######## block 1 ########
block_1/clock_map.png
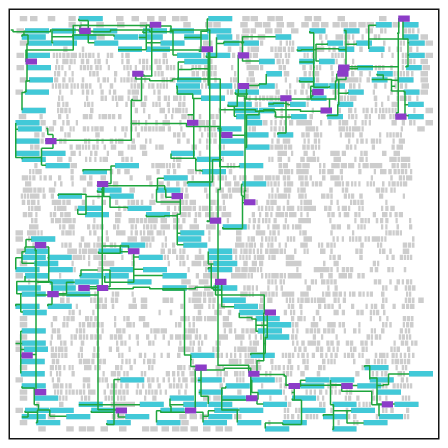

### src/rtl/fpdiv_seq.sv
// Sequential IEEE-754 binary32 divider: restoring radix-2 quotient iteration with
// valid/ready handshakes, subnormal support, four rounding modes and exception flags.
module fpdiv_seq (
    input  logic        clk,
    input  logic        reset_n,
    input  logic        in_valid,
    output logic        in_ready,
    input  logic [31:0] dividend,
    input  logic [31:0] divisor,
    input  logic [1:0]  round_mode,
    output logic        out_valid,
    input  logic        out_ready,
    output logic [31:0] quotient,
    output logic [4:0]  flags
);
    localparam int unsigned ITERS = 26;
    localparam int unsigned SIG_W = 24;
    localparam int unsigned EXP_W = 10;
    localparam int unsigned CNT_W = 5;
    localparam int unsigned SH_W  = 6;
    localparam int unsigned WIDE_W = 50;

    localparam logic [1:0]  RNE  = 2'b00;
    localparam logic [1:0]  RZ   = 2'b01;
    localparam logic [1:0]  RDN  = 2'b10;
    localparam logic [31:0] QNAN = 32'h7fc0_0000;

    typedef enum logic [2:0] {S_IDLE, S_PREP, S_ITER, S_ROUND, S_DONE} state_t;

    state_t                  state;
    logic [31:0]             a_q, b_q;
    logic [1:0]              mode_q;
    logic                    sign_q;
    logic [SIG_W-1:0]        md_q;
    logic [ITERS-1:0]        rem_q, quo_q;
    logic signed [EXP_W-1:0] exp_q;
    logic [CNT_W-1:0]        cnt_q;
    logic                    spec_q;
    logic [31:0]             spec_res_q;
    logic [4:0]              spec_flg_q;

    function automatic logic [4:0] lzc24(input logic [SIG_W-1:0] m);
        logic [4:0] n;
        n = 5'd24;
        for (int i = 0; i < 24; i++) begin
            if (m[i]) n = 5'(23 - i);
        end
        return n;
    endfunction

    function automatic logic round_inc(input logic [1:0] m, input logic s,
                                       input logic lsb, input logic g, input logic st);
        logic r;
        case (m)
            RNE:     r = g & (st | lsb);
            RZ:      r = 1'b0;
            RDN:     r = s & (g | st);
            default: r = ~s & (g | st);
        endcase
        return r;
    endfunction

    // Operand unpack, subnormal normalisation and special-case classification
    logic [7:0]              en_raw_c, ed_raw_c;
    logic [22:0]             fn_c, fd_c;
    logic [4:0]              lzn_c, lzd_c;
    logic [SIG_W-1:0]        mn_c, md_c;
    logic signed [EXP_W-1:0] en_c, ed_c;
    logic                    nan_n_c, nan_d_c, snan_c, inf_n_c, inf_d_c, zero_n_c, zero_d_c;
    logic                    sgn_c, spec_c;
    logic [31:0]             spec_res_c;
    logic [4:0]              spec_flg_c;

    always_comb begin
        en_raw_c = a_q[30:23];
        ed_raw_c = b_q[30:23];
        fn_c     = a_q[22:0];
        fd_c     = b_q[22:0];
        lzn_c    = lzc24({1'b0, fn_c});
        lzd_c    = lzc24({1'b0, fd_c});
        mn_c     = {1'b1, fn_c};
        md_c     = {1'b1, fd_c};
        en_c     = signed'(EXP_W'(en_raw_c));
        ed_c     = signed'(EXP_W'(ed_raw_c));
        if (en_raw_c == 8'd0) begin
            mn_c = {1'b0, fn_c} << lzn_c;
            en_c = 10'sd1 - signed'(EXP_W'(lzn_c));
        end
        if (ed_raw_c == 8'd0) begin
            md_c = {1'b0, fd_c} << lzd_c;
            ed_c = 10'sd1 - signed'(EXP_W'(lzd_c));
        end

        nan_n_c  = (en_raw_c == 8'hff) && (fn_c != 23'd0);
        nan_d_c  = (ed_raw_c == 8'hff) && (fd_c != 23'd0);
        snan_c   = (nan_n_c && !fn_c[22]) || (nan_d_c && !fd_c[22]);
        inf_n_c  = (en_raw_c == 8'hff) && (fn_c == 23'd0);
        inf_d_c  = (ed_raw_c == 8'hff) && (fd_c == 23'd0);
        zero_n_c = (a_q[30:0] == 31'd0);
        zero_d_c = (b_q[30:0] == 31'd0);
        sgn_c    = a_q[31] ^ b_q[31];

        spec_c     = 1'b1;
        spec_res_c = QNAN;
        spec_flg_c = 5'b00000;
        if (nan_n_c || nan_d_c) begin
            spec_flg_c = {snan_c, 4'b0000};
        end else if ((zero_n_c && zero_d_c) || (inf_n_c && inf_d_c)) begin
            spec_flg_c = 5'b10000;
        end else if (inf_n_c) begin
            spec_res_c = {sgn_c, 8'hff, 23'd0};
        end else if (zero_d_c) begin
            spec_res_c = {sgn_c, 8'hff, 23'd0};
            spec_flg_c = 5'b01000;
        end else if (inf_d_c || zero_n_c) begin
            spec_res_c = {sgn_c, 31'd0};
        end else begin
            spec_c = 1'b0;
        end
    end

    // One restoring step: trial subtract of the divisor significand
    logic [ITERS:0]   diff_c;
    logic [ITERS-1:0] rem_keep_c;
    always_comb begin
        diff_c     = {1'b0, rem_q} - {3'b000, md_q};
        rem_keep_c = diff_c[ITERS] ? rem_q : diff_c[ITERS-1:0];
    end

    // Normalise, denormalise into sticky, round and pack
    logic                    qn_c, g0_c, st0_c, g1_c, st1_c, inc_c, inc_u_c;
    logic                    tiny_path_c, tiny_c, ovf_c, nx_c, uf_c;
    logic [SIG_W-1:0]        sig0_c, sig1_c;
    logic signed [EXP_W-1:0] e0_c, sh_full_c, e_fin_c;
    logic [SH_W-1:0]         sh_c;
    logic [WIDE_W-1:0]       wide_c;
    logic [SIG_W:0]          sum_c;
    logic [22:0]             frac_c;
    logic [31:0]             res_c;
    logic [4:0]              flg_c;

    always_comb begin
        qn_c   = quo_q[ITERS-1];
        sig0_c = qn_c ? quo_q[25:2] : quo_q[24:1];
        g0_c   = qn_c ? quo_q[1] : quo_q[0];
        st0_c  = (qn_c & quo_q[0]) | (rem_q != '0);
        e0_c   = qn_c ? exp_q : exp_q - 10'sd1;

        tiny_path_c = (e0_c < 10'sd1);
        sh_full_c   = 10'sd1 - e0_c;
        sh_c        = '0;
        if (tiny_path_c) begin
            sh_c = (sh_full_c > 10'sd26) ? SH_W'(26) : sh_full_c[SH_W-1:0];
        end
        wide_c = {sig0_c, g0_c, 25'd0} >> sh_c;
        sig1_c = wide_c[49:26];
        g1_c   = wide_c[25];
        st1_c  = st0_c | (wide_c[24:0] != 25'd0);

        inc_c = round_inc(mode_q, sign_q, sig1_c[0], g1_c, st1_c);
        sum_c = {1'b0, sig1_c} + (SIG_W+1)'(inc_c);

        // Tininess judged on the unbounded-exponent rounding of the full significand
        inc_u_c = round_inc(mode_q, sign_q, sig0_c[0], g0_c, st0_c);
        tiny_c  = tiny_path_c && !((e0_c == 10'sd0) && (&sig0_c) && inc_u_c);

        e_fin_c = tiny_path_c ? signed'(EXP_W'(sum_c[23])) : e0_c + signed'(EXP_W'(sum_c[24]));
        frac_c  = sum_c[24] ? 23'd0 : sum_c[22:0];
        ovf_c   = !tiny_path_c && (e_fin_c >= 10'sd255);
        nx_c    = g1_c | st1_c;
        uf_c    = tiny_c & nx_c;

        res_c = {sign_q, e_fin_c[7:0], frac_c};
        flg_c = {3'b000, uf_c, nx_c};
        if (spec_q) begin
            res_c = spec_res_q;
            flg_c = spec_flg_q;
        end else if (ovf_c) begin
            flg_c = 5'b00101;
            case (mode_q)
                RNE:     res_c = {sign_q, 8'hff, 23'd0};
                RZ:      res_c = {sign_q, 8'hfe, 23'h7fffff};
                RDN:     res_c = sign_q ? 32'hff80_0000 : 32'h7f7f_ffff;
                default: res_c = sign_q ? 32'hff7f_ffff : 32'h7f80_0000;
            endcase
        end
    end

    // Control FSM and datapath registers
    always_ff @(posedge clk) begin
        if (!reset_n) begin
            state     <= S_IDLE;
            in_ready  <= 1'b1;
            out_valid <= 1'b0;
            quotient  <= '0;
            flags     <= '0;
        end else begin
            case (state)
                S_IDLE: begin
                    if (in_valid && in_ready) begin
                        a_q      <= dividend;
                        b_q      <= divisor;
                        mode_q   <= round_mode;
                        in_ready <= 1'b0;
                        state    <= S_PREP;
                    end
                end
                S_PREP: begin
                    sign_q     <= sgn_c;
                    md_q       <= md_c;
                    rem_q      <= ITERS'(mn_c);
                    quo_q      <= '0;
                    exp_q      <= en_c - ed_c + 10'sd127;
                    spec_q     <= spec_c;
                    spec_res_q <= spec_res_c;
                    spec_flg_q <= spec_flg_c;
                    cnt_q      <= '0;
                    state      <= S_ITER;
                end
                S_ITER: begin
                    rem_q <= {rem_keep_c[ITERS-2:0], 1'b0};
                    quo_q <= {quo_q[ITERS-2:0], ~diff_c[ITERS]};
                    cnt_q <= cnt_q + 5'd1;
                    if (cnt_q == CNT_W'(ITERS - 1)) state <= S_ROUND;
                end
                S_ROUND: begin
                    quotient  <= res_c;
                    flags     <= flg_c;
                    out_valid <= 1'b1;
                    state     <= S_DONE;
                end
                S_DONE: begin
                    if (out_ready) begin
                        out_valid <= 1'b0;
                        in_ready  <= 1'b1;
                        state     <= S_IDLE;
                    end
                end
                default: state <= S_IDLE;
            endcase
        end
    end
endmodule

### config.mk
export PLATFORM = sky130hd
export DESIGN_NAME = fpdiv_seq
export DESIGN_NICKNAME = d
export VERILOG_FILES = /design/src/rtl/fpdiv_seq.sv
export SDC_FILE = /design/constraint.sdc
export NUM_CORES = 1
export LEC_CHECK = 0
export ABC_AREA = 1
export CAP_MARGIN = 10
export CORE_MARGIN = 2
export CORE_UTILIZATION = 45
export CTS_BUF_LIST = sky130_fd_sc_hd__clkbuf_8
export DETAILED_ROUTE_END_ITERATION = 16
export PLACE_DENSITY_LB_ADDON = 0.08
export SETUP_SLACK_MARGIN = 0.02
export SYNTH_ARGS = -nofsm -noshare
export SYNTH_HDL_FRONTEND = slang
export SYNTH_SLANG_ARGS = --single-unit
export TNS_END_PERCENT = 5
### constraint.sdc
create_clock -name clk -period 9.05 [get_ports clk]
set_input_delay 1.81 -clock clk [delete_from_list [all_inputs] [get_ports clk]]
set_output_delay 1.81 -clock clk [all_outputs]
set_load 0.02 [all_outputs]
######## block 2 ########
--- config.mk ---
export PLATFORM = sky130hd
export DESIGN_NAME = bitstream_fetch
export DESIGN_NICKNAME = d
export VERILOG_FILES = /design/src/rtl/bitstream_fetch_pkg.sv /design/src/rtl/bitstream_fetch_axis_out_reg.sv /design/src/rtl/bitstream_fetch.sv
export SDC_FILE = /design/constraint.sdc
export NUM_CORES = 1
export LEC_CHECK = 0
export ABC_AREA = 1
export CORE_AREA = 2 2 481 483
export CTS_CLUSTER_DIAMETER = 80
export DETAILED_ROUTE_END_ITERATION = 16
export DIE_AREA = 0 0 483 485
export GPL_TIMING_DRIVEN = 0
export HOLD_SLACK_MARGIN = 0.06
export PLACE_DENSITY = 0.37
export SLEW_MARGIN = 20
export SYNTH_ARGS = -nofsm -noshare
export SYNTH_HDL_FRONTEND = slang
export SYNTH_SLANG_ARGS = --single-unit
--- constraint.sdc ---
create_clock -name clk -period 5.1 [get_ports clk]
set_clock_uncertainty 0.15 [all_clocks]
set_input_delay 1.275 -clock clk [delete_from_list [all_inputs] [get_ports clk]]
set_output_delay 1.275 -clock clk [all_outputs]
set_load 0.05 [all_outputs]
--- src/rtl/bitstream_fetch_pkg.sv ---
// Shared types and AXI constants for the bitstream fetch path.
// FSM encoding plus fixed AXI attribute values.
package bitstream_fetch_pkg;

  typedef enum logic [1:0] {
    S_IDLE,
    S_ADDR,
    S_DATA,
    S_DONE
  } state_t;

  localparam logic [1:0] AXI_BURST_INCR    = 2'b01;
  localparam logic [3:0] AXI_CACHE_DEFAULT = 4'b0011;
  localparam logic [1:0] AXI_RESP_OKAY     = 2'b00;
  localparam int         BOUNDARY_4K       = 4096;

endpackage

--- src/rtl/bitstream_fetch_axis_out_reg.sv ---
// Single-entry AXI-Stream output register.
// Accepts a new beat whenever empty or draining in the same cycle.
module axis_out_reg #(
  parameter int DATA_WIDTH = 512,
  parameter int KEEP_WIDTH = DATA_WIDTH / 8
) (
  input  logic                  clk,
  input  logic                  rst_n,
  input  logic                  i_load,
  input  logic [DATA_WIDTH-1:0] i_data,
  input  logic [KEEP_WIDTH-1:0] i_keep,
  input  logic                  i_last,
  input  logic                  i_tready,
  output logic                  o_ready,
  output logic                  o_tvalid,
  output logic [DATA_WIDTH-1:0] o_tdata,
  output logic [KEEP_WIDTH-1:0] o_tkeep,
  output logic                  o_tlast
);

  logic                  r_valid;
  logic [DATA_WIDTH-1:0] r_data;
  logic [KEEP_WIDTH-1:0] r_keep;
  logic                  r_last;

  assign o_ready  = !r_valid || i_tready;
  assign o_tvalid = r_valid;
  assign o_tdata  = r_data;
  assign o_tkeep  = r_keep;
  assign o_tlast  = r_last;

  always_ff @(posedge clk) begin
    if (!rst_n) begin
      r_valid <= 1'b0;
      r_data  <= '0;
      r_keep  <= '0;
      r_last  <= 1'b0;
    end else if (i_load) begin
      r_valid <= 1'b1;
      r_data  <= i_data;
      r_keep  <= i_keep;
      r_last  <= i_last;
    end else if (i_tready) begin
      r_valid <= 1'b0;
      r_last  <= 1'b0;
    end
  end

endmodule

--- src/rtl/bitstream_fetch.sv ---
// Fetches a stored bitstream over AXI4 INCR reads and replays it
// as AXI-Stream with tkeep/tlast, one outstanding burst at a time.
module bitstream_fetch
  import bitstream_fetch_pkg::*;
#(
  parameter int                DATA_WIDTH    = 512,
  parameter int                KEEP_WIDTH    = DATA_WIDTH / 8,
  parameter int                ADDR_WIDTH    = 34,
  parameter int                ID_WIDTH      = 6,
  parameter logic [ID_WIDTH-1:0] AXI_ID      = '0,
  parameter int                MAX_BURST_LEN = 16,
  parameter int                LEN_WIDTH     = 32
) (
  input  logic                  clk,
  input  logic                  rst_n,
  input  logic [ADDR_WIDTH-1:0] s_cmd_addr,
  input  logic [LEN_WIDTH-1:0]  s_cmd_len,
  input  logic                  s_cmd_valid,
  output logic                  s_cmd_ready,
  output logic [ID_WIDTH-1:0]   m_axi_arid,
  output logic [ADDR_WIDTH-1:0] m_axi_araddr,
  output logic [7:0]            m_axi_arlen,
  output logic [2:0]            m_axi_arsize,
  output logic [1:0]            m_axi_arburst,
  output logic                  m_axi_arlock,
  output logic [3:0]            m_axi_arcache,
  output logic [2:0]            m_axi_arprot,
  output logic                  m_axi_arvalid,
  input  logic                  m_axi_arready,
  input  logic [ID_WIDTH-1:0]   m_axi_rid,
  input  logic [DATA_WIDTH-1:0] m_axi_rdata,
  input  logic [1:0]            m_axi_rresp,
  input  logic                  m_axi_rlast,
  input  logic                  m_axi_rvalid,
  output logic                  m_axi_rready,
  output logic [DATA_WIDTH-1:0] m_axis_tdata,
  output logic [KEEP_WIDTH-1:0] m_axis_tkeep,
  output logic                  m_axis_tlast,
  output logic                  m_axis_tvalid,
  input  logic                  m_axis_tready,
  output logic                  sts_valid,
  output logic                  sts_error,
  output logic                  busy
);

  localparam int BYTES = KEEP_WIDTH;
  localparam int SIZE  = $clog2(BYTES);

  state_t                r_state;
  logic [ADDR_WIDTH-1:0] r_cur_addr;
  logic [LEN_WIDTH-1:0]  r_bytes_left;
  logic [8:0]            r_burst_left;
  logic                  r_err;
  logic                  r_arvalid;
  logic                  r_sts_valid;
  logic                  r_sts_error;

  logic [LEN_WIDTH-1:0]  w_beats_rem;
  logic [12:0]           w_4k_room;
  logic [8:0]            w_beats;
  logic                  w_last_beat;
  logic [SIZE-1:0]       w_rem;
  logic [KEEP_WIDTH-1:0] w_keep;
  logic                  w_out_ready;
  logic                  w_rbeat;
  logic                  w_unused;

  assign w_unused = ^m_axi_rid;

  assign w_beats_rem = (r_bytes_left >> SIZE)
                     + LEN_WIDTH'(|r_bytes_left[SIZE-1:0]);
  assign w_4k_room = (13'(BOUNDARY_4K) - {1'b0, r_cur_addr[11:0]}) >> SIZE;

  always_comb begin
    w_beats = 9'(MAX_BURST_LEN);
    if (w_4k_room < 13'(w_beats))
      w_beats = w_4k_room[8:0];
    if (w_beats_rem < LEN_WIDTH'(w_beats))
      w_beats = w_beats_rem[8:0];
  end

  // A partial trailing beat only ever occurs on the final command beat.
  assign w_last_beat = (r_bytes_left <= LEN_WIDTH'(BYTES));
  assign w_rem       = r_bytes_left[SIZE-1:0];
  assign w_keep      = (w_last_beat && w_rem != '0)
                     ? (KEEP_WIDTH'(1) << w_rem) - KEEP_WIDTH'(1)
                     : '1;

  assign w_rbeat = (r_state == S_DATA) && m_axi_rvalid && w_out_ready;

  assign s_cmd_ready   = (r_state == S_IDLE);
  assign busy          = (r_state != S_IDLE);
  assign m_axi_arid    = AXI_ID;
  assign m_axi_araddr  = r_cur_addr;
  assign m_axi_arlen   = 8'(w_beats - 9'd1);
  assign m_axi_arsize  = 3'(SIZE);
  assign m_axi_arburst = AXI_BURST_INCR;
  assign m_axi_arlock  = 1'b0;
  assign m_axi_arcache = AXI_CACHE_DEFAULT;
  assign m_axi_arprot  = 3'b000;
  assign m_axi_arvalid = r_arvalid;
  assign m_axi_rready  = (r_state == S_DATA) && w_out_ready;
  assign sts_valid     = r_sts_valid;
  assign sts_error     = r_sts_error;

  axis_out_reg #(
    .DATA_WIDTH(DATA_WIDTH),
    .KEEP_WIDTH(KEEP_WIDTH)
  ) u_out (
    .clk     (clk),
    .rst_n   (rst_n),
    .i_load  (w_rbeat),
    .i_data  (m_axi_rdata),
    .i_keep  (w_keep),
    .i_last  (w_last_beat),
    .i_tready(m_axis_tready),
    .o_ready (w_out_ready),
    .o_tvalid(m_axis_tvalid),
    .o_tdata (m_axis_tdata),
    .o_tkeep (m_axis_tkeep),
    .o_tlast (m_axis_tlast)
  );

  always_ff @(posedge clk) begin
    if (!rst_n) begin
      r_state      <= S_IDLE;
      r_cur_addr   <= '0;
      r_bytes_left <= '0;
      r_burst_left <= '0;
      r_err        <= 1'b0;
      r_arvalid    <= 1'b0;
      r_sts_valid  <= 1'b0;
      r_sts_error  <= 1'b0;
    end else begin
      r_sts_valid <= 1'b0;
      r_sts_error <= 1'b0;
      unique case (r_state)
        S_IDLE: begin
          if (s_cmd_valid) begin
            r_cur_addr   <= s_cmd_addr;
            r_bytes_left <= s_cmd_len;
            r_err        <= 1'b0;
            if (s_cmd_len == '0) begin
              r_state <= S_DONE;
            end else begin
              r_state   <= S_ADDR;
              r_arvalid <= 1'b1;
            end
          end
        end
        S_ADDR: begin
          if (m_axi_arready) begin
            r_arvalid    <= 1'b0;
            r_burst_left <= w_beats;
            r_cur_addr   <= r_cur_addr
                          + (ADDR_WIDTH'(w_beats) << SIZE);
            r_state      <= S_DATA;
          end
        end
        S_DATA: begin
          if (w_rbeat) begin
            r_bytes_left <= w_last_beat ? '0
                          : r_bytes_left - LEN_WIDTH'(BYTES);
            r_burst_left <= r_burst_left - 9'd1;
            // Beat counter, not rlast, decides where the burst ends.
            if (m_axi_rresp != AXI_RESP_OKAY ||
                m_axi_rlast != (r_burst_left == 9'd1))
              r_err <= 1'b1;
            if (r_burst_left == 9'd1) begin
              if (w_last_beat) begin
                r_state <= S_DONE;
              end else begin
                r_state   <= S_ADDR;
                r_arvalid <= 1'b1;
              end
            end
          end
        end
        S_DONE: begin
          if (!m_axis_tvalid || m_axis_tready) begin
            r_sts_valid <= 1'b1;
            r_sts_error <= r_err;
            r_state     <= S_IDLE;
          end
        end
        default: r_state <= S_IDLE;
      endcase
    end
  end

endmodule

######## block 3 ########
File: config.mk
export PLATFORM = sky130hd
export DESIGN_NAME = wave_display_mc
export DESIGN_NICKNAME = d
export VERILOG_FILES = /design/src/rtl/wave_pkg.sv /design/src/rtl/wave_channel.sv /design/src/rtl/wave_display_mc.sv
export SDC_FILE = /design/constraint.sdc
export NUM_CORES = 1
export LEC_CHECK = 0
export CAP_MARGIN = 40
export CORE_MARGIN = 2
export CORE_UTILIZATION = 50
export CTS_BUF_LIST = sky130_fd_sc_hd__clkbuf_4
export CTS_CLUSTER_SIZE = 16
export DETAILED_ROUTE_END_ITERATION = 7
export PLACE_DENSITY_LB_ADDON = 0.1
export RECOVER_POWER = 100
export SETUP_SLACK_MARGIN = 0.2
export SLEW_MARGIN = 20
export SYNTH_ARGS = -nofsm -noshare
export SYNTH_HDL_FRONTEND = slang
export SYNTH_HIERARCHICAL = 1
export SYNTH_SLANG_ARGS = --single-unit
File: constraint.sdc
create_clock -name clk -period 6.1 [get_ports clk]
set_clock_uncertainty 0.15 [all_clocks]
set_input_delay 1.525 -clock clk [delete_from_list [all_inputs] [get_ports clk]]
set_output_delay 1.525 -clock clk [all_outputs]
set_load 0.01 [all_outputs]
File: src/rtl/wave_pkg.sv
// Shared constants and helpers for the multi-channel waveform renderer.
package wave_pkg;

    localparam int COL_W   = 8;
    localparam int COLOR_W = 24;
    localparam logic [7:0] MID_Y = 8'd128;

    // Colour field offsets within a packed {r,g,b} word
    localparam int R_LSB = 16;
    localparam int G_LSB = 8;
    localparam int B_LSB = 0;

    typedef enum logic [1:0] {
        SCALE_DIV2     = 2'd0,
        SCALE_DIV4     = 2'd1,
        SCALE_DIV8     = 2'd2,
        SCALE_DIV8_ALT = 2'd3
    } scale_e;

    localparam logic [1:0] SHIFT_MAX = 2'd2;

    // Encoding 3 aliases the deepest supported shift.
    function automatic logic [1:0] eff_shift(input logic [1:0] s);
        return (s == SCALE_DIV8_ALT) ? SHIFT_MAX : s;
    endfunction

endpackage

File: src/rtl/wave_channel.sv
// One trace: scales the RAM sample, keeps the current/previous segment
// endpoints and decides whether the current row is hit.
module wave_channel
    import wave_pkg::*;
#(
    parameter int SAMPLE_W = 8,
    parameter int Y_OFFSET = 32
) (
    input  logic                clk,
    input  logic                reset,
    input  logic [SAMPLE_W-1:0] sample,
    input  logic [1:0]          scale,
    input  logic                capture,
    input  logic [7:0]          yv,
    input  logic                in_window,
    input  logic                enable,
    input  logic                fill,
    output logic                draw
);

    logic [SAMPLE_W-1:0] shifted;
    logic [7:0]          adj;
    logic [7:0]          curr;
    logic [7:0]          prev;
    logic                line_hit;
    logic                fill_hit;
    logic                hit;

    always_comb begin
        shifted = sample >> (eff_shift(scale) + 2'd1);
        adj     = 8'(shifted) + 8'(Y_OFFSET);
    end

    always_ff @(posedge clk) begin
        if (reset) begin
            curr <= '0;
            prev <= '0;
        end else if (capture) begin
            curr <= adj;
            prev <= curr;
        end
    end

    always_comb begin
        line_hit = ((prev <= yv) && (yv <= curr)) ||
                   ((curr <= yv) && (yv <= prev));
        fill_hit = ((MID_Y <= yv) && (yv <= curr)) ||
                   ((curr <= yv) && (yv <= MID_Y));
        hit      = fill ? fill_hit : line_hit;
        draw     = enable & in_window & hit;
    end

endmodule

File: src/rtl/wave_display_mc.sv
// Multi-channel waveform overlay: address generation, capture timing,
// per-channel hit detection, priority colour mux and registered pixel output.
module wave_display_mc
    import wave_pkg::*;
#(
    parameter int NUM_CH   = 2,
    parameter int SAMPLE_W = 8,
    parameter int Y_OFFSET = 32,
    parameter int COL_LO   = 3,
    parameter int COL_HI   = 252
) (
    input  logic                         clk,
    input  logic                         reset,
    input  logic [10:0]                  x,
    input  logic [9:0]                   y,
    input  logic                         valid,
    input  logic                         read_index,
    input  logic [NUM_CH*SAMPLE_W-1:0]   read_value,
    input  logic [NUM_CH-1:0]            ch_enable,
    input  logic [NUM_CH-1:0]            ch_fill,
    input  logic [1:0]                   scale,
    input  logic [NUM_CH*COLOR_W-1:0]    ch_color,
    output logic [8:0]                   read_address,
    output logic                         valid_pixel,
    output logic [7:0]                   r,
    output logic [7:0]                   g,
    output logic [7:0]                   b
);

    localparam logic [COL_W-1:0] COL_LO_C = COL_W'(COL_LO);
    localparam logic [COL_W-1:0] COL_HI_C = COL_W'(COL_HI);

    logic [COL_W-1:0]   col;
    logic [7:0]         yv;
    logic               in_window;
    logic [8:0]         prev_addr;
    logic               chg;
    logic               chg_q;
    logic [NUM_CH-1:0]  draw;
    logic [COLOR_W-1:0] win_color;
    logic               found;
    logic               unused_bits;

    assign read_address = {read_index, x[9], x[7:1]};
    assign unused_bits  = ^{x[10], x[0], y[0]};

    always_comb begin
        col       = {x[9], x[7:1]};
        yv        = y[8:1];
        in_window = valid
                  && ((x[9:8] == 2'b01) || (x[9:8] == 2'b10))
                  && !y[9]
                  && (col >= COL_LO_C) && (col <= COL_HI_C);
        chg       = (read_address != prev_addr);
    end

    // RAM data trails the address by a cycle, so capture on the delayed change flag.
    always_ff @(posedge clk) begin
        if (reset) begin
            prev_addr <= '0;
            chg_q     <= 1'b0;
        end else begin
            prev_addr <= read_address;
            chg_q     <= chg;
        end
    end

    for (genvar c = 0; c < NUM_CH; c++) begin : g_ch
        wave_channel #(
            .SAMPLE_W (SAMPLE_W),
            .Y_OFFSET (Y_OFFSET)
        ) u_ch (
            .clk       (clk),
            .reset     (reset),
            .sample    (read_value[c*SAMPLE_W +: SAMPLE_W]),
            .scale     (scale),
            .capture   (chg_q),
            .yv        (yv),
            .in_window (in_window),
            .enable    (ch_enable[c]),
            .fill      (ch_fill[c]),
            .draw      (draw[c])
        );
    end

    // Lowest-index drawing channel wins.
    always_comb begin
        win_color = '0;
        found     = 1'b0;
        for (int unsigned i = 0; i < NUM_CH; i++) begin
            if (draw[i] && !found) begin
                found     = 1'b1;
                win_color = ch_color[i*COLOR_W +: COLOR_W];
            end
        end
    end

    always_ff @(posedge clk) begin
        if (reset) begin
            valid_pixel <= 1'b0;
            r           <= '0;
            g           <= '0;
            b           <= '0;
        end else begin
            valid_pixel <= found;
            r           <= win_color[R_LSB +: 8];
            g           <= win_color[G_LSB +: 8];
            b           <= win_color[B_LSB +: 8];
        end
    end

endmodule

block_2/port_nets.png
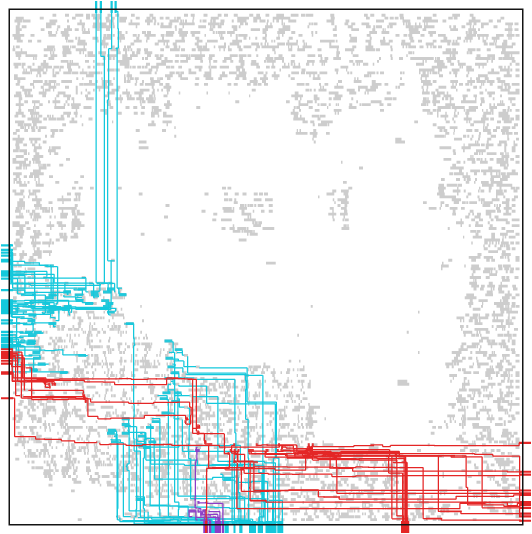
Red marks s_cmd_len, direction input, edge 13 right, 11 left, 8 bottom, end cells 40, buffers 32, wire 7290 um. Cyan marks m_axis_tkeep, direction output, edge 33 left, 27 bottom, 4 top, end cells 64, buffers 64, wire 8900 um. Purple marks m_axi_arlen, direction output, edge bottom, end cells 8, buffers 9, wire 260 um.
port bufs: 1211
# IOs: 1238

block_2/final_placement.png
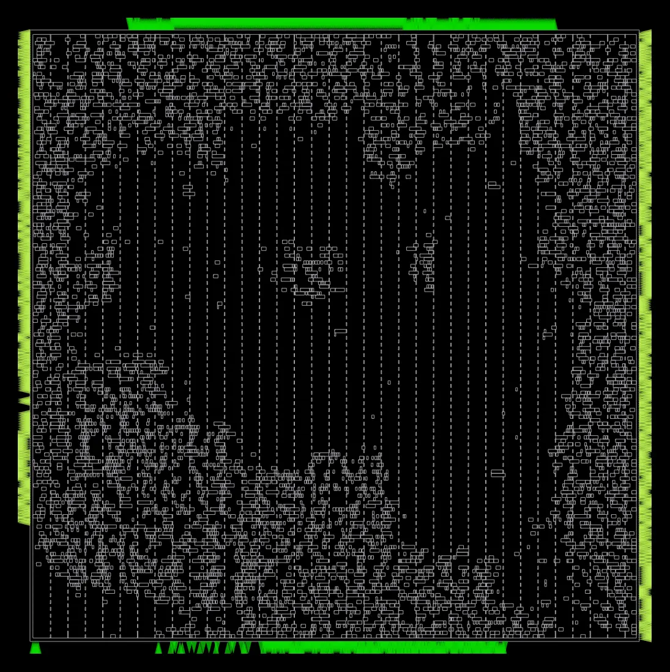
Finished Core Util: 21.0%
Finished Layout Cells: 8484
core area: 0.229 mm2

==> results.yml, block 2 <==
# implementation run metrics
logic_synthesis:
  ys.flop_type: "dfxtp_1"
  synthAoiAreaFrac_pct: 15.8
  synth_top_cell_by_count: "nor2_1"
  ys_types: 54
  synthArstFlopShare_pct: 0
  netlist_area_mm2: 0.0282
  synth-xor-area-share_pct: 0.995
sta:
  final_max_slew_viol_count: 0
  clock.fmax_mhz: 189
  tightest_slew_ns: 1.16
  worst_slack_ns: -0.191
  timing.final.crit_share_pct: 104
  setup_viol: 7
placement:
  placed_cell_area_mm2: 0.0443
  place.gp.congestion: 0.906
  place_inst: 8266
power_and_ir_drop:
  powerComb_mw: 12.0
  power_leader: "combinational cells"
  pwr-share-clk_pct: 25.5
  p_clk_mw: 6.57
  p_seq_share_pct: 27.9
cells_and_area:
  final_area_mm2: 0.0482
  areaGrowthSynthToFinish_pct: 71.2
  layout_top_cell: "nor2_1"
  inv_count: 216
  largest_class: "buffers"
detailed_routing:
  m1WireLength_um: 91400
  met3_length_um: 19400
  wl_per_cell_um: 25.0
  antenna_left: 0
clock_network:
  cts_max_level: 3
  post_cts_resized: 126
  post_cts_buffers: 26
global_routing:
  grt_antenna_before_repair: 74
  grt_pass1_vias: 32100
  grt-ovfl-total: 0
  use_met3_pct: 5.94
min_path:
  timing.hold.worst.class: "reg2reg"
  worstHoldStart: "u_out.o_tdata[454]"
critical_path:
  crit_buf_inv: 8
  cp-endpoint: "m_axi_arlen[4]"
  r2r_slack_ns: 0.08
  required_ns: 3.67
  worst_setup_path_start_kind: "flop"
  startpoint: "m_axi_araddr[6]"
  critPathTopFamily: "simple AND/OR/NAND/NOR gates"
  reg2reg_depth: 36
  slowest_delay_ns: 0.45
outcome:
  violations: "negative setup slack"
  status: "complete, but fails checks"
floorplan:
  initCoreUtil_pct: 12.3
flow_run:
  warnings: 36
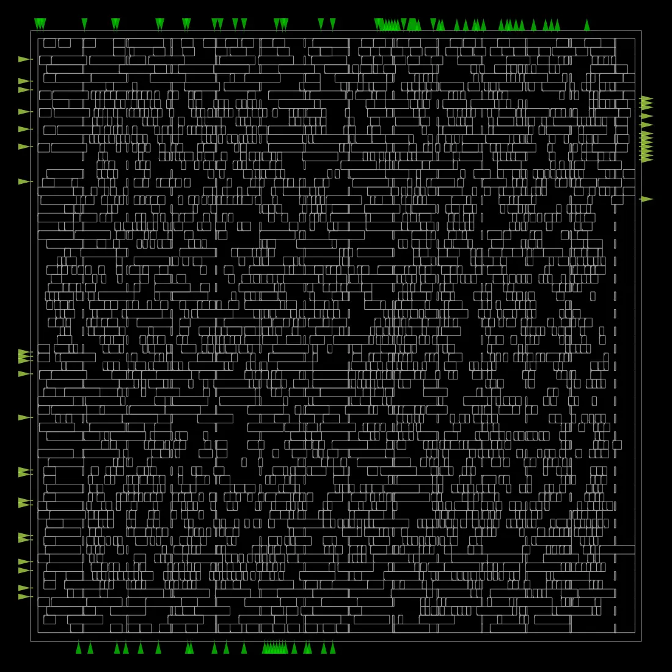
block_1/final_placement.png
Core Rows: 68
sequential share of cell area: 32.1%
Finished Layout Cells: 2767
core area: 0.0344 mm2
Finished Core Util: 52.2%

About block_1/clock_map.png:
Cyan marks flip-flops, count 206. Purple marks cells driving clock nets, count 38. Green marks clock wires, length 3270 um.
Position of the flops: spread over the die.
Clk pwr share: 22.8%
Setup Skew: 0.0309 ns
Clock Latency Late Sink: 0.58 ns
Clk. pwr: 0.891 mW

==> results.yml, block 1 <==
# implementation run metrics
outcome:
  status: "finished, final reports clean"
logic_synthesis:
  logic_family: "simple AND/OR/NAND/NOR gates"
  avgSynthCellArea_um2: 7.11
  yosysWarnings: 0
  ys_area_mm2: 0.0156
  edf_count: 164
  ys.flop_type: "edfxtp_1"
cells_and_area:
  final-comb-area_mm2: 0.00850
  drive_gt1_share_pct: 7.14
  comb_share_pct: 47.3
  areaGrowthSynthToFinish_pct: 15.2
  logic_gates: 1628
  inv_count: 270
  most-common-layout-cells: "615 x nand2_1, 262 x inv_1, 203 x o21ai_0"
  n_all_buffers: 143
critical_path:
  slowest_delay_ns: 0.39
  reg2reg_depth: 55
  path_depth: 55
  r2r_slack_ns: 0.91
  worstSetupEndpointType: "flop"
  reg2reg_from: "exp_q[1]"
clock_network:
  path_clk_slew_ns: 0.05
sta:
  final_max_slew_viol_count: 0
detailed_routing:
  wl_per_cell_um: 16.4
  antenna_left: 0
global_routing:
  grt-ovfl-total: 0
  grt_max_degree: 67
  grt_pass1_vias: 14400
  grt_pass1_wl_um: 72400
  use_met3_pct: 3.49
power_and_ir_drop:
  p_int_mw: 2.26
  powerComb_mw: 1.72
  switching_share_pct: 42.4
min_path:
  holdPathStages: 2
  hold-path-endpoint: "quotient[9]"
floorplan:
  fp.dieH_um: 190
block_3/port_nets.png
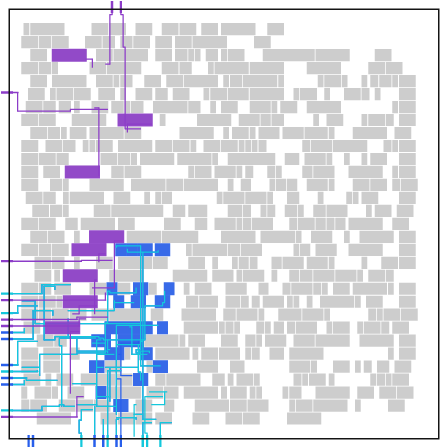
Cyan marks read_address, direction output, edge 5 bottom, 4 left, end cells 0, buffers 18, wire 535 um. Purple marks g, direction output, edge 6 left, 2 top, end cells 8, buffers 8, wire 238 um. Blue marks x, direction input, edge 6 bottom, 5 left, end cells 22, buffers 17, wire 532 um.
port bufs: 123
# IOs: 129

==> results.yml, block 3 <==
# implementation run metrics
detailed_routing:
  wl_met2_um: 4210
  wl_per_cell_um: 14.1
  drt-total-wl_um: 8700
  m1WireLength_um: 3680
placement:
  dp_hpwl_um: 6620
cells_and_area:
  clk_share_pct: 3.08
  final_area_mm2: 0.00504
  n_all_buffers: 127
  seq_share_pct: 26.6
  reg_top3: "g_ch.u_ch/curr: 16 flops, g_ch.u_ch/prev: 16 flops, prev_addr: 9 flops"
clock_network:
  cts-root-buf: "clkbuf_4"
  cts_max_level: 3
  clockBufferDepth: 2
global_routing:
  grt_util_all_layers_pct: 22.2
  grt-ovfl-total: 0
power_and_ir_drop:
  finalPower_mw: 0.985
critical_path:
  crit_fanout: 26
  startpoint: "y[4]"
sta:
  final_max_slew_viol_count: 68
  fin_setup_tns_ns: 0
  tightest_slew_ns: 2.88
logic_synthesis:
  yosys.area_share.adder_pct: 11.6
outcome:
  status: "complete, but fails checks"
  violations: "max-capacitance violations, max-slew violations"
floorplan:
  rows: 31
  chipArea_mm2: 0.00805
flow_run:
  drv_cap: 1

==> layout pictures side by side <==
I/O pins on the die edge.
Pins as bars across the die edge, other pins in grey.
Plate I
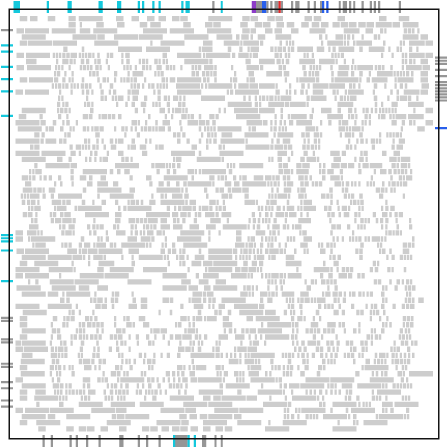
Plate II
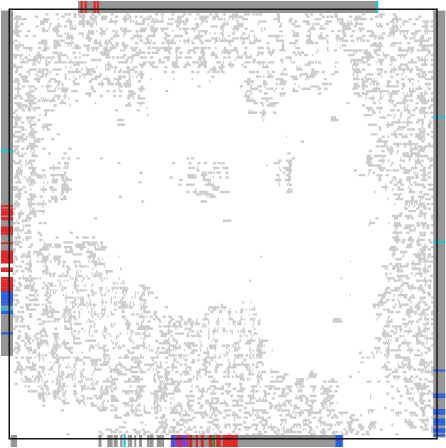
Plate III
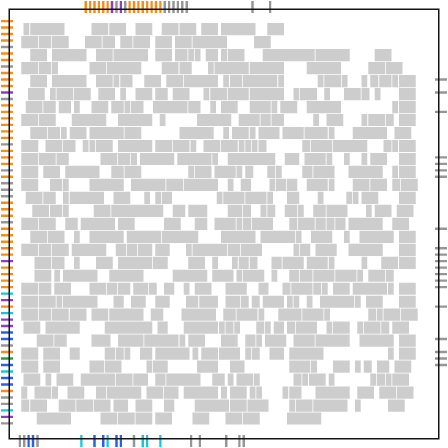
Of these, fewest pins: Plate I
Of these, most pins: Plate II
For block 2, see Plate II.
For block 3, see Plate III.
For block 1, see Plate I.


######## block 4 ########
block_4/metal_stack.png
Scale bar: 20 um.
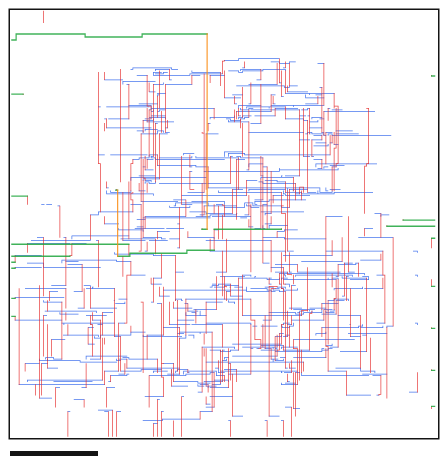

--- config.mk ---
export PLATFORM = sky130hd
export DESIGN_NAME = cnn_layer_sched
export DESIGN_NICKNAME = d
export VERILOG_FILES = /design/src/rtl/cnn_pkg.sv /design/src/rtl/sched_watchdog.sv /design/src/rtl/cnn_layer_sched.sv
export SDC_FILE = /design/constraint.sdc
export NUM_CORES = 1
export LEC_CHECK = 0
export ABC_CLOCK_PERIOD_IN_PS = 4480
export CAP_MARGIN = 20
export CELL_PAD_IN_SITES_DETAIL_PLACEMENT = 0
export CELL_PAD_IN_SITES_GLOBAL_PLACEMENT = 1
export CORE_UTILIZATION = 25
export CTS_CLUSTER_SIZE = 12
export DETAILED_ROUTE_END_ITERATION = 10
export PLACE_DENSITY = 0.51
export SLEW_MARGIN = 20
export SYNTH_ARGS = -nofsm -noshare
export SYNTH_HDL_FRONTEND = slang
export SYNTH_SLANG_ARGS = --single-unit
--- constraint.sdc ---
create_clock -name clk -period 4.48 [get_ports clk]
set_input_delay 1.12 -clock clk [delete_from_list [all_inputs] [get_ports clk]]
set_output_delay 1.12 -clock clk [all_outputs]
set_load 0.02 [all_outputs]
--- src/rtl/cnn_pkg.sv ---
// Shared definitions for the CNN layer sequencer.
// Holds the state codes and the per-layer weight-ROM base address table.
package cnn_pkg;

  localparam int NUM_LAYERS_MAX = 8;
  localparam int WBASE_W        = 14;

  typedef logic [2:0] sched_state_t;

  localparam logic [2:0] ST_IDLE      = 3'd0;
  localparam logic [2:0] ST_WAIT_LOCK = 3'd1;
  localparam logic [2:0] ST_LOAD_W    = 3'd2;
  localparam logic [2:0] ST_CALC      = 3'd3;
  localparam logic [2:0] ST_SWAP      = 3'd4;
  localparam logic [2:0] ST_FIN       = 3'd5;
  localparam logic [2:0] ST_ERR       = 3'd6;

  // Weight-ROM layout: each layer's filters start at these word offsets.
  localparam logic [WBASE_W-1:0] LAYER_WBASE [NUM_LAYERS_MAX] = '{
    14'h0000, 14'h0240, 14'h1680, 14'h2A00,
    14'h2F40, 14'h3280, 14'h35C0, 14'h3900
  };

  function automatic logic state_is_timed(input sched_state_t s);
    return (s == ST_WAIT_LOCK) || (s == ST_LOAD_W) || (s == ST_CALC);
  endfunction

endpackage

--- src/rtl/sched_watchdog.sv ---
// Saturating phase watchdog for the layer sequencer.
// Flags expiry on the counted cycle whose increment lands on the all-ones terminal count.
module sched_watchdog #(
  parameter int TIMEOUT_W = 20
) (
  input  logic clk,
  input  logic rst,
  input  logic clear,
  input  logic count_en,
  output logic expired
);

  localparam logic [TIMEOUT_W-1:0] TERM = '1;

  logic [TIMEOUT_W-1:0] cnt_q;
  logic [TIMEOUT_W-1:0] cnt_d;

  always_comb begin
    cnt_d = cnt_q;
    if (clear) begin
      cnt_d = '0;
    end else if (count_en && (cnt_q != TERM)) begin
      cnt_d = cnt_q + 1'b1;
    end
  end

  always_ff @(posedge clk or posedge rst) begin
    if (rst) begin
      cnt_q <= '0;
    end else begin
      cnt_q <= cnt_d;
    end
  end

  // A phase entered with a cleared counter therefore times out after 2^TIMEOUT_W-1 cycles.
  assign expired = count_en && (cnt_q == (TERM - 1'b1));

endmodule

--- src/rtl/cnn_layer_sched.sv ---
// Layer-level sequencer: per layer, weight load then compute, then a ping-pong swap.
// All outputs are registered from the next-state decode so they change with the state.
module cnn_layer_sched
  import cnn_pkg::*;
#(
  parameter int NUM_LAYERS = 3,
  parameter int TIMEOUT_W  = 20,
  parameter int WADDR_W    = 14
) (
  input  logic               clk,
  input  logic               rst,
  input  logic               locked,
  input  logic               start,
  input  logic               abort,
  input  logic               weight_done,
  input  logic               calc_done,
  output logic               weight_en,
  output logic               calculate_en,
  output logic               initializing,
  output logic [2:0]         layer_idx,
  output logic [WADDR_W-1:0] wbase_addr,
  output logic               buf_sel,
  output logic               busy,
  output logic               done,
  output logic               err
);

  localparam logic [2:0] LAST_LAYER = 3'(NUM_LAYERS - 1);

  sched_state_t state_q, state_d;
  logic [2:0]   layer_q, layer_d;
  logic         buf_q, buf_d;

  logic               weight_en_q, calc_en_q, init_q, busy_q, done_q, err_q;
  logic [WADDR_W-1:0] wbase_q;

  logic wd_clear, wd_count, wd_expired;
  logic locked_lost;

  assign wd_count    = state_is_timed(state_q);
  assign wd_clear    = (state_d != state_q);
  assign locked_lost = !locked &&
                       ((state_q == ST_LOAD_W) || (state_q == ST_CALC) || (state_q == ST_SWAP));

  sched_watchdog #(
    .TIMEOUT_W (TIMEOUT_W)
  ) u_watchdog (
    .clk      (clk),
    .rst      (rst),
    .clear    (wd_clear),
    .count_en (wd_count),
    .expired  (wd_expired)
  );

  // Abort outranks lock loss, which outranks timeout, which outranks the PE handshakes.
  always_comb begin
    state_d = state_q;
    layer_d = layer_q;
    buf_d   = buf_q;
    if (abort) begin
      state_d = ST_IDLE;
      layer_d = '0;
      buf_d   = 1'b0;
    end else if (locked_lost) begin
      state_d = ST_ERR;
    end else if (wd_count && wd_expired) begin
      state_d = ST_ERR;
    end else begin
      case (state_q)
        ST_IDLE: begin
          if (start) begin
            layer_d = '0;
            buf_d   = 1'b0;
            state_d = locked ? ST_LOAD_W : ST_WAIT_LOCK;
          end
        end
        ST_WAIT_LOCK: begin
          if (locked) state_d = ST_LOAD_W;
        end
        ST_LOAD_W: begin
          if (weight_done) state_d = ST_CALC;
        end
        ST_CALC: begin
          if (calc_done) state_d = ST_SWAP;
        end
        ST_SWAP: begin
          buf_d = ~buf_q;
          if (layer_q == LAST_LAYER) begin
            state_d = ST_FIN;
          end else begin
            layer_d = layer_q + 3'd1;
            state_d = ST_LOAD_W;
          end
        end
        ST_FIN:  state_d = ST_IDLE;
        ST_ERR:  state_d = ST_ERR;
        default: state_d = ST_IDLE;
      endcase
    end
  end

  always_ff @(posedge clk or posedge rst) begin
    if (rst) begin
      state_q     <= ST_IDLE;
      layer_q     <= '0;
      buf_q       <= 1'b0;
      weight_en_q <= 1'b0;
      calc_en_q   <= 1'b0;
      init_q      <= 1'b0;
      busy_q      <= 1'b0;
      done_q      <= 1'b0;
      err_q       <= 1'b0;
      wbase_q     <= WADDR_W'(LAYER_WBASE[0]);
    end else begin
      state_q     <= state_d;
      layer_q     <= layer_d;
      buf_q       <= buf_d;
      weight_en_q <= (state_d == ST_LOAD_W);
      calc_en_q   <= (state_d == ST_CALC);
      init_q      <= (state_d == ST_WAIT_LOCK) || (state_d == ST_LOAD_W);
      busy_q      <= (state_d != ST_IDLE) && (state_d != ST_ERR);
      done_q      <= (state_d == ST_FIN);
      err_q       <= (state_d == ST_ERR);
      wbase_q     <= WADDR_W'(LAYER_WBASE[layer_d]);
    end
  end

  assign weight_en    = weight_en_q;
  assign calculate_en = calc_en_q;
  assign initializing = init_q;
  assign layer_idx    = layer_q;
  assign wbase_addr   = wbase_q;
  assign buf_sel      = buf_q;
  assign busy         = busy_q;
  assign done         = done_q;
  assign err          = err_q;

endmodule
######## block 5 ########
File: src/rtl/gnn_pkg.sv
// Shared definitions for the GNN datapath.
// Holds the dense-layer FSM state encoding, the default operand and
// accumulator widths shared with top, and constant helper functions for
// counter sizing and accumulator saturation limits.
package gnn_pkg;

  // Default element and accumulator widths used by top.
  localparam int GNN_DW    = 5;
  localparam int GNN_ACC_W = 21;

  // Dense-layer sequencer states.
  typedef logic [1:0] gnn_state_t;
  localparam gnn_state_t ST_IDLE = 2'd0;
  localparam gnn_state_t ST_ACC  = 2'd1;
  localparam gnn_state_t ST_OUT  = 2'd2;
  localparam gnn_state_t ST_HOLD = 2'd3;

  // Bits needed to count 0..n-1; never less than one bit.
  function automatic int clog2(input int n);
    int r;
    r = 0;
    while ((32'sd1 <<< r) < n) r = r + 32'sd1;
    return (r < 32'sd1) ? 32'sd1 : r;
  endfunction

  // Largest positive value representable in a signed acc_w-bit word.
  function automatic longint sat_max(input int acc_w);
    return (64'sd1 <<< (acc_w - 32'sd1)) - 64'sd1;
  endfunction

  // Most negative value representable in a signed acc_w-bit word.
  function automatic longint sat_min(input int acc_w);
    return -(64'sd1 <<< (acc_w - 32'sd1));
  endfunction

endpackage

File: src/rtl/gnn_mac_lane.sv
// One multiply-accumulate lane of the dense layer.
// Ports:
//   clk    clock, rising edge
//   rst_n  synchronous active-low reset, clears acc
//   clr    clears acc and the saturation flag (start of a transaction)
//   en     accumulate a*b into acc this cycle
//   a, b   signed DW-bit operands
//   acc    signed ACC_W-bit running sum
// With SAT_EN=1 an out-of-range sum clamps and the lane then freezes until
// the next clr, so a saturated result cannot drift back into range.
module gnn_mac_lane
  import gnn_pkg::*;
#(
  parameter int DW     = GNN_DW,
  parameter int ACC_W  = GNN_ACC_W,
  parameter bit SAT_EN = 1'b1
) (
  input  logic                    clk,
  input  logic                    rst_n,
  input  logic                    clr,
  input  logic                    en,
  input  logic signed [DW-1:0]    a,
  input  logic signed [DW-1:0]    b,
  output logic signed [ACC_W-1:0] acc
);

  localparam logic signed [ACC_W:0] MAX_S = (ACC_W+1)'(sat_max(ACC_W));
  localparam logic signed [ACC_W:0] MIN_S = (ACC_W+1)'(sat_min(ACC_W));

  logic signed [2*DW-1:0]  prod_s;
  logic signed [ACC_W:0]   sum_s;
  logic signed [ACC_W-1:0] acc_nxt_s;
  logic                    sat_nxt_s;
  logic                    sat_r;

  // Full-precision product and one-bit-wider sum, then clamp or wrap.
  always_comb begin
    prod_s    = $signed({{DW{a[DW-1]}}, a}) * $signed({{DW{b[DW-1]}}, b});
    sum_s     = $signed({acc[ACC_W-1], acc})
              + $signed({{(ACC_W+1-2*DW){prod_s[2*DW-1]}}, prod_s});
    acc_nxt_s = sum_s[ACC_W-1:0];
    sat_nxt_s = 1'b0;
    if (SAT_EN) begin
      if (sum_s > MAX_S) begin
        acc_nxt_s = MAX_S[ACC_W-1:0];
        sat_nxt_s = 1'b1;
      end else if (sum_s < MIN_S) begin
        acc_nxt_s = MIN_S[ACC_W-1:0];
        sat_nxt_s = 1'b1;
      end else begin
        acc_nxt_s = sum_s[ACC_W-1:0];
        sat_nxt_s = 1'b0;
      end
    end else begin
      acc_nxt_s = sum_s[ACC_W-1:0];
      sat_nxt_s = 1'b0;
    end
  end

  // Accumulator and sticky saturation flag.
  always_ff @(posedge clk) begin
    if (!rst_n) begin
      acc   <= '0;
      sat_r <= 1'b0;
    end else if (clr) begin
      acc   <= '0;
      sat_r <= 1'b0;
    end else if (en && !sat_r) begin
      acc   <= acc_nxt_s;
      sat_r <= sat_nxt_s;
    end
  end

endmodule

File: src/rtl/gnn_dense_layer_seq.sv
// Time-multiplexed dense layer: y[j] = act(sum_k x[k]*w[k][j]).
// N_OUT MAC lanes run in parallel while the N_IN inputs are walked one per
// cycle from captured operand registers.
// Ports:
//   clk, rst_n           clock and synchronous active-low reset
//   in_valid / in_ready  input handshake; x, w captured on acceptance
//   x                    x[k] = x[k*DW +: DW], signed
//   w                    w[k][j] = w[(k*N_OUT+j)*DW +: DW], signed
//   out_valid/out_ready  output handshake; y held until taken
//   y                    y[j] = y[j*ACC_W +: ACC_W], signed
//   busy                 sequencer is not idle
module gnn_dense_layer_seq
  import gnn_pkg::*;
#(
  parameter int DW      = GNN_DW,
  parameter int N_IN    = 4,
  parameter int N_OUT   = 4,
  parameter int ACC_W   = GNN_ACC_W,
  parameter bit RELU_EN = 1'b1,
  parameter bit SAT_EN  = 1'b1
) (
  input  logic                     clk,
  input  logic                     rst_n,
  input  logic                     in_valid,
  output logic                     in_ready,
  input  logic [N_IN*DW-1:0]       x,
  input  logic [N_IN*N_OUT*DW-1:0] w,
  output logic                     out_valid,
  input  logic                     out_ready,
  output logic [N_OUT*ACC_W-1:0]   y,
  output logic                     busy
);

  localparam int              KW     = clog2(N_IN);
  localparam logic [KW-1:0]   K_LAST = KW'(N_IN - 1);
  localparam logic [KW-1:0]   K_ONE  = KW'(1);

  gnn_state_t                 state_r;
  logic [KW-1:0]              k_r;
  // Operands shift down one element per ACC cycle, so the current x[k] and
  // row w[k][*] always sit in the low bits.
  logic [N_IN*DW-1:0]         x_r;
  logic [N_IN*N_OUT*DW-1:0]   w_r;
  logic [N_OUT*ACC_W-1:0]     acc_all_s;
  logic [N_OUT*ACC_W-1:0]     post_s;
  logic                       clr_s;
  logic                       en_s;

  // Lane controls: clear on acceptance, accumulate while in ACC.
  always_comb begin
    clr_s = 1'b0;
    en_s  = 1'b0;
    if (state_r == ST_IDLE) begin
      clr_s = in_valid;
    end else begin
      clr_s = 1'b0;
    end
    if (state_r == ST_ACC) begin
      en_s = 1'b1;
    end else begin
      en_s = 1'b0;
    end
  end

  genvar j;
  generate
    for (j = 0; j < N_OUT; j++) begin : g_lane
      gnn_mac_lane #(
        .DW     (DW),
        .ACC_W  (ACC_W),
        .SAT_EN (SAT_EN)
      ) u_lane (
        .clk   (clk),
        .rst_n (rst_n),
        .clr   (clr_s),
        .en    (en_s),
        .a     (x_r[DW-1:0]),
        .b     (w_r[j*DW +: DW]),
        .acc   (acc_all_s[j*ACC_W +: ACC_W])
      );
    end
  endgenerate

  // Output activation: optional ReLU on each lane.
  always_comb begin
    post_s = '0;
    for (int i = 0; i < N_OUT; i++) begin
      if (RELU_EN && acc_all_s[i*ACC_W + ACC_W - 1]) begin
        post_s[i*ACC_W +: ACC_W] = '0;
      end else begin
        post_s[i*ACC_W +: ACC_W] = acc_all_s[i*ACC_W +: ACC_W];
      end
    end
  end

  // Sequencer, operand registers, k counter and registered outputs.
  always_ff @(posedge clk) begin
    if (!rst_n) begin
      state_r   <= ST_IDLE;
      k_r       <= '0;
      x_r       <= '0;
      w_r       <= '0;
      y         <= '0;
      out_valid <= 1'b0;
      in_ready  <= 1'b1;
      busy      <= 1'b0;
    end else begin
      case (state_r)
        ST_IDLE: begin
          if (in_valid) begin
            x_r      <= x;
            w_r      <= w;
            k_r      <= '0;
            state_r  <= ST_ACC;
            in_ready <= 1'b0;
            busy     <= 1'b1;
          end
        end
        ST_ACC: begin
          x_r <= x_r >> DW;
          w_r <= w_r >> (N_OUT * DW);
          if (k_r == K_LAST) begin
            k_r     <= '0;
            state_r <= ST_OUT;
          end else begin
            k_r <= k_r + K_ONE;
          end
        end
        ST_OUT: begin
          y         <= post_s;
          out_valid <= 1'b1;
          state_r   <= ST_HOLD;
        end
        ST_HOLD: begin
          if (out_valid && out_ready) begin
            out_valid <= 1'b0;
            state_r   <= ST_IDLE;
            in_ready  <= 1'b1;
            busy      <= 1'b0;
          end
        end
        default: begin
          state_r   <= ST_IDLE;
          out_valid <= 1'b0;
          in_ready  <= 1'b1;
          busy      <= 1'b0;
        end
      endcase
    end
  end

endmodule
File: config.mk
export PLATFORM = sky130hd
export DESIGN_NAME = gnn_dense_layer_seq
export DESIGN_NICKNAME = d
export VERILOG_FILES = /design/src/rtl/gnn_pkg.sv /design/src/rtl/gnn_mac_lane.sv /design/src/rtl/gnn_dense_layer_seq.sv
export SDC_FILE = /design/constraint.sdc
export NUM_CORES = 1
export LEC_CHECK = 0
export CORE_AREA = 10 10 238 217
export CTS_BUF_LIST = sky130_fd_sc_hd__clkbuf_4 sky130_fd_sc_hd__clkbuf_8 sky130_fd_sc_hd__clkbuf_16
export DETAILED_ROUTE_END_ITERATION = 6
export DIE_AREA = 0 0 248 227
export PLACE_DENSITY_LB_ADDON = 0.05
export SLEW_MARGIN = 5
export SYNTH_ARGS = -nofsm -noshare
export SYNTH_HDL_FRONTEND = slang
export SYNTH_HIERARCHICAL = 1
export SYNTH_SLANG_ARGS = --single-unit
export TNS_END_PERCENT = 1
File: constraint.sdc
create_clock -name clk -period 9.12 [get_ports clk]
set_input_delay 1.368 -clock clk [delete_from_list [all_inputs] [get_ports clk]]
set_output_delay 1.368 -clock clk [all_outputs]
set_load 0.02 [all_outputs]
######## block 6 ########
--- src/rtl/uart_tx_sched.sv ---
// Round-robin UART transmitter: grants one of four byte requesters and serialises its byte LSB-first.
// Build option: define UART_TX_SCHED_PARITY_EN to add the optional parity bit (even/odd chosen per frame).
module uart_tx_sched #(
    parameter int CLKS_PER_BIT = 16,
    parameter int NREQ         = 4
) (
    input  logic            clk,
    input  logic            reset,
    input  logic [NREQ-1:0] req,
    input  logic [31:0]     data_in,
    input  logic [1:0]      parity_mode,
    output logic [NREQ-1:0] gnt,
    output logic            tx,
    output logic            busy,
    output logic [1:0]      owner
);

    typedef enum logic [2:0] {
        IDLE,
        START,
        DATA,
`ifdef UART_TX_SCHED_PARITY_EN
        PARITY,
`endif
        STOP
    } state_t;

    localparam logic [15:0] LAST = 16'(CLKS_PER_BIT - 1);

    state_t      state;
    logic [15:0] cnt;
    logic [2:0]  bit_idx;
    logic [7:0]  shreg;
    logic [1:0]  sel;
    logic        bit_done;

`ifdef UART_TX_SCHED_PARITY_EN
    logic [1:0]  pmode;
    logic        par_on;
    logic        par_bit;

    assign par_on  = (pmode == 2'b01) || (pmode == 2'b10);
    assign par_bit = (pmode == 2'b01) ? ^shreg : ~^shreg;
`else
    logic        unused_parity;

    assign unused_parity = ^parity_mode;
`endif

    assign bit_done = (cnt == LAST);

    // First requester found searching upward from the one after the last owner.
    always_comb begin
        logic [1:0] cand;
        logic       found;
        cand  = '0;
        found = 1'b0;
        sel   = owner;
        for (int i = 1; i <= 4; i++) begin
            cand = owner + 2'(i);
            if (!found && req[cand]) begin
                sel   = cand;
                found = 1'b1;
            end
        end
    end

    always_ff @(posedge clk or posedge reset) begin
        if (reset) begin
            state   <= IDLE;
            tx      <= 1'b1;
            gnt     <= '0;
            busy    <= 1'b0;
            owner   <= 2'd3;
            cnt     <= '0;
            bit_idx <= '0;
            shreg   <= '0;
`ifdef UART_TX_SCHED_PARITY_EN
            pmode   <= '0;
`endif
        end else begin
            gnt <= '0;
            if (state != IDLE)
                cnt <= bit_done ? 16'd0 : cnt + 16'd1;

            case (state)
                IDLE: begin
                    tx <= 1'b1;
                    if (req != '0) begin
                        gnt     <= NREQ'(1) << sel;
                        owner   <= sel;
                        shreg   <= data_in[{sel, 3'b000} +: 8];
`ifdef UART_TX_SCHED_PARITY_EN
                        pmode   <= parity_mode;
`endif
                        cnt     <= '0;
                        bit_idx <= '0;
                        state   <= START;
                        tx      <= 1'b0;
                        busy    <= 1'b1;
                    end
                end
                START: begin
                    if (bit_done) begin
                        state   <= DATA;
                        bit_idx <= '0;
                        tx      <= shreg[0];
                    end
                end
                DATA: begin
                    if (bit_done) begin
                        if (bit_idx == 3'd7) begin
`ifdef UART_TX_SCHED_PARITY_EN
                            if (par_on) begin
                                state <= PARITY;
                                tx    <= par_bit;
                            end else begin
                                state <= STOP;
                                tx    <= 1'b1;
                            end
`else
                            state <= STOP;
                            tx    <= 1'b1;
`endif
                        end else begin
                            bit_idx <= bit_idx + 3'd1;
                            tx      <= shreg[bit_idx + 3'd1];
                        end
                    end
                end
`ifdef UART_TX_SCHED_PARITY_EN
                PARITY: begin
                    if (bit_done) begin
                        state <= STOP;
                        tx    <= 1'b1;
                    end
                end
`endif
                STOP: begin
                    if (bit_done) begin
                        state <= IDLE;
                        tx    <= 1'b1;
                        busy  <= 1'b0;
                    end
                end
                default: begin
                    state <= IDLE;
                    tx    <= 1'b1;
                    busy  <= 1'b0;
                end
            endcase
        end
    end

endmodule

--- config.mk ---
export PLATFORM = sky130hd
export DESIGN_NAME = uart_tx_sched
export DESIGN_NICKNAME = d
export VERILOG_FILES = /design/src/rtl/uart_tx_sched.sv
export SDC_FILE = /design/constraint.sdc
export NUM_CORES = 1
export LEC_CHECK = 0
export CORE_ASPECT_RATIO = 1.5
export CORE_MARGIN = 4
export CORE_UTILIZATION = 31
export CTS_CLUSTER_SIZE = 40
export DETAILED_ROUTE_END_ITERATION = 12
export HOLD_SLACK_MARGIN = 0.03
export PLACE_DENSITY_LB_ADDON = 0.3
export SLEW_MARGIN = 0
export SYNTH_ARGS = -nofsm -noshare
export SYNTH_HDL_FRONTEND = slang
export SYNTH_SLANG_ARGS = --single-unit
--- constraint.sdc ---
create_clock -name clk -period 3 [get_ports clk]
set_clock_uncertainty 0.2 [all_clocks]
set_input_delay 0.45 -clock clk [delete_from_list [all_inputs] [get_ports clk]]
set_output_delay 0.45 -clock clk [all_outputs]
set_load 0.01 [all_outputs]
######## block 7 ########
<file path="src/rtl/uart_rx_cfg.sv">
// Configurable oversampling UART receiver: 5-9 data bits, none/odd/even parity, 1-2 stop bits.
// Optional break detection is compiled in with `define UART_RX_BREAK_DETECT_EN.
module uart_rx_cfg #(
    parameter int CLK_FREQ   = 50_000_000,
    parameter int BAUD_RATE  = 19200,
    parameter int OVERSAMPLE = 16,
    parameter int DATA_BITS  = 8,
    parameter int PARITY     = 0,
    parameter int STOP_BITS  = 1
) (
    input  logic                 i_clk,
    input  logic                 i_rst,
    input  logic                 i_rx_serial,
    output logic [DATA_BITS-1:0] o_rx_data,
    output logic                 o_rx_valid,
    input  logic                 i_rx_ready,
    output logic                 o_parity_err,
    output logic                 o_frame_err,
    output logic                 o_overrun,
`ifdef UART_RX_BREAK_DETECT_EN
    output logic                 o_break,
`endif
    output logic                 o_busy
);

    localparam int DIV   = CLK_FREQ / (BAUD_RATE * OVERSAMPLE);
    localparam int DIV_W = (DIV > 1) ? $clog2(DIV) : 1;
    localparam int OS_W  = $clog2(OVERSAMPLE);
    localparam int MID   = OVERSAMPLE / 2;

    generate
        if (DIV < 1) begin : g_div_check
            $error("uart_rx_cfg: CLK_FREQ too low for BAUD_RATE * OVERSAMPLE");
        end
        if (OVERSAMPLE < 8 || (OVERSAMPLE % 2) != 0) begin : g_os_check
            $error("uart_rx_cfg: OVERSAMPLE must be even and >= 8");
        end
        if (DATA_BITS < 5 || DATA_BITS > 9 || PARITY < 0 || PARITY > 2 ||
            STOP_BITS < 1 || STOP_BITS > 2) begin : g_fmt_check
            $error("uart_rx_cfg: unsupported frame format");
        end
    endgenerate

    typedef enum logic [2:0] {
        S_IDLE,
        S_START,
        S_DATA,
        S_PARITY,
        S_STOP
`ifdef UART_RX_BREAK_DETECT_EN
        , S_BREAK
`endif
    } state_t;

    state_t               state_q, state_d;
    logic                 rx_meta_q, rx_meta_d;
    logic                 rx_s_q, rx_s_d;
    logic                 armed_q, armed_d;
    logic [DIV_W-1:0]     div_cnt_q, div_cnt_d;
    logic [OS_W-1:0]      tick_cnt_q, tick_cnt_d;
    logic [3:0]           bit_cnt_q, bit_cnt_d;
    logic [1:0]           vote_q, vote_d;
    logic [DATA_BITS-1:0] shift_q, shift_d;
    logic                 perr_q, perr_d;
    logic                 ferr_q, ferr_d;
    logic                 done_q, done_d;
    logic [DATA_BITS-1:0] rx_data_q, rx_data_d;
    logic                 rx_valid_q, rx_valid_d;
    logic                 perr_out_q, perr_out_d;
    logic                 ferr_out_q, ferr_out_d;
    logic                 overrun_q, overrun_d;
`ifdef UART_RX_BREAK_DETECT_EN
    logic                 zero_q, zero_d;
    logic                 brk_done_q, brk_done_d;
    logic                 break_q, break_d;
`endif

    logic       tick;
    logic       sample_win;
    logic       decide;
    logic       bit_end;
    logic [1:0] votes_total;
    logic       bit_val;
    logic       exp_par;
    logic       xfer;

    assign tick        = (div_cnt_q == DIV_W'(DIV - 1));
    assign sample_win  = tick && (tick_cnt_q >= OS_W'(MID - 1)) && (tick_cnt_q <= OS_W'(MID + 1));
    assign decide      = tick && (tick_cnt_q == OS_W'(MID + 1));
    assign bit_end     = tick && (tick_cnt_q == OS_W'(OVERSAMPLE - 1));
    assign votes_total = vote_q + {1'b0, rx_s_q};
    // 2-of-3: at least two ones among the three window samples
    assign bit_val     = votes_total[1];
    assign exp_par     = (^shift_q) ^ (PARITY == 1);
    assign xfer        = rx_valid_q && i_rx_ready;

    // Receive FSM, tick generator and frame datapath
    always_comb begin
        state_d    = state_q;
        rx_meta_d  = i_rx_serial;
        rx_s_d     = rx_meta_q;
        armed_d    = armed_q;
        div_cnt_d  = tick ? '0 : div_cnt_q + DIV_W'(1);
        tick_cnt_d = tick_cnt_q;
        vote_d     = vote_q;
        bit_cnt_d  = bit_cnt_q;
        shift_d    = shift_q;
        perr_d     = perr_q;
        ferr_d     = ferr_q;
        done_d     = 1'b0;
`ifdef UART_RX_BREAK_DETECT_EN
        zero_d     = zero_q;
        brk_done_d = 1'b0;
`endif

        if (tick) begin
            tick_cnt_d = bit_end ? '0 : tick_cnt_q + OS_W'(1);
        end
        if (decide) begin
            vote_d = '0;
        end else if (sample_win) begin
            vote_d = votes_total;
        end

        case (state_q)
            S_IDLE: begin
                armed_d = armed_q | rx_s_q;
                if (armed_q && !rx_s_q) begin
                    state_d    = S_START;
                    armed_d    = 1'b0;
                    div_cnt_d  = '0;
                    tick_cnt_d = '0;
                    vote_d     = '0;
                    bit_cnt_d  = '0;
                    perr_d     = 1'b0;
                    ferr_d     = 1'b0;
`ifdef UART_RX_BREAK_DETECT_EN
                    zero_d     = 1'b1;
`endif
                end
            end
            S_START: begin
                if (decide && bit_val) begin
                    state_d = S_IDLE;
                end else if (bit_end) begin
                    state_d = S_DATA;
                end
            end
            S_DATA: begin
                if (decide) begin
                    shift_d = {bit_val, shift_q[DATA_BITS-1:1]};
`ifdef UART_RX_BREAK_DETECT_EN
                    zero_d  = zero_q & ~bit_val;
`endif
                end
                if (bit_end) begin
                    if (bit_cnt_q == 4'(DATA_BITS - 1)) begin
                        bit_cnt_d = '0;
                        state_d   = (PARITY != 0) ? S_PARITY : S_STOP;
                    end else begin
                        bit_cnt_d = bit_cnt_q + 4'd1;
                    end
                end
            end
            S_PARITY: begin
                if (decide) begin
                    if (bit_val != exp_par) begin
                        perr_d = 1'b1;
                    end
`ifdef UART_RX_BREAK_DETECT_EN
                    zero_d = zero_q & ~bit_val;
`endif
                end
                if (bit_end) begin
                    state_d = S_STOP;
                end
            end
            S_STOP: begin
                if (decide) begin
                    ferr_d = ferr_q | ~bit_val;
`ifdef UART_RX_BREAK_DETECT_EN
                    zero_d = zero_q & ~bit_val;
`endif
                    // Leave at mid-bit so a start edge right after the stop bit is not missed
                    if (bit_cnt_q == 4'(STOP_BITS - 1)) begin
                        bit_cnt_d = '0;
                        state_d   = S_IDLE;
                        done_d    = 1'b1;
`ifdef UART_RX_BREAK_DETECT_EN
                        if (zero_q && !bit_val) begin
                            state_d    = S_BREAK;
                            done_d     = 1'b0;
                            brk_done_d = 1'b1;
                        end
`endif
                    end
                end else if (bit_end) begin
                    bit_cnt_d = bit_cnt_q + 4'd1;
                end
            end
`ifdef UART_RX_BREAK_DETECT_EN
            S_BREAK: begin
                if (rx_s_q) begin
                    state_d = S_IDLE;
                end
            end
`endif
            default: state_d = S_IDLE;
        endcase
    end

    // Host-side word register with handshake and overrun tracking
    always_comb begin
        rx_data_d  = rx_data_q;
        rx_valid_d = rx_valid_q;
        perr_out_d = perr_out_q;
        ferr_out_d = ferr_out_q;
        overrun_d  = overrun_q;
        if (xfer) begin
            rx_valid_d = 1'b0;
            perr_out_d = 1'b0;
            ferr_out_d = 1'b0;
            overrun_d  = 1'b0;
        end
        if (done_q) begin
            if (!rx_valid_q || xfer) begin
                rx_data_d  = shift_q;
                perr_out_d = perr_q;
                ferr_out_d = ferr_q;
                rx_valid_d = 1'b1;
            end else begin
                overrun_d = 1'b1;
            end
        end
`ifdef UART_RX_BREAK_DETECT_EN
        break_d = brk_done_q;
`endif
    end

    always_ff @(posedge i_clk) begin
        if (i_rst) begin
            state_q    <= S_IDLE;
            rx_meta_q  <= 1'b1;
            rx_s_q     <= 1'b1;
            armed_q    <= 1'b0;
            div_cnt_q  <= '0;
            tick_cnt_q <= '0;
            bit_cnt_q  <= '0;
            vote_q     <= '0;
            shift_q    <= '0;
            perr_q     <= 1'b0;
            ferr_q     <= 1'b0;
            done_q     <= 1'b0;
            rx_data_q  <= '0;
            rx_valid_q <= 1'b0;
            perr_out_q <= 1'b0;
            ferr_out_q <= 1'b0;
            overrun_q  <= 1'b0;
`ifdef UART_RX_BREAK_DETECT_EN
            zero_q     <= 1'b0;
            brk_done_q <= 1'b0;
            break_q    <= 1'b0;
`endif
        end else begin
            state_q    <= state_d;
            rx_meta_q  <= rx_meta_d;
            rx_s_q     <= rx_s_d;
            armed_q    <= armed_d;
            div_cnt_q  <= div_cnt_d;
            tick_cnt_q <= tick_cnt_d;
            bit_cnt_q  <= bit_cnt_d;
            vote_q     <= vote_d;
            shift_q    <= shift_d;
            perr_q     <= perr_d;
            ferr_q     <= ferr_d;
            done_q     <= done_d;
            rx_data_q  <= rx_data_d;
            rx_valid_q <= rx_valid_d;
            perr_out_q <= perr_out_d;
            ferr_out_q <= ferr_out_d;
            overrun_q  <= overrun_d;
`ifdef UART_RX_BREAK_DETECT_EN
            zero_q     <= zero_d;
            brk_done_q <= brk_done_d;
            break_q    <= break_d;
`endif
        end
    end

    assign o_rx_data    = rx_data_q;
    assign o_rx_valid   = rx_valid_q;
    assign o_parity_err = perr_out_q;
    assign o_frame_err  = ferr_out_q;
    assign o_overrun    = overrun_q;
    assign o_busy       = state_q inside {S_START, S_DATA, S_PARITY, S_STOP};
`ifdef UART_RX_BREAK_DETECT_EN
    assign o_break      = break_q;
`endif

endmodule

</file>
<file path="config.mk">
export PLATFORM = sky130hd
export DESIGN_NAME = uart_rx_cfg
export DESIGN_NICKNAME = d
export VERILOG_FILES = /design/src/rtl/uart_rx_cfg.sv
export SDC_FILE = /design/constraint.sdc
export NUM_CORES = 1
export LEC_CHECK = 0
export CAP_MARGIN = 20
export CORE_MARGIN = 1
export CORE_UTILIZATION = 41
export CTS_CLUSTER_DIAMETER = 60
export DETAILED_ROUTE_END_ITERATION = 8
export DONT_BUFFER_PORTS = 1
export PLACE_DENSITY = 0.54
export SLEW_MARGIN = 30
export SYNTH_ARGS = -nofsm -noshare
export SYNTH_HDL_FRONTEND = slang
export SYNTH_SLANG_ARGS = --single-unit
</file>
<file path="constraint.sdc">
create_clock -name i_clk -period 1.99 [get_ports i_clk]
set_input_delay 0.4975 -clock i_clk [delete_from_list [all_inputs] [get_ports i_clk]]
set_output_delay 0.4975 -clock i_clk [all_outputs]
set_load 0.02 [all_outputs]
</file>
block_4/final_placement.png
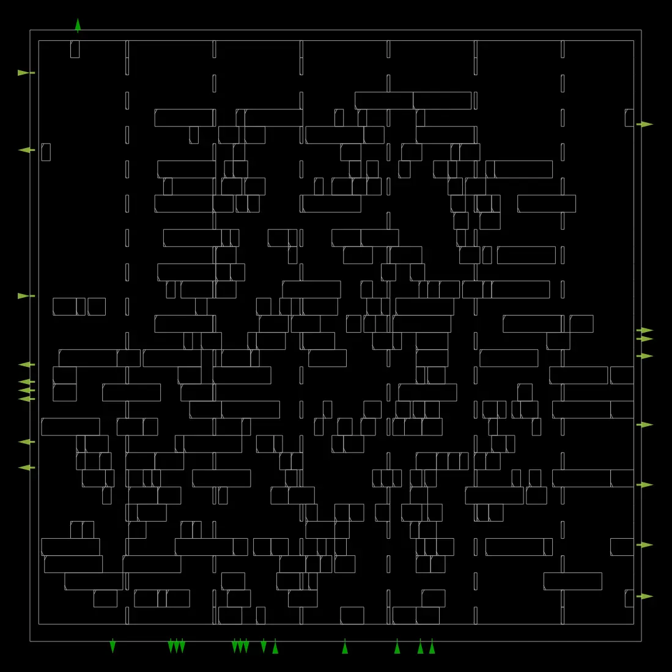
fill count: 926
core area: 0.00872 mm2
Tap Count: 108
Core Rows: 34
Finished Core Util: 30.6%

## Picture notes: block_4/metal_stack.png
Blue marks met1, wire length 2300 um. Red marks met2, wire length 2040 um. Orange marks met4, wire length 59.2 um. Green marks met3, wire length 157 um.

==> results.yml, block 4 <==
# implementation run metrics
logic_synthesis:
  netlist_area_mm2: 0.00225
  synthArstFlopShare_pct: 100
  ys_sh_simple_pct: 22.5
  ys_top_cells_by_area: "dfrtp_1 46%, nor2_1 5.5%, xor2_1 5.4%"
  synthAoiAreaFrac_pct: 11.4
critical_path:
  crit_chain: "clkdlybuf4s50_1 -> or2_2 -> o211ai_1 -> a21oi_1 -> o22ai_1 -> buf_4 -> nor2_1"
sta:
  rsz0062_at_grt: "false"
  fin_setup_tns_ns: 0
  max_slew_margin_pct: 63.8
min_path:
  worstHoldStart: "u_watchdog.cnt_q[19]"
  hold-path-endpoint: "u_watchdog.cnt_q[19]"
power_and_ir_drop:
  p_seq_share_pct: 45.2
detailed_routing:
  wl_per_cell_um: 12.5
  antenna_left: 0
  wl_met2_um: 2040
outcome:
  status: "finished, final reports clean"
placement:
  place.gp.congestion: 0.694
global_routing:
  grt_util_all_layers_pct: 10.6
  grt_pass1_vias: 1718
  grt_pass1_wl_um: 8030
cells_and_area:
  layout_top_cell: "dfrtp_1"
  seq_share_pct: 38.4
  layout.cells.non_filler: 366
  nonClkBufAreaFrac_pct: 9.56
clock_network:
  cts_made_buffers: 5
floorplan:
  ios: 31
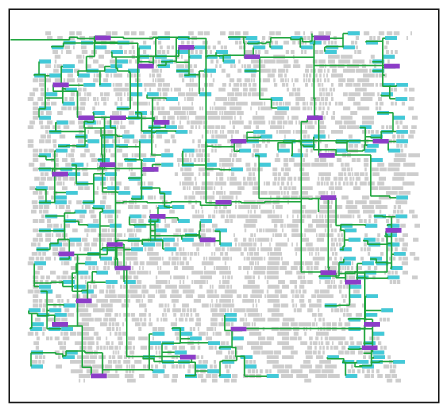
block_5/clock_map.png
Green marks clock wires, length 4450 um. Cyan marks flip-flops, count 275. Purple marks cells driving clock nets, count 34.
Position of the flops: spread over the die.
Setup Skew: 0.0209 ns
Clock Latency Late Sink: 0.56 ns
Clk pwr share: 13.1%
Clk. pwr: 1.41 mW

==> results.yml, block 5 <==
# implementation run metrics
outcome:
  status: "finished, final reports clean"
power_and_ir_drop:
  p_comb_share_pct: 69.1
  p_leak_nw: 12.5
  p_seq_share_pct: 17.8
  powerComb_mw: 7.40
  p_sw_mw: 5.31
  p_int_mw: 5.41
critical_path:
  reg2reg_depth: 15
  critPathArrivalTime_ns: 7.22
  critPathTopFamily: "adder cells"
  worst_setup_path_start_kind: "flop"
  worstSetupEndpointType: "flop"
  reg2reg_from: "x_r[4]"
  slowest_stage: "a21oi_2"
  required_ns: 9.51
  cp-endpoint: "g_lane[3].u_lane/acc[11]"
flow_run:
  drv_cap: 0
floorplan:
  coreArea_mm2: 0.0465
  n_tap_cell: 616
  fp.dieH_um: 227
  chipArea_mm2: 0.0563
  initCoreUtil_pct: 49.5
global_routing:
  grt_max_degree: 89
  grt_util_all_layers_pct: 20.6
  grt-ovfl-total: 0
detailed_routing:
  antenna_left: 0
  drt-total-wl_um: 58000
  drc: 0
  wl_per_cell_um: 18.7
  drtIter0Drc: 951
clock_network:
  clockBufferDepth: 3
  post_cts_buffers: 0
  cts-root-buf: "clkbuf_16"
  path_clk_slew_ns: 0.06
logic_synthesis:
  mux_area_share_pct: 3.52
  synth_flops: 275
  ys_area_mm2: 0.0230
  synth-xor-area-share_pct: 4.01
  ys_sh_simple_pct: 12.6
  common_cells: "275 x dfxtp_1, 236 x fa_1, 211 x inv_1"
  yosys.area.top_type: "dfxtp_1"
  edf_count: 0
  yosys.area_share.adder_pct: 31.7
  synth_top_cell_by_count: "dfxtp_1"
cells_and_area:
  drive_gt1_share_pct: 7.47
  final_area_mm2: 0.0263
  diodes: 0
  n_all_buffers: 204
  nonClkBufAreaFrac_pct: 7.61
  fillers: 4154
  clk_share_pct: 4.41
placement:
  place.gp.congestion: 0.913
  io_buffers: 186
min_path:
  worstHoldStart: "in_ready"
  hold-path-endpoint: "in_ready"
  holdPathStages: 2
sta:
  rsz0062_at_grt: "false"
  setup_viol: 0
  worst_slack_ns: 2.30
  fin_setup_tns_ns: 0
  clock.fmax_mhz: 147
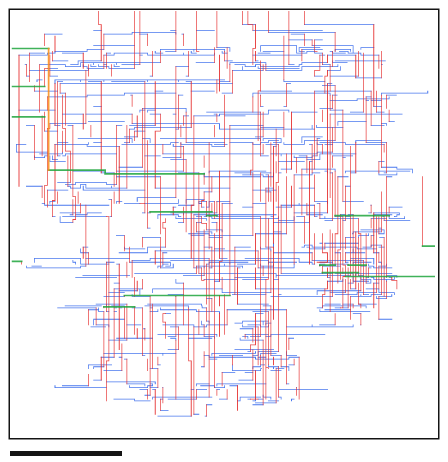
block_7/metal_stack.png
Scale bar: 20 um.
Blue marks met1, wire length 2380 um. Green marks met3, wire length 125 um. Red marks met2, wire length 2200 um. Orange marks met4, wire length 21.8 um.
total track usage: 17.5%
total wire length: 4720 um
WL per Instance: 13.7 um
Vias: 1824

==> results.yml, block 7 <==
# implementation run metrics
floorplan:
  coreArea_mm2: 0.00524
cells_and_area:
  inv_count: 7
  final_area_mm2: 0.00254
  largest_class: "logic gates"
  nClkBuffers: 6
  diodes: 0
  logic_gates: 199
  fillers: 520
  layout.cells.non_filler: 346
  n_all_buffers: 15
  areaGrowthSynthToFinish_pct: 11.4
critical_path:
  reg2reg_from: "div_cnt_q[0]"
  critPathArrivalTime_ns: 2.08
  slowest_delay_ns: 0.40
  r2r_slack_ns: 0.10
  startpoint: "div_cnt_q[0]"
  crit_chain: "ha_1 -> nand4b_1 -> buf_4 -> o31a_1 -> a21oi_4 -> o211ai_1 -> a32o_1"
  crit_buf_inv: 1
  required_ns: 2.19
  worst_setup_path_start_kind: "flop"
  critPathTopFamily: "AND-OR/OR-AND gates"
logic_synthesis:
  logic_family: "simple AND/OR/NAND/NOR gates"
  common_cells: "47 x dfxtp_1, 32 x nand2_1, 31 x a21oi_1"
  ys_sh_simple_pct: 27.5
  synth_flops: 47
  edf_count: 0
  mux_area_share_pct: 1.76
  netlist.area_leader.share_pct: 41.3
  ys.flop_type: "dfxtp_1"
sta:
  final_max_slew_viol_count: 0
  holdWs_ns: 0.263
  max_slew_margin_pct: 67.2
min_path:
  hold-path-endpoint: "bit_cnt_q[1]"
detailed_routing:
  top_layer: "met4"
  drtPass1Iterations: 4
  drtIter0Drc: 51
power_and_ir_drop:
  powerComb_mw: 0.0726
  finalPower_mw: 1.59
  seq-power_mw: 0.961
  pwr-share-clk_pct: 35.0
  power_leader: "sequential cells"
  p_leak_nw: 0.880
  p_seq_share_pct: 60.5
global_routing:
  grt-busiest-layer: "met2"
flow_run:
  warnings: 31
clock_network:
  clock-sinks: 47
  path_clk_slew_ns: 0.09
  cts_made_buffers: 5
placement:
  place.gp.congestion: 0.772
  io_buffers: 0
outcome:
  status: "finished, final reports clean"
block_6/clock_map.png
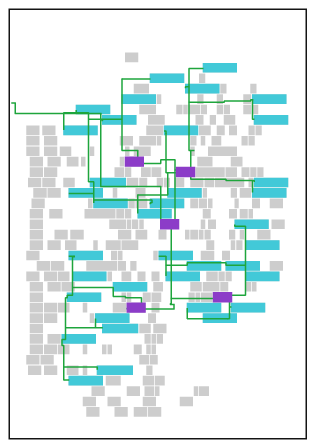
Purple marks cells driving clock nets, count 5. Green marks clock wires, length 525 um. Cyan marks flip-flops, count 37.
There are 6 routed clock nets.
Clock Latency Late Sink: 0.28 ns
Clk. pwr: 0.334 mW
Clk pwr share: 15.7%

==> results.yml, block 6 <==
# implementation run metrics
clock_network:
  post_cts_resized: 0
  cts_max_level: 2
  post_cts_buffers: 0
cells_and_area:
  nets: 315
  largest_class: "logic gates"
  top_register: "cnt"
logic_synthesis:
  yosysWarnings: 0
  ys_seq_share_pct: 41.9
  logic_family: "AND-OR/OR-AND gates"
  ys_types: 53
  yosys.area.top_type: "dfrtp_1"
power_and_ir_drop:
  power.density_mw_per_mm2: 752
  finalPower_mw: 2.13
  p_sw_mw: 0.802
  p_seq_share_pct: 37.1
  powerComb_mw: 1.00
critical_path:
  required_ns: 2.97
  crit_chain: "inv_1 -> ha_1 -> or2_2 -> o21a_1 -> nor3_1 -> mux2_2"
  worst-setup-path-type: "reg2reg"
min_path:
  hold-path-endpoint: "shreg[3]"
floorplan:
  fp.dieH_um: 112
global_routing:
  grt_pass1_vias: 1891
  grt_antenna_before_repair: 0
  use_met3_pct: 3.07
outcome:
  status: "finished, final reports clean"
detailed_routing:
  m1WireLength_um: 2030

==> notes/layouts.md <==
Pictures saved along the way, in no particular order.

I/O pins on the die edge.
Pins as bars across the die edge, other pins in grey.
picture 1
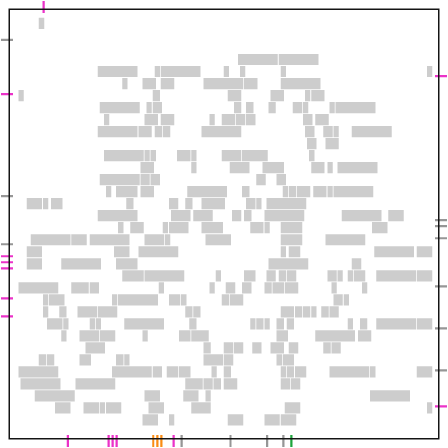
picture 2
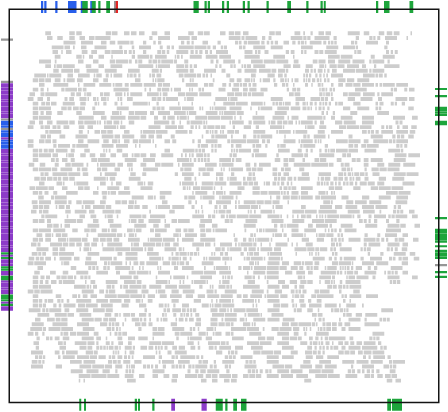
picture 3
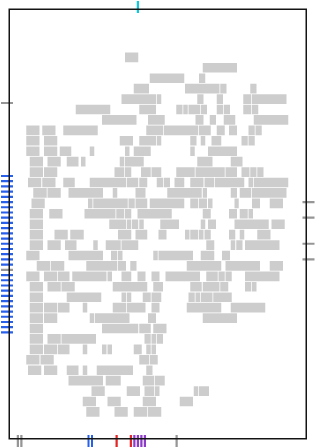
picture 4
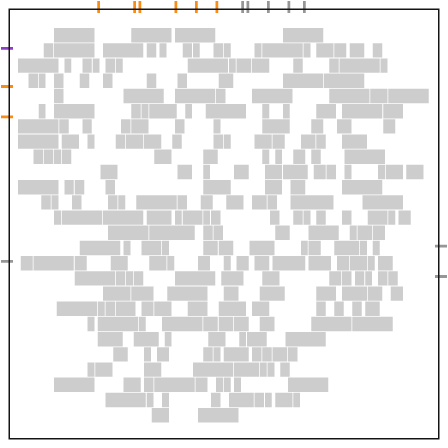
For block 6, see picture 3.
For block 5, see picture 2.
For block 4, see picture 1.
For block 7, see picture 4.



==> gallery <==
Clock network drawn from the DEF.
shot_01.png
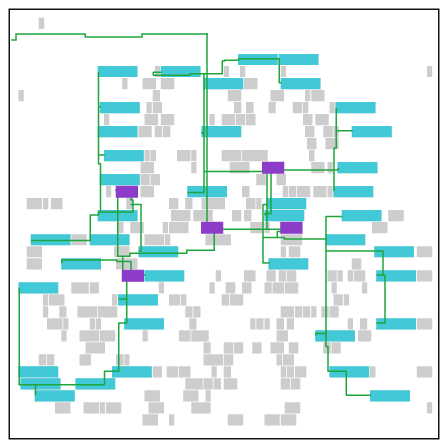
shot_02.png
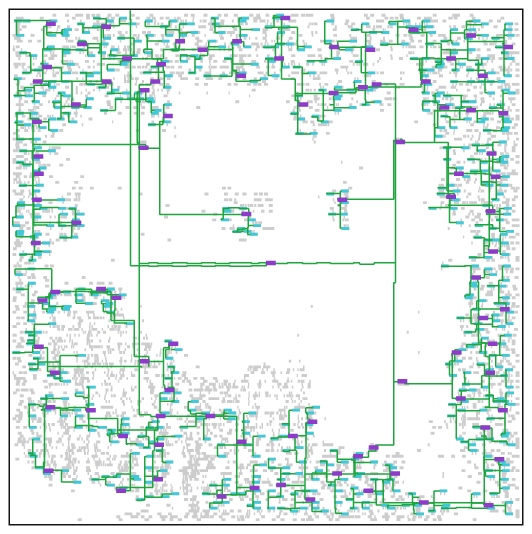
shot_03.png
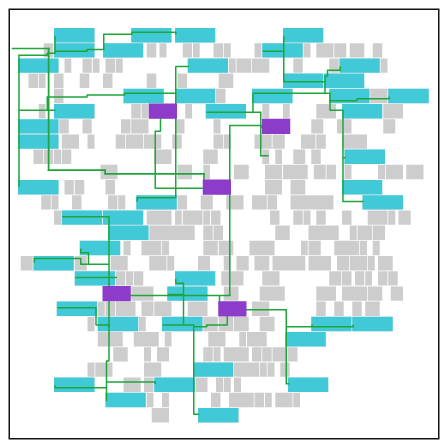
shot_04.png
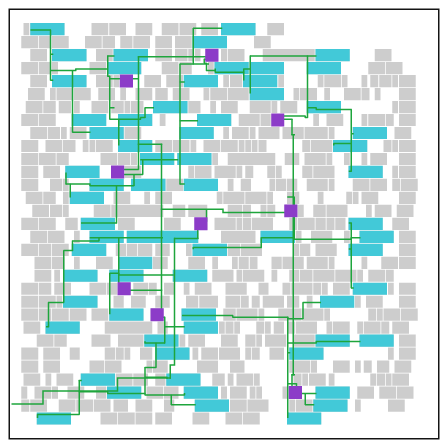
The one with the most sequential cells is shot_02.png.
shot_01.png comes from block 4.
shot_03.png comes from block 7.
shot_02.png comes from block 2.
shot_04.png comes from block 3.

Key to shot_01.png:
Cyan marks flip-flops, count 41. Green marks clock wires, length 617 um. Purple marks cells driving clock nets, count 5.
There are 6 routed clock nets.


==> gallery <==
Metal layers overlaid.
image #1
Scale bar: 20 um.
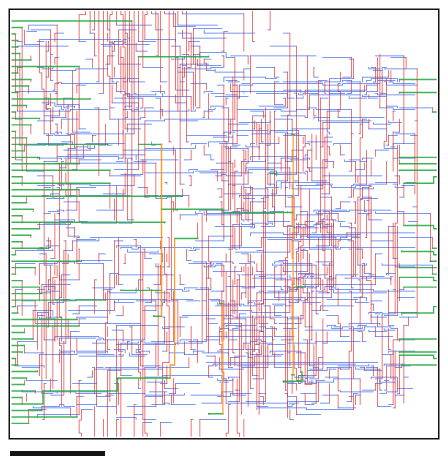
image #2
Scale bar: 50 um.
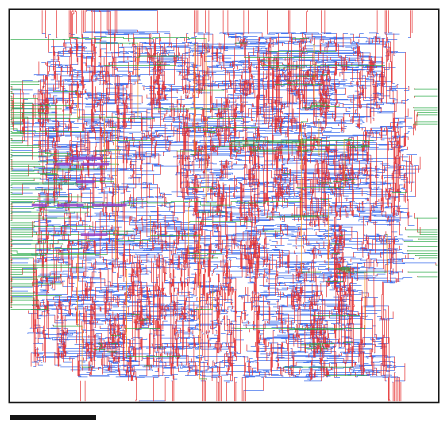
image #3
Scale bar: 100 um.
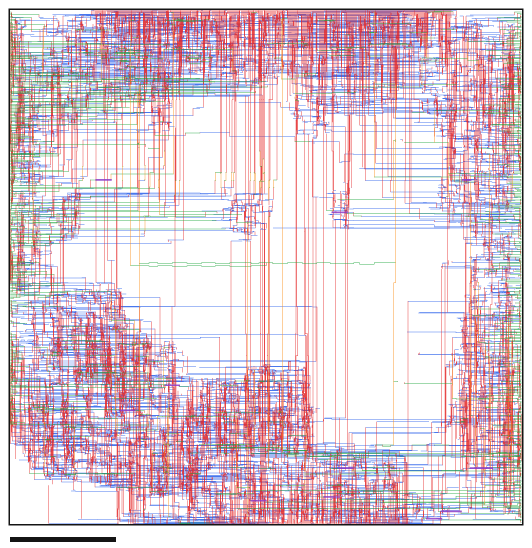
image #4
Scale bar: 20 um.
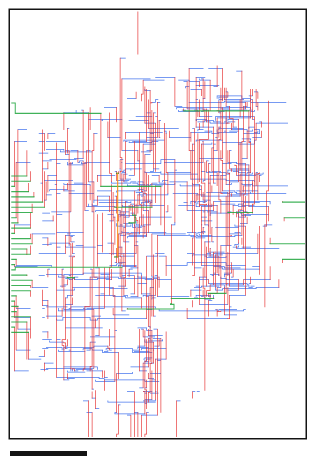
image #5
Scale bar: 50 um.
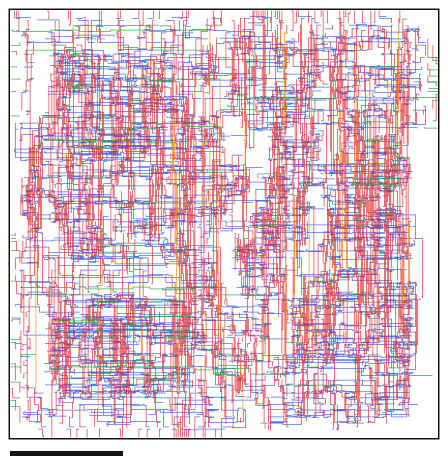
Image #5 is block 1.
Image #1 is block 3.
Image #3 is block 2.
Image #4 is block 6.
Image #2 is block 5.
Of these, largest die: image #3
Of these, most wire: image #3

Key to image #1:
Green marks met3, wire length 669 um. Blue marks met1, wire length 3680 um. Red marks met2, wire length 4210 um. Orange marks met4, wire length 140 um.

Power is estimated from default activity; no workload was simulated.
